==================== block 1
Fig. 1: block 1, routed metal, one color a layer
Only two layers are drawn.
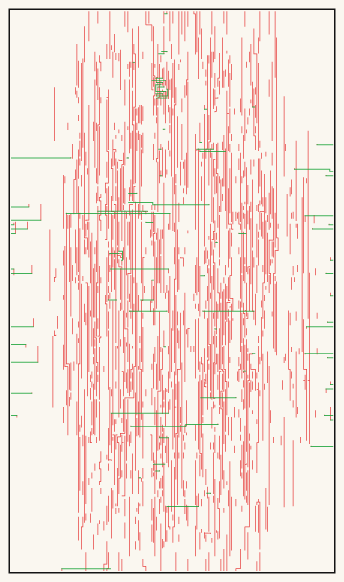
Fig. 2: block 1, a small window of the routed layout
The bar under the picture is 10 um long. Region (35, 71) to (65, 101) um. Cells in gray, sequential cells in the stronger gray; small squares are vias.
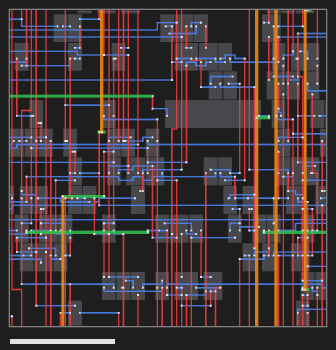
$ cat config.mk
export PLATFORM = sky130hd
export DESIGN_NAME = mygo_proc_consumer_sum
export DESIGN_NICKNAME = d
export VERILOG_FILES = /design/src/rtl/mygo_chan_pkg.sv /design/src/rtl/mygo_chan_tx_slot.sv /design/src/rtl/mygo_proc_consumer_sum.sv
export SDC_FILE = /design/constraint.sdc
export NUM_CORES = 1
export LEC_CHECK = 0
export ABC_AREA = 1
export CORE_ASPECT_RATIO = 1.75
export CORE_UTILIZATION = 30
export CTS_CLUSTER_SIZE = 24
export DETAILED_ROUTE_END_ITERATION = 6
export GPL_TIMING_DRIVEN = 0
export PLACE_DENSITY = 0.59
export SLEW_MARGIN = 20
export SYNTH_ARGS = -nofsm -noshare
export SYNTH_HDL_FRONTEND = slang
export SYNTH_SLANG_ARGS = --single-unit
$ cat constraint.sdc
create_clock -name clk -period 3.1 [get_ports clk]
set_clock_uncertainty 0.2 [all_clocks]
set_input_delay 0.62 -clock clk [delete_from_list [all_inputs] [get_ports clk]]
set_output_delay 0.62 -clock clk [all_outputs]
set_load 0.02 [all_outputs]
$ cat src/rtl/mygo_chan_pkg.sv
// rtl/mygo_chan_pkg.sv - shared channel types and constants for mygo process blocks
package mygo_chan_pkg;

    localparam int DEFAULT_DATA_W = 32;

    // Simulation stdout descriptor used by process trace messages
    localparam logic [31:0] STDOUT_FD = 32'h8000_0001;

    typedef enum logic [2:0] {
        S_INIT = 3'd0,
        S_LOOP = 3'd1,
        S_RECV = 3'd2,
        S_SEND = 3'd3,
        S_DONE = 3'd4
    } state_t;

    // Counter width able to hold 0..count, never narrower than one bit
    function automatic int cnt_width(input int count);
        return (count < 1) ? 1 : $clog2(count + 1);
    endfunction

endpackage

$ cat src/rtl/mygo_chan_tx_slot.sv
// rtl/mygo_chan_tx_slot.sv - output channel slot holding a word stable until accepted
module mygo_chan_tx_slot
    import mygo_chan_pkg::*;
#(
    parameter int DATA_W = DEFAULT_DATA_W
) (
    input  logic              clk,
    input  logic              rst,
    input  logic              load,
    input  logic [DATA_W-1:0] load_data,
    input  logic              send_en,
    output logic [DATA_W-1:0] wdata,
    output logic              wvalid,
    input  logic              wready,
    output logic              fire
);

    logic [DATA_W-1:0] data_q;

    // Capture the outgoing word; it is not touched again until the next load
    always_ff @(posedge clk) begin
        if (!rst) begin
            data_q <= '0;
        end else if (load) begin
            data_q <= load_data;
        end
    end

    assign wdata  = data_q;
    // Valid is masked by reset so no transfer can complete in a reset cycle
    assign wvalid = send_en & rst;
    assign fire   = wvalid & wready;

endmodule

$ cat src/rtl/mygo_proc_consumer_sum.sv
// rtl/mygo_proc_consumer_sum.sv - consumer process: sums COUNT channel words and sends the result
module mygo_proc_consumer_sum
    import mygo_chan_pkg::*;
#(
    parameter int DATA_W = DEFAULT_DATA_W,
    parameter int COUNT  = 4,
    parameter int CNT_W  = cnt_width(COUNT)
) (
    input  logic              clk,
    input  logic              rst,
    input  logic [DATA_W-1:0] chan_in_rdata,
    input  logic              chan_in_rvalid,
    output logic              chan_in_rready,
    output logic [DATA_W-1:0] chan_out_wdata,
    output logic              chan_out_wvalid,
    input  logic              chan_out_wready,
    output logic [CNT_W-1:0]  recv_count,
    output logic              done
);

    localparam logic [CNT_W-1:0] COUNT_C = CNT_W'(COUNT);

    state_t            state;
    state_t            state_next;
    logic [DATA_W-1:0] sum;
    logic [CNT_W-1:0]  cnt_q;
    logic              more_to_recv;
    logic              in_fire;
    logic              out_fire;
    logic              load_result;

    assign more_to_recv   = (cnt_q < COUNT_C);
    assign chan_in_rready = rst & (state == S_RECV);
    assign in_fire        = chan_in_rready & chan_in_rvalid;
    assign load_result    = (state == S_LOOP) & ~more_to_recv;
    assign recv_count     = cnt_q;
    assign done           = (state == S_DONE);

    mygo_chan_tx_slot #(
        .DATA_W (DATA_W)
    ) u_tx_slot (
        .clk       (clk),
        .rst       (rst),
        .load      (load_result),
        .load_data (sum),
        .send_en   (state == S_SEND),
        .wdata     (chan_out_wdata),
        .wvalid    (chan_out_wvalid),
        .wready    (chan_out_wready),
        .fire      (out_fire)
    );

    // Next-state decode; unknown encodings park in place like the done state
    always_comb begin
        state_next = state;
        case (state)
            S_INIT: state_next = S_LOOP;
            S_LOOP: state_next = more_to_recv ? S_RECV : S_SEND;
            S_RECV: if (chan_in_rvalid) state_next = S_LOOP;
            S_SEND: if (chan_out_wready) state_next = S_SEND == state ? S_DONE : state;
            S_DONE: state_next = S_DONE;
            default: state_next = state;
        endcase
    end

    // State register plus the wrapping accumulator and receive counter
    always_ff @(posedge clk) begin
        if (!rst) begin
            state <= S_INIT;
            sum   <= '0;
            cnt_q <= '0;
        end else begin
            state <= state_next;
            if (state == S_INIT) begin
                sum   <= '0;
                cnt_q <= '0;
            end else if (in_fire) begin
                sum   <= sum + chan_in_rdata;
                cnt_q <= cnt_q + CNT_W'(1);
            end
        end
    end

`ifndef SYNTHESIS
    // Trace of channel traffic for simulation logs
    always @(posedge clk) begin
        if (in_fire) begin
            $display("consumer received %d", chan_in_rdata);
        end
        if (out_fire) begin
            $display("consumer sum %d", chan_out_wdata);
        end
    end
`endif

endmodule

==> out/summary.log <==
qor: place.routabilityCongestion 0.947
qor: cts.clock_tree_from_tritoncts yes
qor: floorplanning.design.die.area 17100 um2
qor: yosys.synth-warning-count 0
qor: status.status finished, final reports clean
qor: yosys.post_synth_main_logic_family simple AND/OR/NAND/NOR gates
qor: timing.max_freq 336 MHz
qor: yosys.synth.mux.area_fraction 0%
qor: worst_hold_path.hold_start sum[9]
qor: job.stage_log_warnings 26
qor: yosys.yosys.stat.chipArea 4960 um2
qor: power_and_ir_drop.vdd_ir_drop_max 284 uV
qor: power_and_ir_drop.pwr.group.sequential 0.928 mW
qor: place.placed_cells_incl_taps 1083
qor: critical_path.timing.critical_path.max_delay_family buffers and inverters
qor: critical_path.ff2ff_setup_slack 0.68 ns
qor: finish.synthToLayoutAreaGrowth 25.8%
qor: critical_path.critPathMaxStageDelay 0.66 ns
qor: critical_path.worst-r2r-cell-count 12
qor: floorplanning.die-width 99.2 um
qor: critical_path.critical_path.slowest_cell clkdlybuf4s50_1
qor: route.route.antenna.remaining_nets 0
qor: timing.finalHoldViolations 0
qor: power_and_ir_drop.seqPwrFrac 39.3%
qor: timing.tightest_slew_margin_relative_to_the_limit 56.7%
qor: finish.final_area 6240 um2
qor: critical_path.cp_max_fo 7
qor: cts.cts_root_buffer clkbuf_16
## Picture notes: Fig. 1
M2: marked red, wire length 8560 um. M3: marked green, wire length 421 um.

## Picture notes: Fig. 2
M2: marked red. M4: marked orange. M1: marked blue. M3: marked green.
78 logic cells have their middle in the window. Most frequent: nand2_1 (34), inv_1 (21), nand3_1 (10). Sequential cells in the window: 0.

final cells by class:
type / count / area, um2 / share of cell area, %
flip-flops and latches: 70 / 1400 / 22.4
multi-input cells: 558 / 2790 / 44.6
inverters: 175 / 662 / 10.6
clock inverters: 6 / 87.6 / 1.40
well taps: 189 / 236 / 3.79
plain buffers: 18 / 115 / 1.84
repair buffers: 73 / 729 / 11.7
clock buffers: 9 / 225 / 3.61
through the flow:
| stage | utilization, % | setup slack [ns] | hold slack (ns) |
|---|---|---|---|
| global placement | 37.0 | -0.160 | 0.260 |
| CTS | 39.0 | 0.0619 | 0.274 |
| global route | 39.0 | 0.00564 | 0.292 |
| floorplan | - | 0.783 | 0.247 |
| detailed placement | 37.0 | -0.175 | 0.266 |
| finish | 39.0 | 0.120 | 0.271 |
flip-flops by register name, indices dropped and copies added (netlist names):
| signal | cells |
|---|---|
| sum | 32 |
| state | 3 |
| recv_count | 3 |
| u_tx_slot.wdata | 32 |
metal layers:
layer | vias up | GRT usage (%) | routed length [um]
li1 | 2708 | - | -
met3 | 38 | 2.43 | 421
met1 | 2272 | 18.7 | 5890
met5 | - | 0 | 0
met2 | 100 | 38.3 | 8560
met4 | 0 | 11.2 | 763

==================== block 2
Fig. 3: block 2, nets reached from selected ports
The bar under the picture is 20 um long.
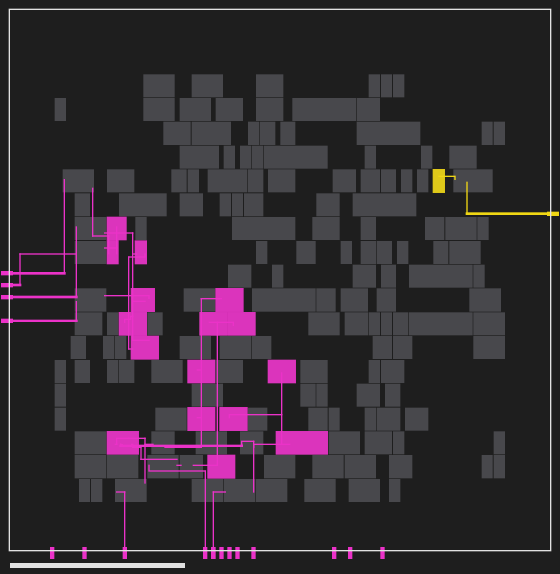
`src/rtl/lc3_pipe_ctrl_if.sv`:
```
// Bundle between the LC3 pipeline controller (master) and the datapath (slave).
// Carries the fetch/execute status inputs and the stage-enable / bypass outputs.
interface lc3_pipe_ctrl_if #(
  parameter int unsigned PERF_W = 16
);
  logic              complete_instr;
  logic              complete_data;
  logic [15:0]       IMem_dout;
  logic [15:0]       IR;
  logic [15:0]       IR_Exec;
  logic [2:0]        psr;
  logic              enable_updatePC;
  logic              enable_fetch;
  logic              enable_decode;
  logic              enable_execute;
  logic              enable_writeback;
  logic              br_taken;
  logic              bypass_alu_1;
  logic              bypass_alu_2;
  logic              bypass_mem_1;
  logic              bypass_mem_2;
  logic [1:0]        mem_state;
  logic [PERF_W-1:0] perf_stall_cnt;

  modport master (
    input  complete_instr, complete_data, IMem_dout, IR, IR_Exec, psr,
    output enable_updatePC, enable_fetch, enable_decode, enable_execute, enable_writeback,
           br_taken, bypass_alu_1, bypass_alu_2, bypass_mem_1, bypass_mem_2, mem_state,
           perf_stall_cnt
  );

  modport slave (
    output complete_instr, complete_data, IMem_dout, IR, IR_Exec, psr,
    input  enable_updatePC, enable_fetch, enable_decode, enable_execute, enable_writeback,
           br_taken, bypass_alu_1, bypass_alu_2, bypass_mem_1, bypass_mem_2, mem_state,
           perf_stall_cnt
  );
endinterface

```
`src/rtl/lc3_pipe_ctrl.sv`:
```
// LC3 pipeline controller: fill sequencing, memory-access FSM, branch bubbles, bypass selects.
// Optional stall counter built only when LC3_CTRL_PERF_EN is defined.
module lc3_pipe_ctrl #(
  parameter int unsigned BR_PENALTY = 3,
  parameter int unsigned PERF_W     = 16
) (
  input logic             clock,
  input logic             reset,
  lc3_pipe_ctrl_if.master bus
);
  localparam logic [3:0] OpBr  = 4'b0000;
  localparam logic [3:0] OpAdd = 4'b0001;
  localparam logic [3:0] OpLd  = 4'b0010;
  localparam logic [3:0] OpSt  = 4'b0011;
  localparam logic [3:0] OpAnd = 4'b0101;
  localparam logic [3:0] OpLdr = 4'b0110;
  localparam logic [3:0] OpStr = 4'b0111;
  localparam logic [3:0] OpNot = 4'b1001;
  localparam logic [3:0] OpLdi = 4'b1010;
  localparam logic [3:0] OpSti = 4'b1011;
  localparam logic [3:0] OpJmp = 4'b1100;
  localparam logic [3:0] OpLea = 4'b1110;

  typedef enum logic [1:0] {
    MemRead  = 2'd0,
    MemInd   = 2'd1,
    MemWrite = 2'd2,
    MemIdle  = 2'd3
  } mem_state_e;

  mem_state_e mem_q, mem_d;
  logic [1:0] fill_q, fill_d;
  logic [2:0] br_cnt_q, br_cnt_d;
  logic       sti_q, sti_d;

  logic en_upd, en_fetch, en_dec, en_exe, en_wb, br_tk;
  logic [3:0] op_ir, op_ex, op_if;
  logic       run;

  assign op_ir = bus.IR[15:12];
  assign op_ex = bus.IR_Exec[15:12];
  assign op_if = bus.IMem_dout[15:12];
  // Nothing advances in reset or while instruction memory has no valid data.
  assign run   = reset & bus.complete_instr;

  always_comb begin
    mem_d    = mem_q;
    fill_d   = fill_q;
    br_cnt_d = br_cnt_q;
    sti_d    = sti_q;
    en_upd   = 1'b0;
    en_fetch = 1'b0;
    en_dec   = 1'b0;
    en_exe   = 1'b0;
    en_wb    = 1'b0;
    br_tk    = 1'b0;
    if (run) begin
      fill_d = (fill_q == 2'd3) ? 2'd3 : fill_q + 2'd1;
      if (mem_q == MemIdle) begin
        en_fetch = (br_cnt_q == 3'd0);
        en_upd   = (br_cnt_q == 3'd0) || (br_cnt_q == 3'd1);
        en_dec   = (fill_q >= 2'd1);
        en_exe   = (fill_q >= 2'd2);
        en_wb    = (fill_q == 2'd3);
        if (br_cnt_q == 3'd1) begin
          br_tk = (op_ex == OpJmp) || ((op_ex == OpBr) && |(bus.IR_Exec[11:9] & bus.psr));
        end
        if (br_cnt_q != 3'd0) begin
          br_cnt_d = br_cnt_q - 3'd1;
        end else if (en_fetch && ((op_if == OpBr) || (op_if == OpJmp))) begin
          br_cnt_d = 3'(BR_PENALTY);
        end
        if (en_exe) begin
          unique case (op_ir)
            OpLd, OpLdr: mem_d = MemRead;
            OpLdi, OpSti: begin
              mem_d = MemInd;
              sti_d = (op_ir == OpSti);
            end
            OpSt, OpStr: mem_d = MemWrite;
            default: ;
          endcase
        end
      end else begin
        en_wb = (mem_q == MemRead) && bus.complete_data;
        unique case (mem_q)
          MemInd: begin
            if (bus.complete_data) mem_d = sti_q ? MemWrite : MemRead;
          end
          MemRead, MemWrite: begin
            if (bus.complete_data) mem_d = MemIdle;
          end
          default: ;
        endcase
      end
    end
  end

  always_ff @(posedge clock) begin
    if (!reset) begin
      mem_q    <= MemIdle;
      fill_q   <= 2'd0;
      br_cnt_q <= 3'd0;
      sti_q    <= 1'b0;
    end else begin
      mem_q    <= mem_d;
      fill_q   <= fill_d;
      br_cnt_q <= br_cnt_d;
      sti_q    <= sti_d;
    end
  end

  logic alu_prod, load_prod, src1_hit, src2_hit;

  always_comb begin
    alu_prod  = (op_ex == OpAdd) || (op_ex == OpAnd) || (op_ex == OpNot) || (op_ex == OpLea);
    load_prod = (op_ex == OpLd) || (op_ex == OpLdr) || (op_ex == OpLdi);
    src1_hit  = ((op_ir == OpAdd) || (op_ir == OpAnd) || (op_ir == OpNot) ||
                 (op_ir == OpLdr) || (op_ir == OpStr) || (op_ir == OpJmp)) &&
                (bus.IR_Exec[11:9] == bus.IR[8:6]);
    src2_hit  = (((op_ir == OpAdd) || (op_ir == OpAnd)) && !bus.IR[5] &&
                 (bus.IR_Exec[11:9] == bus.IR[2:0])) ||
                (((op_ir == OpSt) || (op_ir == OpStr) || (op_ir == OpSti)) &&
                 (bus.IR_Exec[11:9] == bus.IR[11:9]));
  end

  // Memory forwarding wins over ALU forwarding on the same operand.
  assign bus.bypass_mem_1 = reset & load_prod & src1_hit;
  assign bus.bypass_mem_2 = reset & load_prod & src2_hit;
  assign bus.bypass_alu_1 = reset & alu_prod & src1_hit & ~bus.bypass_mem_1;
  assign bus.bypass_alu_2 = reset & alu_prod & src2_hit & ~bus.bypass_mem_2;

  assign bus.enable_updatePC  = en_upd;
  assign bus.enable_fetch     = en_fetch;
  assign bus.enable_decode    = en_dec;
  assign bus.enable_execute   = en_exe;
  assign bus.enable_writeback = en_wb;
  assign bus.br_taken         = br_tk;
  assign bus.mem_state        = mem_q;

`ifdef LC3_CTRL_PERF_EN
  logic [PERF_W-1:0] perf_q;

  always_ff @(posedge clock) begin
    if (!reset) begin
      perf_q <= '0;
    end else if ((fill_q == 2'd3) && !en_fetch && (perf_q != '1)) begin
      perf_q <= perf_q + PERF_W'(1);
    end
  end

  assign bus.perf_stall_cnt = perf_q;
`else
  assign bus.perf_stall_cnt = '0;
`endif
endmodule

```
`src/flat_wrapper.sv`:
```
// flat-port wrapper written by rule: the top's interface ports become plain ports
module lc3_pipe_ctrl_flat 
#(
  parameter int unsigned BR_PENALTY = 3,
  parameter int unsigned PERF_W     = 16
)
  (clock, reset, bus_complete_instr, bus_complete_data, bus_IMem_dout, bus_IR, bus_IR_Exec, bus_psr, bus_enable_updatePC, bus_enable_fetch, bus_enable_decode, bus_enable_execute, bus_enable_writeback, bus_br_taken, bus_bypass_alu_1, bus_bypass_alu_2, bus_bypass_mem_1, bus_bypass_mem_2, bus_mem_state, bus_perf_stall_cnt);
  lc3_pipe_ctrl_if #(.PERF_W(PERF_W)) bus_i ();
  input logic clock;
  input logic reset;
  input wire logic [$bits(bus_i.complete_instr)-1:0] bus_complete_instr;
  input wire logic [$bits(bus_i.complete_data)-1:0] bus_complete_data;
  input wire logic [$bits(bus_i.IMem_dout)-1:0] bus_IMem_dout;
  input wire logic [$bits(bus_i.IR)-1:0] bus_IR;
  input wire logic [$bits(bus_i.IR_Exec)-1:0] bus_IR_Exec;
  input wire logic [$bits(bus_i.psr)-1:0] bus_psr;
  output wire logic [$bits(bus_i.enable_updatePC)-1:0] bus_enable_updatePC;
  output wire logic [$bits(bus_i.enable_fetch)-1:0] bus_enable_fetch;
  output wire logic [$bits(bus_i.enable_decode)-1:0] bus_enable_decode;
  output wire logic [$bits(bus_i.enable_execute)-1:0] bus_enable_execute;
  output wire logic [$bits(bus_i.enable_writeback)-1:0] bus_enable_writeback;
  output wire logic [$bits(bus_i.br_taken)-1:0] bus_br_taken;
  output wire logic [$bits(bus_i.bypass_alu_1)-1:0] bus_bypass_alu_1;
  output wire logic [$bits(bus_i.bypass_alu_2)-1:0] bus_bypass_alu_2;
  output wire logic [$bits(bus_i.bypass_mem_1)-1:0] bus_bypass_mem_1;
  output wire logic [$bits(bus_i.bypass_mem_2)-1:0] bus_bypass_mem_2;
  output wire logic [$bits(bus_i.mem_state)-1:0] bus_mem_state;
  output wire logic [$bits(bus_i.perf_stall_cnt)-1:0] bus_perf_stall_cnt;
  assign bus_i.complete_instr = bus_complete_instr;
  assign bus_i.complete_data = bus_complete_data;
  assign bus_i.IMem_dout = bus_IMem_dout;
  assign bus_i.IR = bus_IR;
  assign bus_i.IR_Exec = bus_IR_Exec;
  assign bus_i.psr = bus_psr;
  assign bus_enable_updatePC = bus_i.enable_updatePC;
  assign bus_enable_fetch = bus_i.enable_fetch;
  assign bus_enable_decode = bus_i.enable_decode;
  assign bus_enable_execute = bus_i.enable_execute;
  assign bus_enable_writeback = bus_i.enable_writeback;
  assign bus_br_taken = bus_i.br_taken;
  assign bus_bypass_alu_1 = bus_i.bypass_alu_1;
  assign bus_bypass_alu_2 = bus_i.bypass_alu_2;
  assign bus_bypass_mem_1 = bus_i.bypass_mem_1;
  assign bus_bypass_mem_2 = bus_i.bypass_mem_2;
  assign bus_mem_state = bus_i.mem_state;
  assign bus_perf_stall_cnt = bus_i.perf_stall_cnt;
  lc3_pipe_ctrl #(.BR_PENALTY(BR_PENALTY), .PERF_W(PERF_W)) u_core (.clock(clock), .reset(reset), .bus(bus_i));
endmodule
```
`config.mk`:
```
export PLATFORM = sky130hd
export DESIGN_NAME = lc3_pipe_ctrl_flat
export DESIGN_NICKNAME = d
export VERILOG_FILES = /design/src/rtl/lc3_pipe_ctrl_if.sv /design/src/rtl/lc3_pipe_ctrl.sv /design/src/flat_wrapper.sv
export SDC_FILE = /design/constraint.sdc
export NUM_CORES = 1
export LEC_CHECK = 0
export CAP_MARGIN = 10
export CORE_MARGIN = 5
export CORE_UTILIZATION = 31
export DETAILED_ROUTE_END_ITERATION = 6
export PLACE_DENSITY_LB_ADDON = 0.08
export SLEW_MARGIN = 0
export SYNTH_ARGS = -nofsm -noshare
export SYNTH_HDL_FRONTEND = slang
export SYNTH_SLANG_ARGS = --single-unit
export TNS_END_PERCENT = 50
```
`constraint.sdc`:
```
create_clock -name clock -period 3.1 [get_ports clock]
set_clock_uncertainty 0.05 [all_clocks]
set_input_delay 0.775 -clock clock [delete_from_list [all_inputs] [get_ports clock]]
set_output_delay 0.775 -clock clock [all_outputs]
set_load 0.01 [all_outputs]
```
==> out/summary.log <==
qor: status.status finished, final reports clean
qor: yosys.synthArstFlopShare 0%
qor: critical_path.worst-r2r-cell-count 4
qor: timing.max_freq 334 MHz
qor: worst_hold_path.hold-path-endpoint u_core.sti_q
qor: yosys.synthTopCellsByCount nor2_1 (17), buf_4 (16), a21oi_1 (8), dfxtp_1 (8)
qor: yosys.top_cell_area_share 19.3%
qor: finish.fin_cells 196
qor: worst_hold_path.hold_start u_core.sti_q
qor: timing.finalCriticalPeriod 3.00 ns
qor: yosys.ys_sh_simple 24.6%
qor: route.remaining_drc_errors 0
qor: timing.whs 0.438 ns
qor: place.placed_cells_incl_taps 193
qor: finish.combGateArea 566 um2
qor: finish.num-multi-input-gates 94
qor: timing.setup_viol 0
qor: finish.area_dominant_class multi-input combinational cells
qor: place.hpwl 1970 um
qor: critical_path.worst_setup_path_end_kind primary output
qor: critical_path.cp.arrival 2.17 ns
qor: grt.first_pass_grt_wire_length 3750 um
qor: finish.final_net_count 226
qor: finish.n_clock_buffer 3
qor: critical_path.critPathMaxStageDelay 0.49 ns
qor: finish.final.signal_inverter_count 7
qor: cts.cts.clk_slew.worst_paths 0.05 ns
qor: critical_path.timing.critical_path.cells clkdlybuf4s50_1 > a222oi_1 > or3_1 > a2111oi_2 > buf_2
qor: grt.globalRoute.totalOverflow 0
## Picture notes: Fig. 3
`bus_enable_execute`: marked yellow, direction output, end cells 1, wire 14.7 um. `bus_IR_Exec`: marked magenta, direction input, end cells 16, wire 240 um.
I/O pins: 83
IO Port Bufs: 43

-- what timing repair did --
item / in CTS / in global routing
resized: 13 / 7
pin swaps: 0 / 3
setup endpoints to repair: 8 / 6
hold buffers: 0 / 0
-- metal layers --
layer / vias up / track usage (%) / share of wire [%]
li1: 475 / - / -
met1: 401 / 15.9 / 41
met2: 31 / 21.7 / 50
met3: 0 / 2.48 / 8.9
met4: 0 / 4.55 / 0
met5: - / 0 / 0
-- tightest hold or removal path, cell delays in order (launching register included) --
cell and delay, ns:
dfxtp_1 0.31, mux2i_1 0.07, nor2_1 0.07
-- state kept, by name (all words and copies together) (netlist names) --
register              flops
u_core.br_cnt_q           3
u_core.sti_q              1
u_core.fill_q             2
u_core.bus.mem_state      2
-- where the power goes --
group,leakage [nW],switching [mW],internal [mW]
combinational,0.489,0.0560,0.0716
clock,0.0138,0.0350,0.0443
sequential,0.0652,0.00572,0.107
-- cell families (layout without fill, tap and decap cells) --
logic type / count (synthesis) / after routing
compound gates: 22 / 22
xor+xnor: 11 / 11
fa+ha+maj: 3 / 3
buf+inv: 27 / 64
flops: 8 / 8
mux: 1 / 1
other cells: 1 / 16
simple gates: 41 / 41

==================== block 3
Fig. 4: block 3, metal 1
Supply wires on this layer in gray.
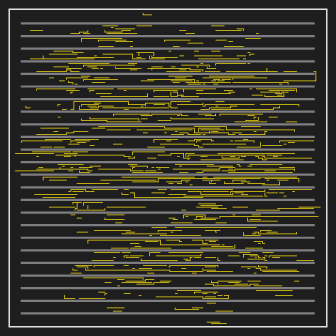
===== src/rtl/lane_dist_pkg.sv =====
// Shared encodings and index helpers for lane_distributor and its skid buffer.
package lane_dist_pkg;

    localparam int STEP_ONE  = 0;
    localparam int STEP_PACK = 1;

    function automatic int cnt_clamp(input int cnt, input int num_ch);
        return (cnt > num_ch) ? num_ch : cnt;
    endfunction

    // Callers keep i + ptr below 2*num_ch, so one conditional subtract is a true modulo.
    function automatic int ch_index(input int i, input int ptr, input int num_ch);
        int sum;
        sum = i + ptr;
        return (sum >= num_ch) ? (sum - num_ch) : sum;
    endfunction

endpackage


===== src/rtl/lane_dist_skid.sv =====
// One-entry valid/ready skid buffer; upstream ready is registered and never sees downstream ready.
module lane_dist_skid #(
    parameter int W = 8
) (
    input  logic         clk,
    input  logic         rst_n,
    input  logic         clr,
    input  logic         i_valid,
    output logic         o_ready,
    input  logic [W-1:0] i_data,
    output logic         o_valid,
    input  logic         i_ready,
    output logic [W-1:0] o_data
);

    logic         r_full;
    logic [W-1:0] r_data;

    assign o_ready = ~r_full & ~clr;
    assign o_valid = r_full | (i_valid & ~clr);
    assign o_data  = r_full ? r_data : i_data;

    // A stored beat always leaves before any newer one, which keeps beat order intact.
    always_ff @(posedge clk or negedge rst_n) begin
        if (!rst_n) begin
            r_full <= 1'b0;
            r_data <= '0;
        end else if (clr) begin
            r_full <= 1'b0;
        end else if (r_full) begin
            if (i_ready) begin
                r_full <= 1'b0;
            end
        end else if (i_valid && !i_ready) begin
            r_full <= 1'b1;
            r_data <= i_data;
        end
    end

endmodule


===== src/rtl/lane_distributor.sv =====
// Lane splitter/rotator: steers valid lanes to channels chosen by a rotating pointer.
// Define LANE_DIST_SKID_EN to place a 1-entry skid buffer on the input (registered in_ready).
module lane_distributor
    import lane_dist_pkg::*;
#(
    parameter  int LANE_W    = 16,
    parameter  int NUM_CH    = 2,
    parameter  int STEP_MODE = STEP_ONE,
    localparam int CW        = $clog2(NUM_CH + 1),
    localparam int PW        = $clog2(NUM_CH)
) (
    input  logic                     clk,
    input  logic                     rst_n,
    input  logic                     clr,
    input  logic                     in_valid,
    output logic                     in_ready,
    input  logic [NUM_CH*LANE_W-1:0] in_data,
    input  logic [CW-1:0]            in_cnt,
    output logic                     out_valid,
    input  logic                     out_ready,
    output logic [NUM_CH*LANE_W-1:0] out_data,
    output logic [NUM_CH-1:0]        out_mask,
    output logic [PW-1:0]            rot_ptr
);

    localparam int DW = NUM_CH * LANE_W;

    logic              w_bValid;
    logic [DW-1:0]     w_bData;
    logic [CW-1:0]     w_bCnt;
    logic              w_stageReady;
    logic              w_take;
    logic [CW-1:0]     w_n;
    logic [CW-1:0]     w_step;
    logic [PW-1:0]     w_nextPtr;
    logic [DW-1:0]     w_mapData;
    logic [NUM_CH-1:0] w_mapMask;

    logic              r_outValid;
    logic [DW-1:0]     r_outData;
    logic [NUM_CH-1:0] r_outMask;
    logic [PW-1:0]     r_ptr;

    assign w_stageReady = ~r_outValid | out_ready;

`ifdef LANE_DIST_SKID_EN
    logic [DW+CW-1:0] w_skidOut;

    lane_dist_skid #(
        .W (DW + CW)
    ) u_skid (
        .clk     (clk),
        .rst_n   (rst_n),
        .clr     (clr),
        .i_valid (in_valid),
        .o_ready (in_ready),
        .i_data  ({in_cnt, in_data}),
        .o_valid (w_bValid),
        .i_ready (w_stageReady),
        .o_data  (w_skidOut)
    );

    assign {w_bCnt, w_bData} = w_skidOut;
`else
    assign in_ready = ~clr & w_stageReady;
    assign w_bValid = in_valid;
    assign w_bData  = in_data;
    assign w_bCnt   = in_cnt;
`endif

    assign w_take    = w_bValid & w_stageReady & ~clr;
    assign w_n       = CW'(cnt_clamp(int'(w_bCnt), NUM_CH));
    assign w_step    = (STEP_MODE == STEP_PACK) ? w_n : CW'(1);
    assign w_nextPtr = PW'(ch_index(int'(w_step), int'(r_ptr), NUM_CH));

    // Each channel looks for the single valid lane that rotates onto it; none means zero.
    for (genvar c = 0; c < NUM_CH; c++) begin : g_ch
        logic [LANE_W-1:0] w_lane;
        logic              w_hit;

        always_comb begin
            w_lane = '0;
            w_hit  = 1'b0;
            for (int i = 0; i < NUM_CH; i++) begin
                if ((i < int'(w_n)) && (ch_index(i, int'(r_ptr), NUM_CH) == c)) begin
                    w_lane = w_bData[i*LANE_W +: LANE_W];
                    w_hit  = 1'b1;
                end
            end
        end

        assign w_mapData[c*LANE_W +: LANE_W] = w_lane;
        assign w_mapMask[c]                  = w_hit;
    end

    // Empty beats are consumed without touching the pointer or producing an output beat.
    always_ff @(posedge clk or negedge rst_n) begin
        if (!rst_n) begin
            r_outValid <= 1'b0;
            r_outData  <= '0;
            r_outMask  <= '0;
            r_ptr      <= '0;
        end else if (clr) begin
            r_outValid <= 1'b0;
            r_outData  <= '0;
            r_outMask  <= '0;
            r_ptr      <= '0;
        end else if (w_take && (w_n != '0)) begin
            r_outValid <= 1'b1;
            r_outData  <= w_mapData;
            r_outMask  <= w_mapMask;
            r_ptr      <= w_nextPtr;
        end else if (out_ready) begin
            r_outValid <= 1'b0;
        end
    end

    assign out_valid = r_outValid;
    assign out_data  = r_outData;
    assign out_mask  = r_outMask;
    assign rot_ptr   = r_ptr;

endmodule


===== config.mk =====
export PLATFORM = sky130hd
export DESIGN_NAME = lane_distributor
export DESIGN_NICKNAME = d
export VERILOG_FILES = /design/src/rtl/lane_dist_pkg.sv /design/src/rtl/lane_dist_skid.sv /design/src/rtl/lane_distributor.sv
export SDC_FILE = /design/constraint.sdc
export NUM_CORES = 1
export LEC_CHECK = 0
export CAP_MARGIN = 20
export CORE_MARGIN = 2
export CORE_UTILIZATION = 42
export CTS_CLUSTER_SIZE = 30
export DETAILED_ROUTE_END_ITERATION = 10
export PLACE_DENSITY = 0.83
export REMOVE_ABC_BUFFERS = 1
export SYNTH_ARGS = -nofsm -noshare
export SYNTH_HDL_FRONTEND = slang
export SYNTH_SLANG_ARGS = --single-unit

===== constraint.sdc =====
create_clock -name clk -period 1.45 [get_ports clk]
set_input_delay 0.145 -clock clk [delete_from_list [all_inputs] [get_ports clk]]
set_output_delay 0.145 -clock clk [all_outputs]
set_load 0.005 [all_outputs]

==> out/summary.log <==
qor: status.status finished, final reports clean
qor: finish.final.signal_inverter_count 1
qor: critical_path.worst-r2r-cell-count 5
qor: place.hpwl 3600 um
qor: yosys.xor_share 0%
qor: timing.maxSlewViolCount 0
qor: finish.ff_latch_area 902 um2
qor: route.mean_routed_wirelength_per_cell 18.8 um
qor: yosys.synth.mux.area_fraction 18.5%
qor: cts.post-cts-setup-buffer-count 0
qor: finish.area_dominant_class buffers
qor: place.port_buffers 75
qor: timing.setup_viol 0
qor: critical_path.setup.worst_path.start_class flop
qor: finish.final_util 68.6%
qor: yosys.netlist_instances 127
qor: power_and_ir_drop.finalPower 2.43 mW
qor: yosys.synthDominantAreaCellType dfrtp_1
qor: cts.number_of_gates_given_a_new_drive_strength_after_cts 1
qor: floorplanning.rows 23
qor: critical_path.cp_num_cells 1
Notes on Fig. 4 above:
The wires run mostly horizontal. The layer holds 43% of the routed length.
total detailed-routing wirelength: 4930 um
count of vias placed by the detailed router: 1445
met1 capacity usage during global routing: 29.7%

==> layer usage <==
metal	vias up	GRT usage (%)	share of wire [%]	wire, um
met5	-	0	0	0
met4	0	7.75	1.3	64
met3	7	3.29	4.9	243
met2	49	38.3	50	2490
met1	728	29.7	43	2140
li1	661	-	-	-
==> sequential cells by signal (all words and copies together), names as in the netlist <==
name       count
out_mask       2
out_valid      1
out_data      32
rot_ptr        1
==> placed cells by master (no fill, tap or decap), drive strengths merged <==
cell	count
nand2b	2
buf	13
clkdlybuf4s50	73
nand4	1
nor2	1
clkbuf	7
a21bo	2
inv	1
o2bb2ai	32
dlygate4sd2	1
nand2	1
o2111ai	1
o21ai	2
or3	1
mux2i	32
dlygate4sd3	1
dfrtp	36
a21o	1
nor2b	2
o21a	1
a21oi	2
==> metrics by stage <==
stage          std cells  instance area, um2
6_report             263                2720
5_1_grt              263                2720
4_1_cts              263                2720
3_5_place_dp         255                2620
3_3_place_gp         255                2620
2_1_floorplan        118                1640
==> power breakdown <==
part	switching (mW)	internal [mW]
logic	0.222	0.337
clock network	0.339	0.423
registers	0.0422	1.07
total	0.603	1.83

==================== block 4
==> src/rtl/tdc_word_decoder_if.sv <==
// FIFO-side and output-side signal bundle for the TDC word decoder.
interface tdc_word_decoder_if;
   // Source FIFO (first-word-fall-through)
   logic        FIFO_EMPTY;
   logic [31:0] FIFO_DATA;
   logic        FIFO_READ;
   // Decoded output stream
   logic [11:0] EVENT_CNT;
   logic [15:0] TDC_VALUE;
   logic        OUT_VALID;
   logic        OUT_READY;
   logic        SEQ_ERR;

   // Decoder side
   modport master (
      input  FIFO_EMPTY,
      input  FIFO_DATA,
      input  OUT_READY,
      output FIFO_READ,
      output EVENT_CNT,
      output TDC_VALUE,
      output OUT_VALID,
      output SEQ_ERR
   );

   // FIFO owner / output consumer side
   modport slave (
      output FIFO_EMPTY,
      output FIFO_DATA,
      output OUT_READY,
      input  FIFO_READ,
      input  EVENT_CNT,
      input  TDC_VALUE,
      input  OUT_VALID,
      input  SEQ_ERR
   );
endinterface

==> src/rtl/tdc_word_decoder.sv <==
// Pops TDC words from a FWFT FIFO, filters on the identifier nibble, checks
// event-counter continuity and presents decoded words on a valid/ready port.
module tdc_word_decoder #(
   parameter logic [3:0] DATA_IDENTIFIER = 4'b0100
) (
   input  logic                BUS_CLK,
   input  logic                BUS_RST,
   input  logic                ENABLE,
   input  logic                CLEAR,
   tdc_word_decoder_if.master  bus,
   output logic [7:0]          ID_ERR_CNT,
   output logic [7:0]          SEQ_ERR_CNT,
   output logic [31:0]         WORD_CNT
);

   localparam int unsigned EVT_W  = 12;
   localparam int unsigned TDC_W  = 16;
   localparam int unsigned ERR_W  = 8;
   localparam int unsigned WORD_W = 32;

   typedef enum logic {
      SYNC   = 1'b0,
      LOCKED = 1'b1
   } state_e;

   state_e             state_q, state_d;
   logic [EVT_W-1:0]   last_q, last_d;
   logic [EVT_W-1:0]   event_cnt_q, event_cnt_d;
   logic [TDC_W-1:0]   tdc_value_q, tdc_value_d;
   logic               out_valid_q, out_valid_d;
   logic               seq_err_q, seq_err_d;
   logic [ERR_W-1:0]   id_err_cnt_q, id_err_cnt_d;
   logic [ERR_W-1:0]   seq_err_cnt_q, seq_err_cnt_d;
   logic [WORD_W-1:0]  word_cnt_q, word_cnt_d;

   logic               fifo_read_c;
   logic               id_match_c;
   logic [EVT_W-1:0]   head_evt_c;
   logic [TDC_W-1:0]   head_tdc_c;
   logic [EVT_W-1:0]   expect_evt_c;

   // Pop when enabled, not clearing, data present and the output slot frees up;
   // forced low while reset is held.
   assign fifo_read_c = ENABLE & ~CLEAR & ~bus.FIFO_EMPTY & ~BUS_RST &
                        (~out_valid_q | bus.OUT_READY);

   assign id_match_c   = (bus.FIFO_DATA[31:28] == DATA_IDENTIFIER);
   assign head_evt_c   = bus.FIFO_DATA[27:16];
   assign head_tdc_c   = bus.FIFO_DATA[15:0];
   assign expect_evt_c = last_q + EVT_W'(1);

   // Next-state: clear, ID filtering, sequence check and output handshake
   always_comb begin
      state_d       = state_q;
      last_d        = last_q;
      event_cnt_d   = event_cnt_q;
      tdc_value_d   = tdc_value_q;
      out_valid_d   = out_valid_q;
      seq_err_d     = 1'b0;
      id_err_cnt_d  = id_err_cnt_q;
      seq_err_cnt_d = seq_err_cnt_q;
      word_cnt_d    = word_cnt_q;

      // A transfer this cycle frees the slot unless refilled below
      if (out_valid_q && bus.OUT_READY) begin
         out_valid_d = 1'b0;
      end

      if (CLEAR) begin
         state_d       = SYNC;
         last_d        = '0;
         event_cnt_d   = '0;
         tdc_value_d   = '0;
         out_valid_d   = 1'b0;
         id_err_cnt_d  = '0;
         seq_err_cnt_d = '0;
         word_cnt_d    = '0;
      end else if (fifo_read_c) begin
         if (id_match_c) begin
            event_cnt_d = head_evt_c;
            tdc_value_d = head_tdc_c;
            out_valid_d = 1'b1;
            word_cnt_d  = word_cnt_q + WORD_W'(1);
            last_d      = head_evt_c;
            state_d     = LOCKED;
            // First word after SYNC only seeds the reference count
            if ((state_q == LOCKED) && (head_evt_c != expect_evt_c)) begin
               seq_err_d = 1'b1;
               if (seq_err_cnt_q != '1) begin
                  seq_err_cnt_d = seq_err_cnt_q + ERR_W'(1);
               end
            end
         end else begin
            if (id_err_cnt_q != '1) begin
               id_err_cnt_d = id_err_cnt_q + ERR_W'(1);
            end
         end
      end
   end

   // State and output registers
   always_ff @(posedge BUS_CLK or posedge BUS_RST) begin
      if (BUS_RST) begin
         state_q       <= SYNC;
         last_q        <= '0;
         event_cnt_q   <= '0;
         tdc_value_q   <= '0;
         out_valid_q   <= 1'b0;
         seq_err_q     <= 1'b0;
         id_err_cnt_q  <= '0;
         seq_err_cnt_q <= '0;
         word_cnt_q    <= '0;
      end else begin
         state_q       <= state_d;
         last_q        <= last_d;
         event_cnt_q   <= event_cnt_d;
         tdc_value_q   <= tdc_value_d;
         out_valid_q   <= out_valid_d;
         seq_err_q     <= seq_err_d;
         id_err_cnt_q  <= id_err_cnt_d;
         seq_err_cnt_q <= seq_err_cnt_d;
         word_cnt_q    <= word_cnt_d;
      end
   end

   assign bus.FIFO_READ = fifo_read_c;
   assign bus.EVENT_CNT = event_cnt_q;
   assign bus.TDC_VALUE = tdc_value_q;
   assign bus.OUT_VALID = out_valid_q;
   assign bus.SEQ_ERR   = seq_err_q;
   assign ID_ERR_CNT    = id_err_cnt_q;
   assign SEQ_ERR_CNT   = seq_err_cnt_q;
   assign WORD_CNT      = word_cnt_q;

endmodule

==> src/flat_wrapper.sv <==
// flat-port wrapper written by rule: the top's interface ports become plain ports
module tdc_word_decoder_flat 
#(
   parameter logic [3:0] DATA_IDENTIFIER = 4'b0100
)
  (BUS_CLK, BUS_RST, ENABLE, CLEAR, ID_ERR_CNT, SEQ_ERR_CNT, WORD_CNT, bus_FIFO_EMPTY, bus_FIFO_DATA, bus_OUT_READY, bus_FIFO_READ, bus_EVENT_CNT, bus_TDC_VALUE, bus_OUT_VALID, bus_SEQ_ERR);
  tdc_word_decoder_if bus_i ();
  input  logic BUS_CLK;
  input  logic BUS_RST;
  input  logic ENABLE;
  input  logic CLEAR;
  output logic [7:0] ID_ERR_CNT;
  output logic [7:0] SEQ_ERR_CNT;
  output logic [31:0] WORD_CNT;
  input wire logic [$bits(bus_i.FIFO_EMPTY)-1:0] bus_FIFO_EMPTY;
  input wire logic [$bits(bus_i.FIFO_DATA)-1:0] bus_FIFO_DATA;
  input wire logic [$bits(bus_i.OUT_READY)-1:0] bus_OUT_READY;
  output wire logic [$bits(bus_i.FIFO_READ)-1:0] bus_FIFO_READ;
  output wire logic [$bits(bus_i.EVENT_CNT)-1:0] bus_EVENT_CNT;
  output wire logic [$bits(bus_i.TDC_VALUE)-1:0] bus_TDC_VALUE;
  output wire logic [$bits(bus_i.OUT_VALID)-1:0] bus_OUT_VALID;
  output wire logic [$bits(bus_i.SEQ_ERR)-1:0] bus_SEQ_ERR;
  assign bus_i.FIFO_EMPTY = bus_FIFO_EMPTY;
  assign bus_i.FIFO_DATA = bus_FIFO_DATA;
  assign bus_i.OUT_READY = bus_OUT_READY;
  assign bus_FIFO_READ = bus_i.FIFO_READ;
  assign bus_EVENT_CNT = bus_i.EVENT_CNT;
  assign bus_TDC_VALUE = bus_i.TDC_VALUE;
  assign bus_OUT_VALID = bus_i.OUT_VALID;
  assign bus_SEQ_ERR = bus_i.SEQ_ERR;
  tdc_word_decoder #(.DATA_IDENTIFIER(DATA_IDENTIFIER)) u_core (.BUS_CLK(BUS_CLK), .BUS_RST(BUS_RST), .ENABLE(ENABLE), .CLEAR(CLEAR), .bus(bus_i), .ID_ERR_CNT(ID_ERR_CNT), .SEQ_ERR_CNT(SEQ_ERR_CNT), .WORD_CNT(WORD_CNT));
endmodule
==> config.mk <==
export PLATFORM = sky130hd
export DESIGN_NAME = tdc_word_decoder_flat
export DESIGN_NICKNAME = d
export VERILOG_FILES = /design/src/rtl/tdc_word_decoder_if.sv /design/src/rtl/tdc_word_decoder.sv /design/src/flat_wrapper.sv
export SDC_FILE = /design/constraint.sdc
export NUM_CORES = 1
export LEC_CHECK = 0
export ABC_AREA = 1
export CORE_MARGIN = 5
export CORE_UTILIZATION = 23
export CTS_BUF_LIST = sky130_fd_sc_hd__clkbuf_8
export CTS_CLUSTER_SIZE = 20
export DETAILED_ROUTE_END_ITERATION = 16
export PLACE_DENSITY = 0.51
export SYNTH_ARGS = -nofsm -noshare
export SYNTH_HDL_FRONTEND = slang
export SYNTH_SLANG_ARGS = --single-unit
==> constraint.sdc <==
create_clock -name BUS_CLK -period 2.8 [get_ports BUS_CLK]
set_input_delay 0.42 -clock BUS_CLK [delete_from_list [all_inputs] [get_ports BUS_CLK]]
set_output_delay 0.42 -clock BUS_CLK [all_outputs]
set_load 0.05 [all_outputs]
Fig. 5: block 4, a small window of the routed layout
The bar under the picture is 10 um long. Region (61, 61) to (91, 91) um. Cells in gray, sequential cells in the stronger gray; small squares are vias.
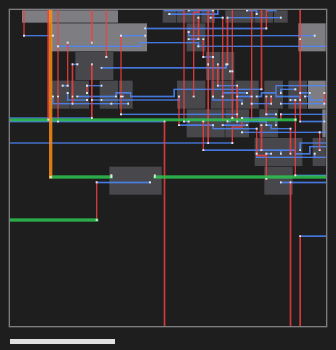
M2: marked red. M3: marked green. M4: marked orange. M1: marked blue.
Sequential cells in the window: 1. Netlist names of flops here include `u_core.WORD_CNT` (1). 21 logic cells have their middle in the window. Most frequent: o21ai_0 (5).

Fig. 6: block 4, the metal 4 layer
Supply wires on this layer in gray.
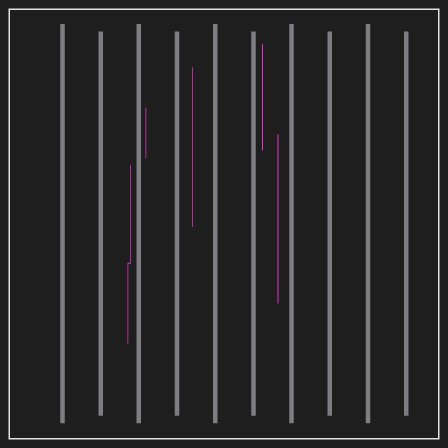
The layer carries 236 um of wire. The layer holds 1.6% of the routed length. The longest straight run is 59.8 um.

==> out/summary.log <==
qor: critical_path.timing_worst_setup_path_type reg -> out
qor: job.max_cap_violations 0
qor: floorplanning.tap_count 270
qor: yosys.yosys.stat.chipArea 4640 um2
qor: worst_hold_path.hold_crit_depth 2
qor: critical_path.cp.arrival 1.75 ns
qor: critical_path.launching_point_of_the_worst_reg2reg_path u_core.last_q[1]
qor: critical_path.critical_path_buf_inv_count 1
qor: floorplanning.rows 52
qor: timing.maxSlewViolCount 0
qor: yosys.synth_net_count 657
qor: timing.final_min_period_over_clock_period 77.6%
qor: power_and_ir_drop.switching_power 0.569 mW
qor: yosys.count_of_cell_types_in_the_netlist 41
qor: yosys.cell_total_in_the_yosys_stat_output 615
qor: cts.cts_root_buffer clkbuf_8
qor: power_and_ir_drop.pwr.group.combinational 0.198 mW
qor: critical_path.timing.critical_path.max_delay_family buffers and inverters
qor: cts.number_of_gates_given_a_new_drive_strength_after_cts 0
qor: status.status finished, final reports clean
qor: finish.num-multi-input-gates 453
qor: finish.final-nonclk-buf-share 19.5%
Fig. 7: block 4, routed metal, one color a layer
Only two layers are drawn.
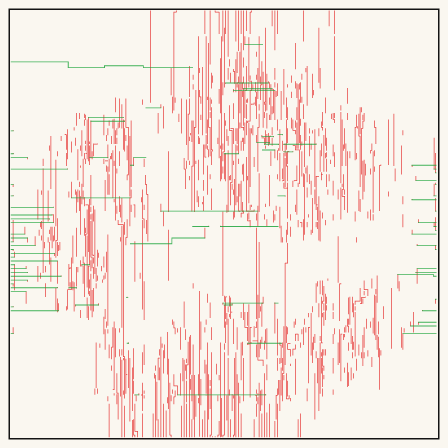
M2: marked red, wire length 6790 um. M3: marked green, wire length 710 um.
count of vias placed by the detailed router: 4498
GRT Total Usage: 12.7%
total detailed-routing wirelength: 14500 um
mean routed wirelength per cell: 14.4 um

-- sequential cells by signal (all words and copies together) (netlist names) --
signal,cells
u_core.bus.SEQ_ERR,1
u_core.state_q,1
u_core.ID_ERR_CNT,8
u_core.SEQ_ERR_CNT,8
u_core.bus.OUT_VALID,1
u_core.bus.TDC_VALUE,16
u_core.last_q,12
u_core.WORD_CNT,32
-- cell families (layout without fill, tap and decap cells) --
| logic type | after synthesis | after routing | synth area share [%] |
|---|---|---|---|
| and+or+nand+nor | 367 | 367 | 37.1 |
| xor gates and xnor gates | 24 | 24 | 4.53 |
| AOI/OAI and AO/OA | 58 | 58 | 7.33 |
| DFF | 79 | 79 | 42.6 |
| adders and majority gates | 4 | 4 | 1.08 |
| buffers and inverters | 83 | 202 | 7.33 |
-- per-layer routing --
metal | routed length, um | GRT usage [%] | up-vias
li1 | - | - | 2257
met1 | 6760 | 17.3 | 2115
met2 | 6790 | 19.9 | 112
met3 | 709 | 2.65 | 14
met4 | 235 | 4.37 | 0
met5 | 0 | 0 | -

==================== block 5
===== src/rtl/axis_sample_bridge.sv =====
// ADC-to-DAC AXI-Stream bridge: decimation, width map with rounding/saturation,
// first-word-fall-through elastic FIFO and saturating overflow statistics.
module axis_sample_bridge #(
  parameter int IN_W         = 12,
  parameter int OUT_W        = 14,
  parameter int DEPTH        = 8,
  parameter int DROP_ON_FULL = 0,
  parameter int CNT_W        = 16
) (
  input  logic                      clk,
  input  logic                      rst_n,
  input  logic [IN_W-1:0]           s_axis_tdata,
  input  logic                      s_axis_tvalid,
  output logic                      s_axis_tready,
  output logic [OUT_W-1:0]          m_axis_tdata,
  output logic                      m_axis_tvalid,
  input  logic                      m_axis_tready,
  input  logic [7:0]                decim,
  input  logic                      clear_stats,
  output logic [$clog2(DEPTH):0]    fifo_level,
  output logic [CNT_W-1:0]          overflow_cnt
);

  localparam int AW    = $clog2(DEPTH);
  localparam int LVL_W = AW + 1;
  // Shift amounts are clamped so both width-map branches elaborate legally.
  localparam int SH    = (IN_W > OUT_W) ? IN_W - OUT_W : 1;
  localparam int ZW    = (OUT_W > IN_W) ? OUT_W - IN_W : 0;
  localparam logic [LVL_W-1:0] FULL_LVL = LVL_W'(DEPTH);

  function automatic logic [OUT_W-1:0] round_sat(input logic [IN_W-1:0] x);
    logic [OUT_W-1:0] top;
    logic             rb;
    top = OUT_W'(x >> SH);
    rb  = x[SH-1];
    if ((&top) && rb) round_sat = '1;
    else              round_sat = top + OUT_W'(rb);
  endfunction

  function automatic logic [OUT_W-1:0] map_sample(input logic [IN_W-1:0] x);
    if (OUT_W >= IN_W) map_sample = OUT_W'(x) << ZW;
    else               map_sample = round_sat(x);
  endfunction

  logic                 run;
  logic [7:0]           dcnt;
  logic [LVL_W-1:0]     level;
  logic [LVL_W-1:0]     level_nxt;
  logic [LVL_W-1:0]     mem_cnt;
  logic                 full;
  logic [AW-1:0]        wptr;
  logic [AW-1:0]        rptr;
  logic [OUT_W-1:0]     mem [DEPTH];
  logic [CNT_W-1:0]     ovf_cnt;

  logic                 accept;
  logic                 vld_p0;
  logic [OUT_W-1:0]     data_p0;
  logic                 wr_p0;
  logic                 ovf_p0;
  logic                 rd_p1;
  logic                 load_p1;
  logic                 pop;
  logic                 bypass;
  logic                 push;
  logic                 vld_p1;
  logic [OUT_W-1:0]     data_p1;

  assign s_axis_tready = run && ((DROP_ON_FULL != 0) || !full);
  assign m_axis_tvalid = vld_p1;
  assign m_axis_tdata  = data_p1;
  assign fifo_level    = level;
  assign overflow_cnt  = ovf_cnt;

  // Stage p0: accept, decimate, map width, decide write/drop
  always_comb begin
    accept    = s_axis_tvalid && s_axis_tready;
    vld_p0    = accept && (dcnt == 8'd0);
    data_p0   = map_sample(s_axis_tdata);
    wr_p0     = vld_p0 && !full;
    ovf_p0    = vld_p0 && full;
    rd_p1     = vld_p1 && m_axis_tready;
    mem_cnt   = level - LVL_W'(vld_p1);
    // The output register refills whenever it is empty or being drained.
    load_p1   = !vld_p1 || rd_p1;
    pop       = load_p1 && (mem_cnt != '0);
    bypass    = load_p1 && (mem_cnt == '0) && wr_p0;
    push      = wr_p0 && !bypass;
    level_nxt = level + LVL_W'(wr_p0) - LVL_W'(rd_p1);
  end

  // Stage p1: FIFO bookkeeping and first-word-fall-through output register
  always_ff @(posedge clk) begin
    if (!rst_n) begin
      run     <= 1'b0;
      dcnt    <= '0;
      level   <= '0;
      full    <= 1'b0;
      wptr    <= '0;
      rptr    <= '0;
      vld_p1  <= 1'b0;
      data_p1 <= '0;
      ovf_cnt <= '0;
    end else begin
      run <= 1'b1;
      if (accept) dcnt <= (dcnt >= decim) ? 8'd0 : dcnt + 8'd1;
      if (push) wptr <= wptr + AW'(1);
      if (pop)  rptr <= rptr + AW'(1);
      if (load_p1) begin
        if (pop) begin
          vld_p1  <= 1'b1;
          data_p1 <= mem[rptr];
        end else if (bypass) begin
          vld_p1  <= 1'b1;
          data_p1 <= data_p0;
        end else begin
          vld_p1  <= 1'b0;
        end
      end
      level <= level_nxt;
      full  <= (level_nxt == FULL_LVL);
      if (clear_stats)                  ovf_cnt <= '0;
      else if (ovf_p0 && ~&ovf_cnt)     ovf_cnt <= ovf_cnt + CNT_W'(1);
    end
  end

  always_ff @(posedge clk) begin
    if (rst_n && push) mem[wptr] <= data_p0;
  end

endmodule


===== config.mk =====
export PLATFORM = sky130hd
export DESIGN_NAME = axis_sample_bridge
export DESIGN_NICKNAME = d
export VERILOG_FILES = /design/src/rtl/axis_sample_bridge.sv
export SDC_FILE = /design/constraint.sdc
export NUM_CORES = 1
export LEC_CHECK = 0
export CAP_MARGIN = 20
export CORE_UTILIZATION = 61
export DETAILED_ROUTE_END_ITERATION = 8
export MAX_ROUTING_LAYER = met4
export PLACE_DENSITY_LB_ADDON = 0.15
export SYNTH_ARGS = -nofsm -noshare
export SYNTH_HDL_FRONTEND = slang
export SYNTH_SLANG_ARGS = --single-unit
export TNS_END_PERCENT = 20

===== constraint.sdc =====
create_clock -name clk -period 7.6 [get_ports clk]
set_input_delay 1.14 -clock clk [delete_from_list [all_inputs] [get_ports clk]]
set_output_delay 1.14 -clock clk [all_outputs]
set_load 0.05 [all_outputs]

Fig. 8: block 5, metal 1
Supply wires on this layer in gray.
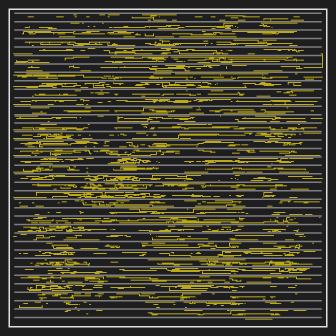
The longest straight run is 39.1 um. The layer carries 5080 um of wire.

==> out/summary.log <==
qor: finish.ff_latch_area 3920 um2
qor: power_and_ir_drop.p_clk 0.798 mW
qor: grt.groute.layer.met2.usage 42.7%
qor: finish.area_dominant_class flip-flops and latches
qor: route.drt-initial-drc-count 186
qor: timing.setup_viol 0
qor: floorplanning.design.die.area 10300 um2
qor: job.max_cap_violations 0
qor: status.status finished, final reports clean
qor: power_and_ir_drop.power.share.switching 32.1%
qor: grt.grt.total_usage 26.7%
qor: yosys.yosys.stat.chipArea 6060 um2
qor: power_and_ir_drop.cellPowerDensity 346 nW/um2
qor: yosys.synthTopCellsByArea edfxtp_1 (48%), dfxtp_1 (17%), mux4_2 (8.9%)
qor: critical_path.ff2ff_setup_slack 4.71 ns
qor: yosys.postSynthAreaPerCell 15.3 um2
qor: critical_path.cp.arrival 3.45 ns
qor: power_and_ir_drop.static-leakage-power 2.60 nW
qor: cts.number_of_gates_given_a_new_drive_strength_after_cts 0
qor: timing.final_min_period_over_clock_period 43.6%
qor: critical_path.worst-r2r-cell-count 6
qor: finish.nFlopsAndLatches 148
qor: timing.whs 0.462 ns
qor: cts.cts-root-to-sink-buffers 2
qor: finish.final-nonclk-buf-share 8.84%
qor: finish.final_net_count 510
Fig. 9: block 5, the metal 4 layer
Supply wires on this layer in gray.
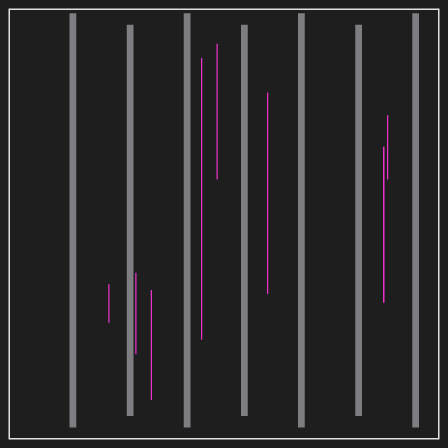
The layer holds 2.1% of the routed length. The wires run mostly vertical. The layer carries 252 um of wire.

[synth_stat cells, drive strengths merged, types with 2 or more instances]
| library cell | number |
|---|---|
| ha | 19 |
| nand2 | 8 |
| and3 | 4 |
| o21ai | 7 |
| buf | 9 |
| edfxtp | 96 |
| and2b | 3 |
| nor2 | 33 |
| o211ai | 2 |
| o31ai | 2 |
| mux2i | 2 |
| or3 | 2 |
| inv | 18 |
| o221ai | 11 |
| nor4 | 6 |
| nand2b | 4 |
| and2 | 21 |
| nor2b | 3 |
| nor3 | 3 |
| a21boi | 2 |
| xor2 | 7 |
| nand3 | 9 |
| mux2 | 11 |
| mux4 | 24 |
| nand4 | 2 |
| xnor2 | 4 |
| a21oi | 5 |
| clkbuf | 9 |
| dfxtp | 52 |
[worst max-delay path: stages]
cell and delay (ns):
clkdlybuf4s50_1 0.45, and3b_1 0.39, nand3_2 0.22, a31o_2 0.39, nor3_2 0.85
[kinds of logic after synthesis]
kind of cell	synth area share, %
buf+inv	2.87
mux	11.3
xor+xnor	1.59
other cells	0.0619
flops	64.8
compound gates	5.35
fa+ha+maj	4.25
simple gates	9.83

==================== block 6
Fig. 10: block 6, clock nets
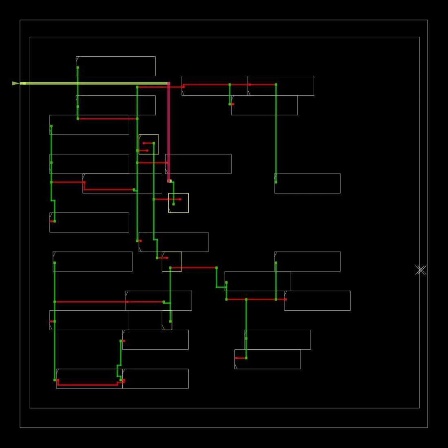
Fig. 11: block 6, a small window of the routed layout
The bar under the picture is 10 um long. Region (13, 13) to (43, 43) um. Cells in gray, sequential cells in the stronger gray; small squares are vias.
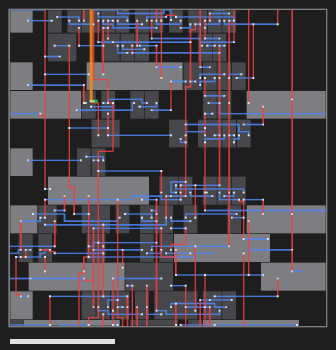
==> src/rtl/o_serializer.sv <==
// o_serializer: parallel-to-serial converter with a one-word holding register.
// Words are accepted into the holding register and moved into the shift
// register, with no idle bit between consecutive words. Q is registered.
module o_serializer #(
    parameter int    WIDTH      = 8,
    parameter string BIT_ORDER  = "LSB_FIRST",
    parameter logic  IDLE_LEVEL = 1'b0
) (
    input  logic             CLK_IN,
    input  logic             RST,
    input  logic [WIDTH-1:0] D,
    input  logic             DATA_VALID,
    output logic             DATA_READY,
    output logic             Q,
    output logic             OE_OUT,
    output logic             TX_DONE
);

    generate
        if (WIDTH < 2 || WIDTH > 16 ||
            (BIT_ORDER != "LSB_FIRST" && BIT_ORDER != "MSB_FIRST")) begin : g_bad_param
            $fatal(1, "%m: illegal parameters WIDTH=%0d BIT_ORDER=%s; legal WIDTH is 2..16, legal BIT_ORDER is \"LSB_FIRST\" or \"MSB_FIRST\"",
                   WIDTH, BIT_ORDER);
        end
    endgenerate

    localparam bit              MSB_ORDER = (BIT_ORDER == "MSB_FIRST");
    localparam int              CNT_W     = (WIDTH > 2) ? $clog2(WIDTH) : 1;
    localparam logic [CNT_W-1:0] LAST_CNT = CNT_W'(WIDTH - 1);

    typedef enum logic {
        IDLE,
        SHIFT
    } state_t;

    state_t             state;
    logic [WIDTH-1:0]   hr;
    logic               hr_full;
    logic [WIDTH-1:0]   sr;
    logic [CNT_W-1:0]   cnt;
    logic               accept;

    // Bit that goes on the line first from a word
    function automatic logic first_bit(input logic [WIDTH-1:0] w);
        return MSB_ORDER ? w[WIDTH-1] : w[0];
    endfunction

    // Word with the bit just sent removed, so the next one sits in first_bit position
    function automatic logic [WIDTH-1:0] shift_next(input logic [WIDTH-1:0] w);
        return MSB_ORDER ? {w[WIDTH-2:0], 1'b0} : {1'b0, w[WIDTH-1:1]};
    endfunction

    // Ready comes straight from the registered flag, never from DATA_VALID
    assign DATA_READY = !hr_full;
    assign accept     = DATA_VALID && !hr_full;

    // Holding-register data is only read while hr_full is set, so it carries no reset
    always_ff @(posedge CLK_IN) begin
        if (accept) begin
            hr <= D;
        end
    end

    // Control FSM, shift register and registered line outputs
    always_ff @(posedge CLK_IN or negedge RST) begin
        if (!RST) begin
            state   <= IDLE;
            hr_full <= 1'b0;
            cnt     <= '0;
            sr      <= '0;
            Q       <= IDLE_LEVEL;
            OE_OUT  <= 1'b0;
            TX_DONE <= 1'b0;
        end else begin
            TX_DONE <= 1'b0;
            // Acceptance needs hr_full=0 and transfer needs hr_full=1, so the
            // set below and the clears in the FSM never fire on the same edge.
            if (accept) begin
                hr_full <= 1'b1;
            end
            case (state)
                IDLE: begin
                    Q      <= IDLE_LEVEL;
                    OE_OUT <= 1'b0;
                    if (hr_full) begin
                        sr      <= hr;
                        hr_full <= 1'b0;
                        cnt     <= '0;
                        Q       <= first_bit(hr);
                        OE_OUT  <= 1'b1;
                        state   <= SHIFT;
                    end
                end
                SHIFT: begin
                    if (cnt != LAST_CNT) begin
                        sr  <= shift_next(sr);
                        Q   <= first_bit(shift_next(sr));
                        cnt <= cnt + CNT_W'(1);
                    end else if (hr_full) begin
                        // Next word follows the last bit directly
                        sr      <= hr;
                        hr_full <= 1'b0;
                        cnt     <= '0;
                        Q       <= first_bit(hr);
                    end else begin
                        state   <= IDLE;
                        Q       <= IDLE_LEVEL;
                        OE_OUT  <= 1'b0;
                        TX_DONE <= 1'b1;
                    end
                end
                default: begin
                    state <= IDLE;
                end
            endcase
        end
    end

endmodule

==> config.mk <==
export PLATFORM = sky130hd
export DESIGN_NAME = o_serializer
export DESIGN_NICKNAME = d
export VERILOG_FILES = /design/src/rtl/o_serializer.sv
export SDC_FILE = /design/constraint.sdc
export NUM_CORES = 1
export LEC_CHECK = 0
export ABC_AREA = 1
export CORE_MARGIN = 1
export CORE_UTILIZATION = 33
export DETAILED_ROUTE_END_ITERATION = 6
export PLACE_DENSITY = 0.59
export SYNTH_ARGS = -nofsm -noshare
export SYNTH_HDL_FRONTEND = slang
export SYNTH_SLANG_ARGS = --single-unit
==> constraint.sdc <==
create_clock -name CLK_IN -period 1.8 [get_ports CLK_IN]
set_input_delay 0.18 -clock CLK_IN [delete_from_list [all_inputs] [get_ports CLK_IN]]
set_output_delay 0.18 -clock CLK_IN [all_outputs]
set_load 0.03 [all_outputs]
==> out/summary.log <==
qor: status.status finished, violations left
qor: status.failing_checks DRC
qor: finish.layout.filler_cells 277
qor: grt.first_pass_grt_wire_length 2770 um
qor: critical_path.r2r_end sr[4]
qor: finish.nFlopsAndLatches 23
qor: grt.first_global_vias 668
qor: critical_path.cp_num_cells 2
qor: floorplanning.chipHeight 56.8 um
qor: cts.tritoncts.num_buffers 3
qor: floorplanning.rows 19
qor: yosys.ys_seq_elements 23
qor: grt.groute.layer.met2.usage 18.7%
qor: timing.finalHoldViolations 0
qor: route.remaining_drc_errors 2
qor: finish.final_util 42.0%
qor: power_and_ir_drop.power.share.clock 13.2%
qor: timing.final_min_period_over_clock_period 95.5%
qor: yosys.synth-warning-count 0
qor: critical_path.worstSetupEndpoint DATA_READY
qor: timing.worstMarginPinSlew 0.360 ns
qor: worst_hold_path.hold_path_class in -> async
qor: route.vias_per_cell 4.34
About Fig. 10:
insertion delay to the later sink of the worst-skew pair: 0.30 ns
count of clock buffers in the final design: 4

About Fig. 11:
M3: marked green. M4: marked orange. M2: marked red. M1: marked blue.
Most frequent: nand2_1 (27), inv_1 (12), nand3_1 (8). Netlist names of flops here include `sr` (5). Sequential cells in the window: 8. 67 logic cells have their middle in the window.

[logic make-up after synthesis]
group / Yosys count / share of synthesized area [%]
compound gates: 3 / 1.52
buf+inv: 21 / 10.5
flops: 23 / 62.2
fa+ha+maj: 3 / 3.79
simple gates: 51 / 22.0
[per-stage QoR]
stage / setup slack, ns / area, um2
after floorplan: 0.506 / 990
final: 0.0817 / 1180
after detailed placement: 0.294 / 1150
after global routing: 0.0216 / 1180
after CTS: 0.0107 / 1180
after global placement: 0.334 / 1150
[synth_stat cells (3+ instances only)]
master / number / share of area [%]
nand3_1: 12 / 6.1
ha_1: 3 / 3.8
nand2_1: 33 / 13
inv_1: 17 / 6.4
nor2_1: 3 / 1.1
buf_6: 3 / 3.4
edfxtp_1: 8 / 24
dfrtp_1: 15 / 38
[state kept, by name, indices dropped and copies added (netlist names)]
register,cells
hr,8
sr,7
cnt,3
OE_OUT,1
Q,1
TX_DONE,1
hr_full,1
state,1
[what timing repair did]
action,in CTS,in global routing
buffers inserted,0,0
hold buffers,0,0
setup endpoints to repair,0,1
gates resized,0,1

==================== block 7
Fig. 12: block 7, the metal 4 layer
Supply wires on this layer in gray.
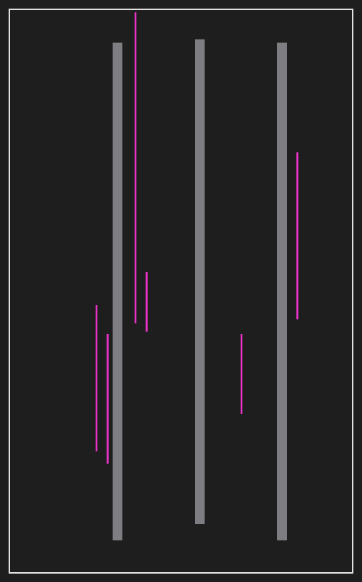
Fig. 13: block 7, routed metal, one color a layer
Only two layers are drawn.
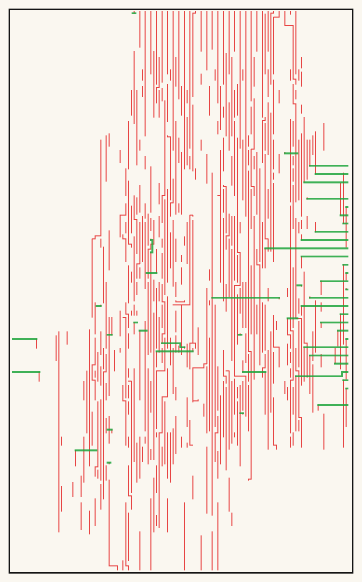
--- src/rtl/dma_sched_pkg.sv ---
// dma_sched_pkg: shared state/source encodings and OAM target default for dma_scheduler
package dma_sched_pkg;
  typedef enum logic [1:0] {ST_IDLE, ST_HALT, ST_RUN} state_t;
  typedef enum logic [1:0] {SRC_CPU, SRC_OAM, SRC_PPU, SRC_DMC} src_t;
  localparam logic [15:0] PPU_OAM_ADDR_DEF = 16'h2004;
endpackage

--- src/rtl/oam_byte_counter.sv ---
// oam_byte_counter: 8-bit OAM byte index with clear, increment and last-byte flag
module oam_byte_counter #(
  parameter int LEN = 256
) (
  input  logic       CLK,
  input  logic       RES,
  input  logic       clr,
  input  logic       inc,
  output logic [7:0] cnt,
  output logic       wrap
);
  assign wrap = cnt == 8'(LEN - 1);
  // clear on a new transfer, step after each OAM write, roll over after the last byte
  always_ff @(posedge CLK or posedge RES)
    if (RES) cnt <= 8'd0;
    else if (clr) cnt <= 8'd0;
    else if (inc) cnt <= wrap ? 8'd0 : cnt + 8'd1;
endmodule

--- src/rtl/dma_scheduler.sv ---
// dma_scheduler: halts the core and interleaves OAM page copies with DMC sample fetches
import dma_sched_pkg::*;
module dma_scheduler #(
  parameter logic [15:0] PPU_OAM_ADDR = PPU_OAM_ADDR_DEF,
  parameter int          OAM_LEN      = 256
) (
  input  logic        CLK,
  input  logic        RES,
  input  logic        CYC,
  input  logic        GET,
  input  logic        RnW,
  input  logic        W4014,
  input  logic [7:0]  DB,
  input  logic        DMC_REQ,
  input  logic [15:0] DMC_Addr,
  input  logic [15:0] CPU_Addr,
  output logic [15:0] Addr,
  output logic        RD,
  output logic        WR,
  output logic        SPR_PPU,
  output logic        RDY,
  output logic        DMC_ACK,
  output logic        BUSY
);
  state_t     st;
  src_t       src;
  logic [7:0] page, cnt;
  logic       pend, held, wrap;
  logic       go_run, fin, start, dmc_rd, oam_rd, oam_wr, busy_n;
  oam_byte_counter #(.LEN(OAM_LEN)) u_cnt (
    .CLK(CLK),
    .RES(RES),
    .clr(CYC && st == ST_IDLE && W4014),
    .inc(CYC && oam_wr),
    .cnt(cnt),
    .wrap(wrap)
  );
  // decide the action of the CPU cycle that begins at this CYC; a halt ends once the core reads
  always_comb begin
    start  = st == ST_IDLE && (W4014 || DMC_REQ);
    go_run = st == ST_RUN || (st == ST_HALT && RnW);
    fin    = st == ST_RUN && !pend && !held && !DMC_REQ;
    dmc_rd = go_run && !fin && GET && DMC_REQ;
    oam_rd = go_run && !fin && GET && !DMC_REQ && pend && !held;
    oam_wr = go_run && !fin && !GET && held;
    busy_n = start || (st != ST_IDLE && !fin);
    Addr   = src == SRC_DMC ? DMC_Addr :
             src == SRC_OAM ? {page, cnt} :
             src == SRC_PPU ? PPU_OAM_ADDR : CPU_Addr;
  end
  // state, transfer bookkeeping and per-CPU-cycle registered outputs
  always_ff @(posedge CLK or posedge RES)
    if (RES) begin
      st      <= ST_IDLE;
      src     <= SRC_CPU;
      page    <= 8'd0;
      pend    <= 1'b0;
      held    <= 1'b0;
      RD      <= 1'b0;
      WR      <= 1'b0;
      SPR_PPU <= 1'b0;
      DMC_ACK <= 1'b0;
      RDY     <= 1'b1;
      BUSY    <= 1'b0;
    end else if (CYC) begin
      RD      <= dmc_rd || oam_rd;
      WR      <= oam_wr;
      SPR_PPU <= oam_wr;
      DMC_ACK <= dmc_rd;
      RDY     <= !busy_n;
      BUSY    <= busy_n;
      src     <= dmc_rd ? SRC_DMC : oam_rd ? SRC_OAM : oam_wr ? SRC_PPU : SRC_CPU;
      st      <= start ? ST_HALT : fin ? ST_IDLE : go_run ? ST_RUN : st;
      if (st == ST_IDLE && W4014) begin
        page <= DB;
        pend <= 1'b1;
      end
      if (oam_rd) held <= 1'b1;
      if (oam_wr) begin
        held <= 1'b0;
        if (wrap) pend <= 1'b0;
      end
    end
endmodule

--- config.mk ---
export PLATFORM = sky130hd
export DESIGN_NAME = dma_scheduler
export DESIGN_NICKNAME = d
export VERILOG_FILES = /design/src/rtl/dma_sched_pkg.sv /design/src/rtl/oam_byte_counter.sv /design/src/rtl/dma_scheduler.sv
export SDC_FILE = /design/constraint.sdc
export NUM_CORES = 1
export LEC_CHECK = 0
export CAP_MARGIN = 30
export CORE_ASPECT_RATIO = 1.75
export CORE_MARGIN = 4
export CORE_UTILIZATION = 38
export CTS_CLUSTER_DIAMETER = 100
export DETAILED_ROUTE_END_ITERATION = 7
export PLACE_DENSITY = 0.87
export SLEW_MARGIN = 30
export SYNTH_ARGS = -nofsm -noshare
export SYNTH_HDL_FRONTEND = slang
export SYNTH_SLANG_ARGS = --single-unit
export TNS_END_PERCENT = 50
--- constraint.sdc ---
create_clock -name CLK -period 1.5 [get_ports CLK]
set_input_delay 0.15 -clock CLK [delete_from_list [all_inputs] [get_ports CLK]]
set_output_delay 0.15 -clock CLK [all_outputs]
set_load 0.01 [all_outputs]
==> out/summary.log <==
qor: status.status finished, violations left
qor: status.failing_checks setup timing
qor: finish.top_regs page: 8 flops, u_cnt.cnt: 8 flops, st: 2 flops
qor: timing.worstMarginPinSlew 0.342 ns
qor: finish.fin_cells 324
qor: timing.finalHoldViolations 0
qor: route.vias_per_cell 5.33
qor: critical_path.critical_path_buf_inv_count 3
qor: timing.setup_viol 8
qor: timing.final.setup.worst_slack -0.0341 ns
qor: grt.first_pass_grt_wire_length 8110 um
qor: place.dpl_worst_slack -0.120 ns
qor: worst_hold_path.hold_path_class in -> async
qor: timing.finalCriticalPeriod 1.53 ns
qor: route.remaining_drc_errors 0
qor: finish.combGateArea 865 um2
qor: finish.synthToLayoutAreaGrowth 63.3%
qor: finish.area_dominant_class multi-input combinational cells
qor: finish.comb-cell-share 34.0%
qor: yosys.most_common_cell nand2_1
qor: timing.tightest_slew_margin_relative_to_the_limit 77.2%
qor: floorplanning.die-width 56.4 um
qor: yosys.ys_sh_simple 23.6%
qor: yosys.synthDominantAreaCellType dfrtp_1
qor: cts.clock_sinks 26
## Picture notes: Fig. 12
The layer carries 146 um of wire. The longest straight run is 51.0 um. The wires run mostly vertical. 6 nets have wire on it.
count of vias placed by the detailed router: 1728
total detailed-routing wirelength: 5300 um

## Picture notes: Fig. 13
M2: marked red, wire length 3000 um. M3: marked green, wire length 168 um.
GRT Total Usage: 19.5%
mean routed wirelength per cell: 16.4 um

[worst paths after layout]
kind / cells after the start / endpoint / startpoint
max in group asynchronous: 3 / RDY / RES
max: 6 / Addr[13] / RD
min in group CLK: 3 / page[0] / DB[0]
min: 3 / u_cnt.cnt[1] / RES
max reg2reg: 4 / u_cnt.cnt[6] / st[1]
min reg2reg: 2 / RDY / RDY
[routing by layer]
metal | global-route usage (%) | routed length, um | vias up
li1 | - | - | 828
met1 | 20.3 | 1990 | 832
met2 | 38.5 | 3000 | 54
met3 | 1.39 | 168 | 14
met4 | 8.32 | 145 | 0
met5 | 0 | 0 | -
[power breakdown]
part | internal (mW) | switching (mW)
logic | 0.791 | 0.720
clock network | 0.357 | 0.231
registers | 0.913 | 0.175
total | 2.06 | 1.13
[layout by cell type, fill, tap and decap left out, types with 3 or more instances in the layout]
master and n:
clkdlybuf4s50_1 50, buf_2 16, buf_6 4, buf_4 22, nand3b_1 3, nand2_1 48
a21oi_2 3, o21a_1 4, o21ai_0 10, a21oi_1 8, nor3_1 3, clkbuf_8 3
o21ai_1 10, nor2_1 4, inv_1 7, dfrtp_1 23, mux2i_1 17

==================== block 8
--- src/rtl/controle_cofre.sv ---
// controle_cofre: safe controller holding the password, capturing attempts and tracking failures/lockout.
// Timed lockout is built only when CONTROLE_COFRE_BLOQUEIO_EN is defined.
module controle_cofre #(
  parameter int          MAX_TENTATIVAS  = 3,
  parameter int          BLOQUEIO_CICLOS = 1000,
  parameter logic [3:0]  SENHA_PADRAO    = 4'd0
) (
  input  logic       clk,
  input  logic       rst,
  input  logic [3:0] chaves,
  input  logic       btn_confirmar,
  input  logic       btn_programar,
  input  logic       aberto_in,
  input  logic       proximo_in,
  input  logic       errado_in,
  output logic [3:0] senha,
  output logic [3:0] tentativa,
  output logic       aberto,
  output logic       perto,
  output logic       bloqueado,
  output logic [1:0] erros
);
  typedef enum logic [1:0] {OCIOSO, AVALIA, ABERTO, BLOQUEADO} estado_t;
  localparam logic [1:0] MAX = 2'(MAX_TENTATIVAS);
  estado_t    est_q, est_d;
  logic [3:0] senha_q, senha_d, tent_q, tent_d;
  logic [1:0] erros_q, erros_d, inc;
  logic       perto_q, perto_d, aberto_q;
  logic [1:0] btn, hist_q, arm_q, press;
  logic       unused_errado;
  assign unused_errado = errado_in;
  assign btn   = {btn_programar, btn_confirmar};
  // arm_q blocks a button held across reset until it has been seen low
  assign press = btn & ~hist_q & arm_q;
  assign inc   = erros_q + 2'd1;
`ifdef CONTROLE_COFRE_BLOQUEIO_EN
  localparam int CW = $clog2(BLOQUEIO_CICLOS);
  logic [CW-1:0] cnt_q, cnt_d;
  logic          bloq_q;
  assign bloqueado = bloq_q;
`else
  assign bloqueado = 1'b0;
`endif
  always_comb begin
    est_d   = est_q;
    senha_d = senha_q;
    tent_d  = tent_q;
    perto_d = perto_q;
    erros_d = erros_q;
`ifdef CONTROLE_COFRE_BLOQUEIO_EN
    cnt_d   = cnt_q;
`endif
    case (est_q)
      OCIOSO: if (press[0]) begin
        tent_d  = chaves;
        perto_d = 1'b0;
        est_d   = AVALIA;
      end
      AVALIA: if (aberto_in) begin
        est_d   = ABERTO;
        erros_d = 2'd0;
      end else begin
        perto_d = proximo_in;
`ifdef CONTROLE_COFRE_BLOQUEIO_EN
        erros_d = inc;
        est_d   = (inc == MAX) ? BLOQUEADO : OCIOSO;
        cnt_d   = (inc == MAX) ? CW'(BLOQUEIO_CICLOS - 1) : cnt_q;
`else
        erros_d = (erros_q >= MAX) ? erros_q : inc;
        est_d   = OCIOSO;
`endif
      end
      ABERTO: begin
        senha_d = press[1] ? chaves : senha_q;
        est_d   = (!press[1] && press[0]) ? OCIOSO : ABERTO;
      end
`ifdef CONTROLE_COFRE_BLOQUEIO_EN
      BLOQUEADO: if (cnt_q == '0) begin
        est_d   = OCIOSO;
        erros_d = 2'd0;
        perto_d = 1'b0;
      end else begin
        cnt_d = cnt_q - 1'b1;
      end
`endif
      default: est_d = OCIOSO;
    endcase
  end
  always_ff @(posedge clk or posedge rst) begin
    if (rst) begin
      est_q    <= OCIOSO;
      senha_q  <= SENHA_PADRAO;
      tent_q   <= 4'd0;
      perto_q  <= 1'b0;
      erros_q  <= 2'd0;
      aberto_q <= 1'b0;
      hist_q   <= 2'b00;
      arm_q    <= 2'b00;
`ifdef CONTROLE_COFRE_BLOQUEIO_EN
      cnt_q    <= '0;
      bloq_q   <= 1'b0;
`endif
    end else begin
      est_q    <= est_d;
      senha_q  <= senha_d;
      tent_q   <= tent_d;
      perto_q  <= perto_d;
      erros_q  <= erros_d;
      aberto_q <= (est_d == ABERTO);
      hist_q   <= btn;
      arm_q    <= arm_q | ~btn;
`ifdef CONTROLE_COFRE_BLOQUEIO_EN
      cnt_q    <= cnt_d;
      bloq_q   <= (est_d == BLOQUEADO);
`endif
    end
  end
  assign senha     = senha_q;
  assign tentativa = tent_q;
  assign aberto    = aberto_q;
  assign perto     = perto_q;
  assign erros     = erros_q;
endmodule

--- config.mk ---
export PLATFORM = sky130hd
export DESIGN_NAME = controle_cofre
export DESIGN_NICKNAME = d
export VERILOG_FILES = /design/src/rtl/controle_cofre.sv
export SDC_FILE = /design/constraint.sdc
export NUM_CORES = 1
export LEC_CHECK = 0
export CORE_ASPECT_RATIO = 1.4
export CORE_MARGIN = 10
export CORE_UTILIZATION = 39
export CTS_CLUSTER_SIZE = 12
export DETAILED_ROUTE_END_ITERATION = 10
export GPL_TIMING_DRIVEN = 0
export PLACE_DENSITY = 0.75
export SKIP_LAST_GASP = 1
export SLEW_MARGIN = 0
export SYNTH_ARGS = -nofsm -noshare
export SYNTH_HDL_FRONTEND = slang
export SYNTH_SLANG_ARGS = --single-unit
--- constraint.sdc ---
create_clock -name clk -period 1.4 [get_ports clk]
set_input_delay 0.28 -clock clk [delete_from_list [all_inputs] [get_ports clk]]
set_output_delay 0.28 -clock clk [all_outputs]
set_load 0.02 [all_outputs]
Fig. 14: block 8, metal 1
Supply wires on this layer in gray.
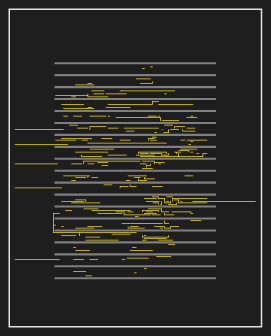
84 nets have wire on it. The layer carries 613 um of wire.

==> out/summary.log <==
qor: critical_path.worst_setup_path_end_kind flop
qor: route.vias_per_cell 4.89
qor: route.uppermost_signal_routing_layer_after_detailed_routing met3
qor: finish.ff_latch_area 452 um2
qor: timing.worstMarginPinSlew 0.659 ns
qor: timing.final.setup.worst_slack -0.0367 ns
qor: status.failing_checks setup timing
qor: cts.post-cts-setup-buffer-count 2
qor: finish.seqAreaFraction 43.7%
qor: power_and_ir_drop.vdd_ir_drop_max 1100 uV
qor: cts.cts_root_buffer clkbuf_4
qor: timing.setup_viol 4
qor: route.count_of_vias_placed_by_the_detailed_router 504
qor: yosys.cell_total_in_the_yosys_stat_output 56
qor: status.status finished, violations left
Fig. 15: block 8, a small window of the routed layout
The bar under the picture is 10 um long. Region (14, 21) to (44, 51) um. Cells in gray, sequential cells in the stronger gray; small squares are vias.
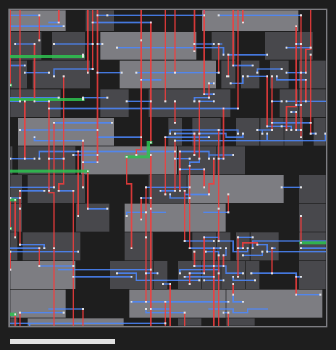
M1: marked blue. M3: marked green. M2: marked red.
Sequential cells in the window: 12. 55 logic cells have their middle in the window. Most frequent: dfrtp_1 (11), mux2_4 (6), dlygate4sd2_1 (6). Netlist names of flops here include `senha` (3), `hist_q` (2), `tentativa` (2).

## final timing paths
kind | cells past startpoint | startpoint | endpoint | slack (ns)
worst max-delay path | 4 | hist_q[0] | tentativa[0] | -0.04
worst min register to register | 1 | arm_q[0] | arm_q[0] | 0.48
max in group asynchronous | 2 | rst | est_q[1] | 0.56
worst max register to register | 4 | hist_q[0] | tentativa[0] | -0.04
worst min-delay path | 1 | btn_confirmar | hist_q[0] | 0.28
min in group asynchronous | 2 | rst | est_q[0] | 0.38
## registers in the layout, indices dropped and copies added, names as in the netlist
signal / count
perto: 1
tentativa: 4
aberto: 1
est_q: 2
erros: 2
arm_q: 2
senha: 4
hist_q: 2
## where the power goes
part	switching (mW)	internal [mW]
Sequential	0.118	0.707
Combinational	0.438	0.443
Clock	0.138	0.0998
Total	0.694	1.25
## synth_stat cells
library cell and instances:
mux2_4 4, nor2_1 1, a21oi_1 1, mux2_2 4, o22ai_1 1, buf_4 1, conb_1 1, inv_2 1
o21ai_0 4, inv_1 5, a22oi_1 1, and3_1 1, nand2_1 1, nand2b_1 3, or3_1 2, nor4_4 1
dfrtp_1 18, a311o_1 2, buf_6 1, nand3b_1 1, ha_1 1, nor2b_1 1

==================== block 9
Fig. 16: block 9, metal 1
Supply wires on this layer in gray.
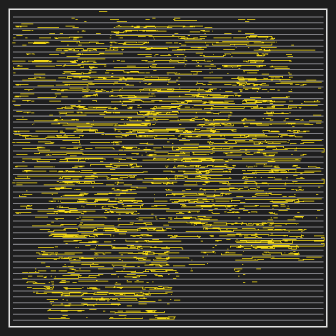
Fig. 17: block 9, the metal 4 layer
Supply wires on this layer in gray.
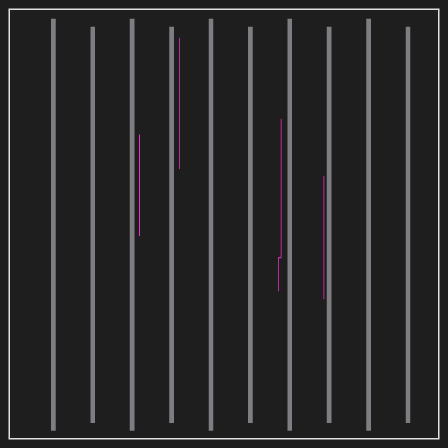
Fig. 18: block 9, a small window of the routed layout
The bar under the picture is 10 um long. Region (59, 59) to (89, 89) um. Cells in gray, sequential cells in the stronger gray; small squares are vias.
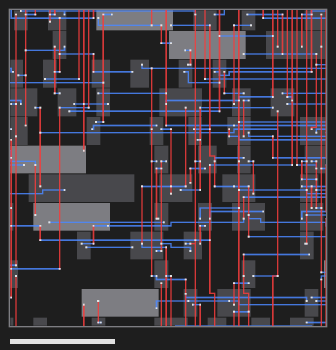
$ cat src/rtl/code_sequencer.sv
// code_sequencer
//   Pulse-repetition sequencer for the transmitter. A free-running period
//   counter fires a trigger every prf_period clocks; on each trigger the
//   programmable code word is latched and played out LSB-first, one chip
//   every chip_cycles clocks, with sinc framing the pulse. All outputs are
//   registered.
//
// Ports
//   clk          system clock, rising edge
//   rst          synchronous reset, active low
//   en           sequencer enable (low forces the period counter to 0 and
//                aborts any pulse in flight)
//   code_word    code bits, chip k = code_word[k]
//   code_len     number of chips (0 -> 1, above MAX_CHIPS -> MAX_CHIPS)
//   chip_cycles  clocks per chip (0 -> 1)
//   prf_period   clocks between pulse starts (below 2 disables pulsing)
//   code         current chip value, 0 whenever sinc is 0
//   sinc         high for exactly code_len*chip_cycles cycles per pulse
//   pulse_start  one-cycle strobe on the first cycle of sinc
//   chip_idx     index of the chip currently on code
//   busy         copy of sinc
//   overrun      sticky: a trigger arrived while a pulse was still running
module code_sequencer #(
  parameter int MAX_CHIPS = 32,
  parameter int CNT_W     = 16
) (
  input  logic                 clk,
  input  logic                 rst,
  input  logic                 en,
  input  logic [MAX_CHIPS-1:0] code_word,
  input  logic [5:0]           code_len,
  input  logic [CNT_W-1:0]     chip_cycles,
  input  logic [CNT_W-1:0]     prf_period,
  output logic                 code,
  output logic                 sinc,
  output logic                 pulse_start,
  output logic [4:0]           chip_idx,
  output logic                 busy,
  output logic                 overrun
);

  localparam logic [CNT_W-1:0] CNT_ONE = CNT_W'(1);
  localparam logic [CNT_W-1:0] CNT_TWO = CNT_W'(2);
  localparam logic [5:0]       LEN_MAX = 6'(MAX_CHIPS);

  typedef enum logic {IDLE, TX} state_t;

  state_t               state_q, state_d;
  logic [CNT_W-1:0]     pcnt_q, pcnt_d;
  logic [CNT_W-1:0]     ccnt_q, ccnt_d;
  logic [4:0]           chip_idx_q, chip_idx_d;
  logic                 code_q, code_d;
  logic                 sinc_q, sinc_d;
  logic                 ps_q, ps_d;
  logic                 ovr_q, ovr_d;

  // Shadow copy of the configuration, frozen for the whole pulse.
  logic [MAX_CHIPS-1:0] word_s_q;
  logic [5:0]           len_s_q;
  logic [CNT_W-1:0]     cc_s_q;
  logic                 load;

  logic                 run, trigger, chip_wrap, last_chip;
  logic [4:0]           idx_inc;

  function automatic logic [5:0] sat_len(input logic [5:0] l);
    if (l == 6'd0)         return 6'd1;
    else if (l > LEN_MAX)  return LEN_MAX;
    else                   return l;
  endfunction

  function automatic logic [CNT_W-1:0] sat_cc(input logic [CNT_W-1:0] c);
    return (c == '0) ? CNT_ONE : c;
  endfunction

  // Period timer and trigger
  always_comb begin
    run     = en && (prf_period >= CNT_TWO);
    trigger = run && (pcnt_q == '0);
    pcnt_d  = '0;
    // The >= also recovers if prf_period is lowered below the current count.
    if (run) pcnt_d = (pcnt_q >= prf_period - CNT_ONE) ? '0 : pcnt_q + CNT_ONE;
  end

  assign chip_wrap = (ccnt_q == cc_s_q - CNT_ONE);
  assign last_chip = !({1'b0, chip_idx_q} < len_s_q - 6'd1);
  assign idx_inc   = chip_idx_q + 5'd1;

  // Sequencer FSM next state
  always_comb begin
    state_d    = state_q;
    ccnt_d     = ccnt_q;
    chip_idx_d = chip_idx_q;
    code_d     = code_q;
    sinc_d     = sinc_q;
    ps_d       = 1'b0;
    ovr_d      = ovr_q;
    load       = 1'b0;

    unique case (state_q)
      IDLE: begin
        ccnt_d     = '0;
        chip_idx_d = '0;
        code_d     = 1'b0;
        sinc_d     = 1'b0;
        if (trigger) load = 1'b1;
      end
      TX: begin
        if (!en) begin
          state_d    = IDLE;
          ccnt_d     = '0;
          chip_idx_d = '0;
          code_d     = 1'b0;
          sinc_d     = 1'b0;
        end else if (chip_wrap && last_chip) begin
          // Final cycle of the pulse counts as idle, so a coincident
          // trigger starts the next pulse seamlessly without overrun.
          if (trigger) begin
            load = 1'b1;
          end else begin
            state_d    = IDLE;
            ccnt_d     = '0;
            chip_idx_d = '0;
            code_d     = 1'b0;
            sinc_d     = 1'b0;
          end
        end else begin
          if (trigger) ovr_d = 1'b1;
          if (chip_wrap) begin
            ccnt_d     = '0;
            chip_idx_d = idx_inc;
            code_d     = word_s_q[idx_inc];
          end else begin
            ccnt_d = ccnt_q + CNT_ONE;
          end
        end
      end
      default: state_d = IDLE;
    endcase

    if (load) begin
      state_d    = TX;
      ccnt_d     = '0;
      chip_idx_d = '0;
      code_d     = code_word[0];
      sinc_d     = 1'b1;
      ps_d       = 1'b1;
    end
  end

  always_ff @(posedge clk) begin
    if (!rst) begin
      state_q    <= IDLE;
      pcnt_q     <= '0;
      ccnt_q     <= '0;
      chip_idx_q <= '0;
      code_q     <= 1'b0;
      sinc_q     <= 1'b0;
      ps_q       <= 1'b0;
      ovr_q      <= 1'b0;
    end else begin
      state_q    <= state_d;
      pcnt_q     <= pcnt_d;
      ccnt_q     <= ccnt_d;
      chip_idx_q <= chip_idx_d;
      code_q     <= code_d;
      sinc_q     <= sinc_d;
      ps_q       <= ps_d;
      ovr_q      <= ovr_d;
    end
  end

  always_ff @(posedge clk) begin
    if (load) begin
      word_s_q <= code_word;
      len_s_q  <= sat_len(code_len);
      cc_s_q   <= sat_cc(chip_cycles);
    end
  end

  assign code        = code_q;
  assign sinc        = sinc_q;
  assign busy        = sinc_q;
  assign pulse_start = ps_q;
  assign chip_idx    = chip_idx_q;
  assign overrun     = ovr_q;

endmodule

$ cat config.mk
export PLATFORM = sky130hd
export DESIGN_NAME = code_sequencer
export DESIGN_NICKNAME = d
export VERILOG_FILES = /design/src/rtl/code_sequencer.sv
export SDC_FILE = /design/constraint.sdc
export NUM_CORES = 1
export LEC_CHECK = 0
export ABC_AREA = 1
export CAP_MARGIN = 20
export CELL_PAD_IN_SITES_DETAIL_PLACEMENT = 2
export CELL_PAD_IN_SITES_GLOBAL_PLACEMENT = 2
export CORE_MARGIN = 1
export CORE_UTILIZATION = 29
export DETAILED_ROUTE_END_ITERATION = 6
export GPL_TIMING_DRIVEN = 0
export PLACE_DENSITY = 0.76
export SLEW_MARGIN = 0
export SYNTH_ARGS = -nofsm -noshare
export SYNTH_HDL_FRONTEND = slang
export SYNTH_SLANG_ARGS = --single-unit
$ cat constraint.sdc
create_clock -name clk -period 4.65 [get_ports clk]
set_input_delay 0.93 -clock clk [delete_from_list [all_inputs] [get_ports clk]]
set_output_delay 0.93 -clock clk [all_outputs]
set_load 0.02 [all_outputs]
==> out/summary.log <==
qor: job.max_cap_violations 0
qor: timing.final_min_period_over_clock_period 92.6%
qor: grt.first_global_vias 6104
qor: worst_hold_path.hold_path_class reg -> reg
qor: finish.nFlopsAndLatches 96
qor: status.status finished, final reports clean
qor: critical_path.critical_path.slowest_cell clkdlybuf4s50_1
qor: power_and_ir_drop.pwr.group.combinational 0.291 mW
qor: timing.whs 0.500 ns
qor: route.drt_first_pass_iters 4
qor: yosys.synth-warning-count 0
qor: grt.antenna_found_initial 0
qor: timing.finalCriticalPeriod 4.31 ns
qor: critical_path.critPathLaunch prf_period[2]
qor: yosys.synthDominantAreaCellType edfxtp_1
qor: critical_path.cp_max_fo 10
qor: finish.clk_share 3.75%
qor: critical_path.timing_worst_setup_path_type in -> reg
qor: timing.final.setup_skew 0.00919 ns
qor: yosys.edf_count 54
qor: finish.seqAreaFraction 32.2%
qor: route.remaining_drc_errors 0
qor: power_and_ir_drop.power.share.switching 27.9%
qor: cts.tritoncts.num_buffers 9
qor: yosys.flop_cell edfxtp_1
qor: critical_path.critical_path_buf_inv_count 2
qor: route.drt-initial-drc-count 122
qor: power_and_ir_drop.finalPower 2.01 mW
## Picture notes: Fig. 16
The wires run mostly horizontal. The longest straight run is 51.1 um. 929 nets have wire on it.

## Picture notes: Fig. 17
The layer holds 0.98% of the routed length. 3 nets have wire on it.
total detailed-routing wirelength: 18600 um
count of vias placed by the detailed router: 5566

## Picture notes: Fig. 18
M2: marked red. M1: marked blue.
52 logic cells have their middle in the window. Netlist names of flops here include `ccnt_q` (4), `state_q` (1). Sequential cells in the window: 5. Most frequent: inv_1 (9), nand2_1 (7), dfxtp_1 (5).

[through the flow]
stage | TNS (ns) | worst slack [ns]
final | 0 | 0.344
after CTS | 0 | 0.124
after floorplan | 0 | 0.111
after global routing | 0 | 0.00186
after detailed placement | -2.38 | -0.252
after global placement | -84.58 | -1.55
[layer usage]
metal / wire length (um) / share of wire (%) / vias up / GRT usage, %
met5: 0 / 0 / - / 0
met4: 181 / 0.97 / 0 / 3.61
met3: 508 / 2.7 / 11 / 3.27
met2: 9490 / 51 / 63 / 33.4
met1: 8450 / 45 / 2685 / 21.7
li1: - / - / 2807 / -
[cell families after synthesis]
logic type / synth area share, %
buf+inv: 9.02
xor+xnor: 8.43
simple gates: 32.1
flops: 40.1
compound gates: 4.57
fa+ha+maj: 5.71
[flip-flops by register name (all words and copies together), names as in the netlist]
name,flops
word_s_q,32
cc_s_q,16
ccnt_q,16
pcnt_q,16
len_s_q,6
chip_idx,5
busy,1
code,1
overrun,1
pulse_start,1
state_q,1
[timing repair]
| item | CTS | global route |
|---|---|---|
| gates resized | 0 | 3 |
| endpoints found under the hold margin | 0 | 0 |
| setup endpoints to repair | 0 | 10 |

==================== block 10
`config.mk`:
```
export PLATFORM = sky130hd
export DESIGN_NAME = id_ex_stage_flat
export DESIGN_NICKNAME = d
export VERILOG_FILES = /design/src/rtl/id_ex_stage_if.sv /design/src/rtl/id_ex_stage.sv /design/src/flat_wrapper.sv
export SDC_FILE = /design/constraint.sdc
export NUM_CORES = 1
export LEC_CHECK = 0
export CORE_MARGIN = 2
export CORE_UTILIZATION = 40
export DETAILED_ROUTE_END_ITERATION = 8
export DONT_BUFFER_PORTS = 1
export PLACE_DENSITY = 0.56
export SYNTH_ARGS = -nofsm -noshare
export SYNTH_HDL_FRONTEND = slang
export SYNTH_SLANG_ARGS = --single-unit
```
`constraint.sdc`:
```
create_clock -name CLK -period 5.1 [get_ports CLK]
set_clock_uncertainty 0.05 [all_clocks]
set_input_delay 1.275 -clock CLK [delete_from_list [all_inputs] [get_ports CLK]]
set_output_delay 1.275 -clock CLK [all_outputs]
set_load 0.005 [all_outputs]
```
`src/rtl/id_ex_stage_if.sv`:
```
// Decode -> execute bundle for id_ex_stage. It carries the decode slot, the two
// forwarding sources, stall/flush control and the EX-side outputs.
interface id_ex_stage_if #(
  parameter int DATA_W = 16
);
  // Pipeline control
  logic              stall;
  logic              flush;

  // Decode slot
  logic              idValid;
  logic [DATA_W-1:0] idPC;
  logic [DATA_W-1:0] idData1;
  logic [DATA_W-1:0] idData2;
  logic [DATA_W-1:0] idImm;
  logic [2:0]        idRs1;
  logic [2:0]        idRs2;
  logic [1:0]        idReadSpecReg;
  logic              idUse1;
  logic              idUse2;
  logic [2:0]        idRd;
  logic [1:0]        idWriteSpecReg;
  logic              idRegWrite;
  logic              idMemRead;
  logic              idMemWrite;
  logic [3:0]        idAluOp;

  // Forward source A: result leaving EX (newest)
  logic              fwdARegWrite;
  logic [2:0]        fwdARd;
  logic [1:0]        fwdASpec;
  logic [DATA_W-1:0] fwdAData;

  // Forward source B: result leaving MEM (older)
  logic              fwdBRegWrite;
  logic [2:0]        fwdBRd;
  logic [1:0]        fwdBSpec;
  logic [DATA_W-1:0] fwdBData;

  // EX-side outputs
  logic              exValid;
  logic [DATA_W-1:0] exPC;
  logic [DATA_W-1:0] exData1;
  logic [DATA_W-1:0] exData2;
  logic [DATA_W-1:0] exImm;
  logic [2:0]        exRd;
  logic [1:0]        exWriteSpecReg;
  logic              exRegWrite;
  logic              exMemRead;
  logic              exMemWrite;
  logic [3:0]        exAluOp;
  logic              hazardStall;
  logic [15:0]       bubbleCount;

  // Pipeline side: drives decode/forward/control, observes EX outputs.
  modport master (
    output stall, flush,
    output idValid, idPC, idData1, idData2, idImm, idRs1, idRs2, idReadSpecReg,
    output idUse1, idUse2, idRd, idWriteSpecReg, idRegWrite, idMemRead,
    output idMemWrite, idAluOp,
    output fwdARegWrite, fwdARd, fwdASpec, fwdAData,
    output fwdBRegWrite, fwdBRd, fwdBSpec, fwdBData,
    input  exValid, exPC, exData1, exData2, exImm, exRd, exWriteSpecReg,
    input  exRegWrite, exMemRead, exMemWrite, exAluOp, hazardStall, bubbleCount
  );

  // The ID/EX register itself.
  modport slave (
    input  stall, flush,
    input  idValid, idPC, idData1, idData2, idImm, idRs1, idRs2, idReadSpecReg,
    input  idUse1, idUse2, idRd, idWriteSpecReg, idRegWrite, idMemRead,
    input  idMemWrite, idAluOp,
    input  fwdARegWrite, fwdARd, fwdASpec, fwdAData,
    input  fwdBRegWrite, fwdBRd, fwdBSpec, fwdBData,
    output exValid, exPC, exData1, exData2, exImm, exRd, exWriteSpecReg,
    output exRegWrite, exMemRead, exMemWrite, exAluOp, hazardStall, bubbleCount
  );
endinterface

```
`src/rtl/id_ex_stage.sv`:
```
// ID/EX pipeline register for the 16-bit CPU. Captures the decode slot with
// operand forwarding, inserts a bubble on load-use hazards, and honours
// downstream stall and branch flush (flush always wins).
module id_ex_stage #(
  parameter int DATA_W = 16,
  // Width of the internal bubble counter (1..16). The port is always 16 bits,
  // zero-extended; the counter saturates at its own all-ones value.
  parameter int BCNT_W = 16
) (
  input  logic         CLK,
  input  logic         RST,
  id_ex_stage_if.slave bus
);

  // Register key {spec, index}; spec = 00 names a general register, any other
  // spec value names a special register and the index is ignored.
  typedef logic [4:0] reg_key_t;

  typedef struct packed {
    logic              valid;
    logic [DATA_W-1:0] pc;
    logic [DATA_W-1:0] data1;
    logic [DATA_W-1:0] data2;
    logic [DATA_W-1:0] imm;
    logic [2:0]        rd;
    logic [1:0]        wspec;
    logic              reg_write;
    logic              mem_read;
    logic              mem_write;
    logic [3:0]        alu_op;
  } ex_slot_t;

  function automatic logic keys_match(input reg_key_t a, input reg_key_t b);
    return (a[4:3] == b[4:3]) && ((a[4:3] != 2'b00) || (a[2:0] == b[2:0]));
  endfunction

  ex_slot_t          r_ex;
  logic [BCNT_W-1:0] r_bubble_count;

  reg_key_t          w_key1;
  reg_key_t          w_key2;
  reg_key_t          w_fwda_key;
  reg_key_t          w_fwdb_key;
  reg_key_t          w_ex_key;
  logic [DATA_W-1:0] w_op1;
  logic [DATA_W-1:0] w_op2;
  ex_slot_t          w_capture;
  logic              w_ex_is_load;
  logic              w_use_hit;
  logic              w_hazard;
  logic              w_bcnt_full;

  // Operand 2 never reads a special register, so its key is always general.
  assign w_key1     = {bus.idReadSpecReg, bus.idRs1};
  assign w_key2     = {2'b00, bus.idRs2};
  assign w_fwda_key = {bus.fwdASpec, bus.fwdARd};
  assign w_fwdb_key = {bus.fwdBSpec, bus.fwdBRd};
  assign w_ex_key   = {r_ex.wspec, r_ex.rd};

  // Operand forwarding: A (leaving EX) is newer than B (leaving MEM) and wins.
  always_comb begin
    // NOTE: every output gets a default before any condition, so no path
    // leaves it unassigned and no latch is inferred.
    w_op1 = bus.idData1;
    w_op2 = bus.idData2;
    if (bus.fwdARegWrite && keys_match(w_fwda_key, w_key1)) begin
      w_op1 = bus.fwdAData;
    end else if (bus.fwdBRegWrite && keys_match(w_fwdb_key, w_key1)) begin
      w_op1 = bus.fwdBData;
    end
    if (bus.fwdARegWrite && keys_match(w_fwda_key, w_key2)) begin
      w_op2 = bus.fwdAData;
    end else if (bus.fwdBRegWrite && keys_match(w_fwdb_key, w_key2)) begin
      w_op2 = bus.fwdBData;
    end
  end

  // Decode slot as it would enter EX; exValid simply follows idValid.
  always_comb begin
    w_capture           = '0;
    w_capture.valid     = bus.idValid;
    w_capture.pc        = bus.idPC;
    w_capture.data1     = w_op1;
    w_capture.data2     = w_op2;
    w_capture.imm       = bus.idImm;
    w_capture.rd        = bus.idRd;
    w_capture.wspec     = bus.idWriteSpecReg;
    w_capture.reg_write = bus.idRegWrite;
    w_capture.mem_read  = bus.idMemRead;
    w_capture.mem_write = bus.idMemWrite;
    w_capture.alu_op    = bus.idAluOp;
  end

  // Load-use: a load in EX whose destination is consumed by the decode slot.
  // A downstream stall already freezes everything, so the hazard is masked.
  assign w_ex_is_load = r_ex.valid & r_ex.mem_read & r_ex.reg_write;
  assign w_use_hit    = (bus.idUse1 & keys_match(w_key1, w_ex_key))
                      | (bus.idUse2 & keys_match(w_key2, w_ex_key));
  assign w_hazard     = ~bus.stall & w_ex_is_load & bus.idValid & w_use_hit;
  assign w_bcnt_full  = &r_bubble_count;

  // Slot register, priority: reset > flush > stall > load-use bubble > capture.
  // A bubble is an all-zero slot so data fields never carry stale values.
  always_ff @(posedge CLK) begin
    // NOTE: state is updated with non-blocking assignments so every flop
    // samples pre-edge values, independent of statement order.
    if (RST) begin
      r_ex <= '0;
    end else if (bus.flush) begin
      r_ex <= '0;
    end else if (bus.stall) begin
      r_ex <= r_ex;
    end else if (w_hazard) begin
      r_ex <= '0;
    end else begin
      r_ex <= w_capture;
    end
  end

  // Saturating count of load-use bubbles; a flush in the same cycle takes the
  // slot and is not counted.
  always_ff @(posedge CLK) begin
    if (RST) begin
      r_bubble_count <= '0;
    end else if (!bus.flush && w_hazard && !w_bcnt_full) begin
      r_bubble_count <= r_bubble_count + BCNT_W'(1);
    end
  end

  assign bus.exValid        = r_ex.valid;
  assign bus.exPC           = r_ex.pc;
  assign bus.exData1        = r_ex.data1;
  assign bus.exData2        = r_ex.data2;
  assign bus.exImm          = r_ex.imm;
  assign bus.exRd           = r_ex.rd;
  assign bus.exWriteSpecReg = r_ex.wspec;
  assign bus.exRegWrite     = r_ex.reg_write;
  assign bus.exMemRead      = r_ex.mem_read;
  assign bus.exMemWrite     = r_ex.mem_write;
  assign bus.exAluOp        = r_ex.alu_op;
  assign bus.hazardStall    = w_hazard;
  assign bus.bubbleCount    = 16'(r_bubble_count);

endmodule

```
`src/flat_wrapper.sv`:
```
// flat-port wrapper written by rule: the top's interface ports become plain ports
module id_ex_stage_flat 
#(
  parameter int DATA_W = 16,
                                                                              
                                                                    
  parameter int BCNT_W = 16
)
  (CLK, RST, bus_stall, bus_flush, bus_idValid, bus_idPC, bus_idData1, bus_idData2, bus_idImm, bus_idRs1, bus_idRs2, bus_idReadSpecReg, bus_idUse1, bus_idUse2, bus_idRd, bus_idWriteSpecReg, bus_idRegWrite, bus_idMemRead, bus_idMemWrite, bus_idAluOp, bus_fwdARegWrite, bus_fwdARd, bus_fwdASpec, bus_fwdAData, bus_fwdBRegWrite, bus_fwdBRd, bus_fwdBSpec, bus_fwdBData, bus_exValid, bus_exPC, bus_exData1, bus_exData2, bus_exImm, bus_exRd, bus_exWriteSpecReg, bus_exRegWrite, bus_exMemRead, bus_exMemWrite, bus_exAluOp, bus_hazardStall, bus_bubbleCount);
  id_ex_stage_if #(.DATA_W(DATA_W)) bus_i ();
  input  logic CLK;
  input  logic RST;
  input wire logic [$bits(bus_i.stall)-1:0] bus_stall;
  input wire logic [$bits(bus_i.flush)-1:0] bus_flush;
  input wire logic [$bits(bus_i.idValid)-1:0] bus_idValid;
  input wire logic [$bits(bus_i.idPC)-1:0] bus_idPC;
  input wire logic [$bits(bus_i.idData1)-1:0] bus_idData1;
  input wire logic [$bits(bus_i.idData2)-1:0] bus_idData2;
  input wire logic [$bits(bus_i.idImm)-1:0] bus_idImm;
  input wire logic [$bits(bus_i.idRs1)-1:0] bus_idRs1;
  input wire logic [$bits(bus_i.idRs2)-1:0] bus_idRs2;
  input wire logic [$bits(bus_i.idReadSpecReg)-1:0] bus_idReadSpecReg;
  input wire logic [$bits(bus_i.idUse1)-1:0] bus_idUse1;
  input wire logic [$bits(bus_i.idUse2)-1:0] bus_idUse2;
  input wire logic [$bits(bus_i.idRd)-1:0] bus_idRd;
  input wire logic [$bits(bus_i.idWriteSpecReg)-1:0] bus_idWriteSpecReg;
  input wire logic [$bits(bus_i.idRegWrite)-1:0] bus_idRegWrite;
  input wire logic [$bits(bus_i.idMemRead)-1:0] bus_idMemRead;
  input wire logic [$bits(bus_i.idMemWrite)-1:0] bus_idMemWrite;
  input wire logic [$bits(bus_i.idAluOp)-1:0] bus_idAluOp;
  input wire logic [$bits(bus_i.fwdARegWrite)-1:0] bus_fwdARegWrite;
  input wire logic [$bits(bus_i.fwdARd)-1:0] bus_fwdARd;
  input wire logic [$bits(bus_i.fwdASpec)-1:0] bus_fwdASpec;
  input wire logic [$bits(bus_i.fwdAData)-1:0] bus_fwdAData;
  input wire logic [$bits(bus_i.fwdBRegWrite)-1:0] bus_fwdBRegWrite;
  input wire logic [$bits(bus_i.fwdBRd)-1:0] bus_fwdBRd;
  input wire logic [$bits(bus_i.fwdBSpec)-1:0] bus_fwdBSpec;
  input wire logic [$bits(bus_i.fwdBData)-1:0] bus_fwdBData;
  output wire logic [$bits(bus_i.exValid)-1:0] bus_exValid;
  output wire logic [$bits(bus_i.exPC)-1:0] bus_exPC;
  output wire logic [$bits(bus_i.exData1)-1:0] bus_exData1;
  output wire logic [$bits(bus_i.exData2)-1:0] bus_exData2;
  output wire logic [$bits(bus_i.exImm)-1:0] bus_exImm;
  output wire logic [$bits(bus_i.exRd)-1:0] bus_exRd;
  output wire logic [$bits(bus_i.exWriteSpecReg)-1:0] bus_exWriteSpecReg;
  output wire logic [$bits(bus_i.exRegWrite)-1:0] bus_exRegWrite;
  output wire logic [$bits(bus_i.exMemRead)-1:0] bus_exMemRead;
  output wire logic [$bits(bus_i.exMemWrite)-1:0] bus_exMemWrite;
  output wire logic [$bits(bus_i.exAluOp)-1:0] bus_exAluOp;
  output wire logic [$bits(bus_i.hazardStall)-1:0] bus_hazardStall;
  output wire logic [$bits(bus_i.bubbleCount)-1:0] bus_bubbleCount;
  assign bus_i.stall = bus_stall;
  assign bus_i.flush = bus_flush;
  assign bus_i.idValid = bus_idValid;
  assign bus_i.idPC = bus_idPC;
  assign bus_i.idData1 = bus_idData1;
  assign bus_i.idData2 = bus_idData2;
  assign bus_i.idImm = bus_idImm;
  assign bus_i.idRs1 = bus_idRs1;
  assign bus_i.idRs2 = bus_idRs2;
  assign bus_i.idReadSpecReg = bus_idReadSpecReg;
  assign bus_i.idUse1 = bus_idUse1;
  assign bus_i.idUse2 = bus_idUse2;
  assign bus_i.idRd = bus_idRd;
  assign bus_i.idWriteSpecReg = bus_idWriteSpecReg;
  assign bus_i.idRegWrite = bus_idRegWrite;
  assign bus_i.idMemRead = bus_idMemRead;
  assign bus_i.idMemWrite = bus_idMemWrite;
  assign bus_i.idAluOp = bus_idAluOp;
  assign bus_i.fwdARegWrite = bus_fwdARegWrite;
  assign bus_i.fwdARd = bus_fwdARd;
  assign bus_i.fwdASpec = bus_fwdASpec;
  assign bus_i.fwdAData = bus_fwdAData;
  assign bus_i.fwdBRegWrite = bus_fwdBRegWrite;
  assign bus_i.fwdBRd = bus_fwdBRd;
  assign bus_i.fwdBSpec = bus_fwdBSpec;
  assign bus_i.fwdBData = bus_fwdBData;
  assign bus_exValid = bus_i.exValid;
  assign bus_exPC = bus_i.exPC;
  assign bus_exData1 = bus_i.exData1;
  assign bus_exData2 = bus_i.exData2;
  assign bus_exImm = bus_i.exImm;
  assign bus_exRd = bus_i.exRd;
  assign bus_exWriteSpecReg = bus_i.exWriteSpecReg;
  assign bus_exRegWrite = bus_i.exRegWrite;
  assign bus_exMemRead = bus_i.exMemRead;
  assign bus_exMemWrite = bus_i.exMemWrite;
  assign bus_exAluOp = bus_i.exAluOp;
  assign bus_hazardStall = bus_i.hazardStall;
  assign bus_bubbleCount = bus_i.bubbleCount;
  id_ex_stage #(.DATA_W(DATA_W), .BCNT_W(BCNT_W)) u_core (.CLK(CLK), .RST(RST), .bus(bus_i));
endmodule
```
==> out/summary.log <==
qor: status.status finished, final reports clean
qor: yosys.netlist_instances 520
qor: grt.grt.total_usage 20.0%
qor: yosys.postSynthAreaPerCell 8.52 um2
qor: critical_path.timing.critical_path.cells xnor2_1 > nand3_1 > o32ai_4 > nand2_4 > inv_2
qor: yosys.synthTopCellsByCount dfxtp_1 (93), nand2_1 (71), a21oi_1 (68)
qor: yosys.post_synth_instance_area 4430 um2
qor: critical_path.worst_setup_path_end_kind primary output
qor: power_and_ir_drop.power.group.top sequential cells
qor: grt.grt_max_degree 51
qor: place.routabilityCongestion 0.790
qor: power_and_ir_drop.static-leakage-power 1.72 nW
qor: cts.ctsHoldBuffers 0
qor: yosys.yosys.area_share.aoi 17.7%
qor: yosys.count_of_cell_types_in_the_netlist 44
qor: worst_hold_path.hold_path_class reg -> reg
qor: job.max_cap_violations 0
qor: yosys.top_cell_area_share 42.0%
qor: power_and_ir_drop.switching_power 0.349 mW
qor: route.route.antenna.remaining_nets 0
qor: route.remaining_drc_errors 0
qor: route.vias_per_cell 5.81
qor: yosys.flop_cell dfxtp_1
qor: finish.post_route_cells_drive_above_1_share 9.34%
qor: critical_path.cp.arrival 2.74 ns
qor: critical_path.r2r_end u_core.bus.exData1[8]
qor: timing.finalHoldViolations 0
qor: timing.finalCriticalPeriod 4.06 ns
qor: timing.totalNegativeSetupSlack 0 ns
## layer usage
metal  wire length (um)  vias to the layer above  global-route usage, %
met5                  0                        -                      0
li1                   -                     1807                      -
met3               1200                       22                   6.69
met1               5130                     1736                   24.2
met4                342                        0                   10.2
met2               5740                      169                   31.8
## stage by stage
step	hold slack [ns]	cell area (um2)	util (%)	worst slack (ns)
floorplan	0.412	4430	-	1.65
global placement	0.424	4460	41.1	1.09
detailed placement	0.426	4460	41.1	1.03
CTS	0.440	4690	43.3	1.03
global route	0.457	4690	43.3	0.957
finish	0.438	4690	43.3	1.04
## cell usage in the layout (no fill, tap or decap), types with 2 or more instances in the layout
cell type	n
nor3_1	3
clkinv_2	3
nor2_2	2
a32o_1	16
bufinv_16	3
inv_2	2
a22o_1	16
and3_1	2
a21oi_1	68
dfxtp_1	93
nor2_1	28
nor4_1	2
nand3_1	56
o21ai_0	9
buf_4	4
clkbuf_8	9
nand4_1	8
nand2_1	71
xnor2_1	18
or2_2	17
xor2_1	11
or3_1	8
mux2i_1	33
## cell type report
cell class	instances	area share, %
repair buffers	4	0.640
inverters	3	0.240
clock buffers	9	2.64
multi-input cells	387	50.7
well taps	140	3.73
flip-flops and latches	93	39.7
clock inverters	7	2.43
Fig. 19: block 10, a small window of the routed layout
The bar under the picture is 10 um long. Region (40, 40) to (70, 70) um. Cells in gray, sequential cells in the stronger gray; small squares are vias.
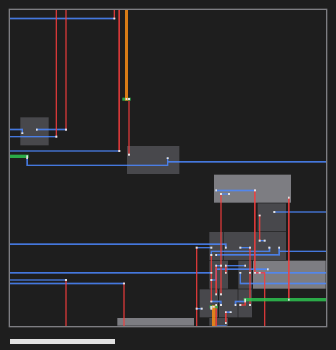
M4: marked orange. M3: marked green. M2: marked red. M1: marked blue.
Sequential cells in the window: 2. Netlist names of flops here include `u_core.bus.exImm` (2). 12 logic cells have their middle in the window.

Fig. 20: block 10, clock nets
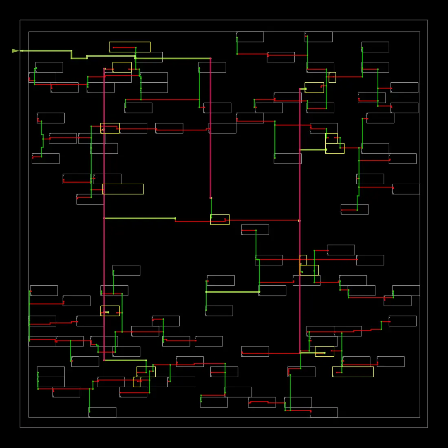
clock buffers created by TritonCTS: 9
insertion delay to the later sink of the worst-skew pair: 0.38 ns
clk pwr: 0.594 mW
count of clock buffers in the final design: 9
layout sequential cell count: 93



==> gallery <==
Clock nets.
(a)
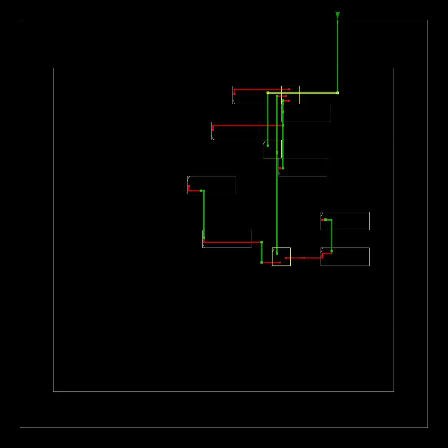
(b)
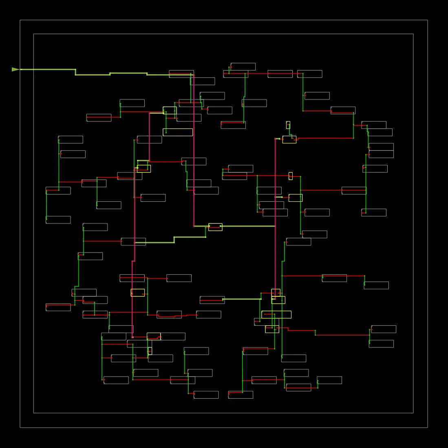
(c)
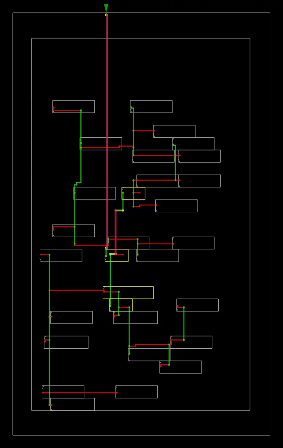
(d)
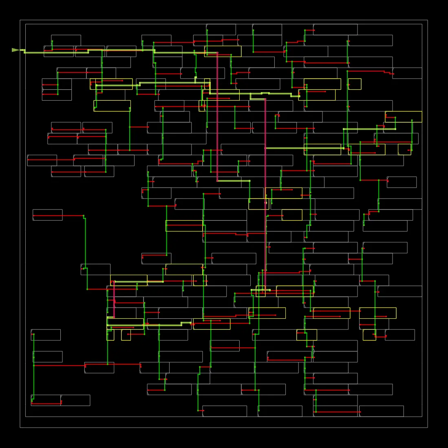
(e)
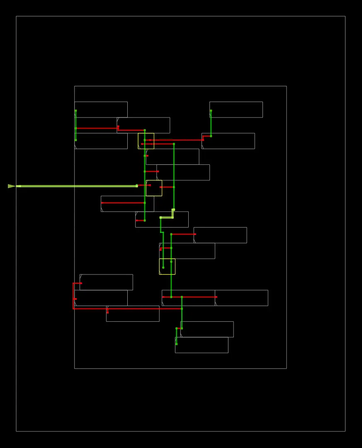
(f)
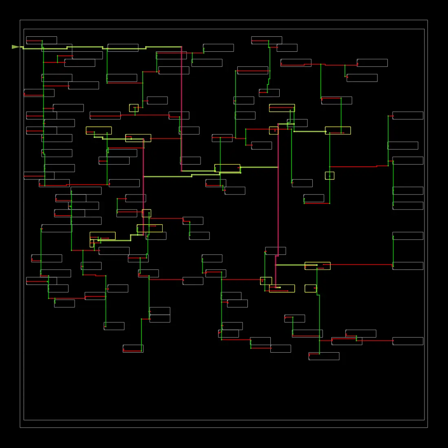
The one with the most clock buffers is (d).
The one with the fewest sequential cells is (a).
- (c) = block 7
- (e) = block 8
- (d) = block 5
- (f) = block 9
- (b) = block 4
- (a) = block 2


==> screenshots <==
Nets reached from selected ports.
The bar under the picture is 20 um long.
Plate I
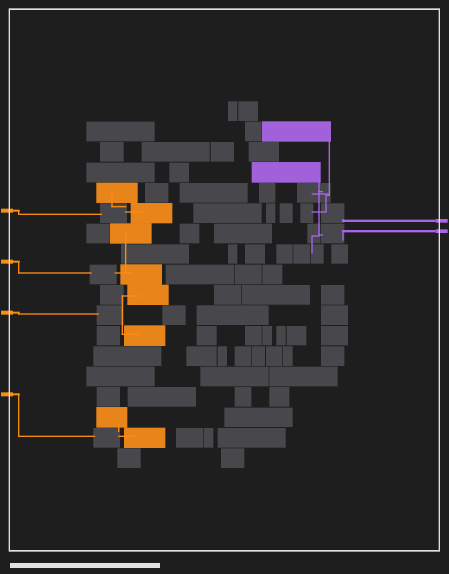
Plate II
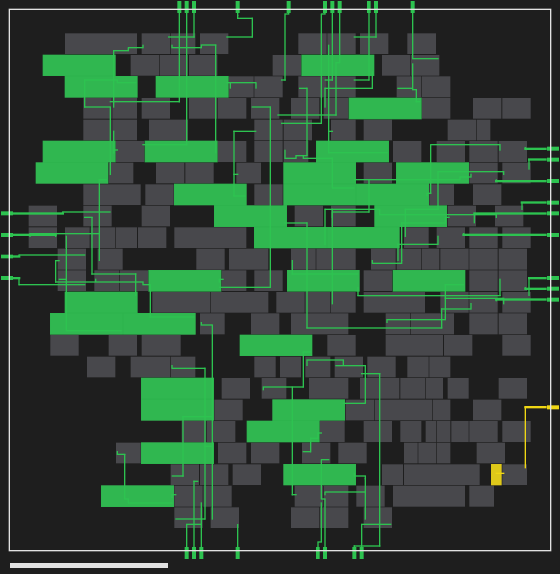
Plate III
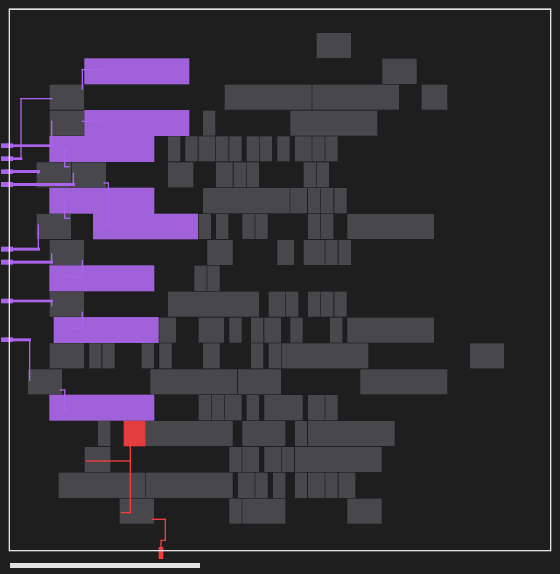
block 8 -> Plate I
block 3 -> Plate II
block 6 -> Plate III
- smallest die: Plate III
- fewest cells: Plate I

Power and IR drop assume default switching activity.
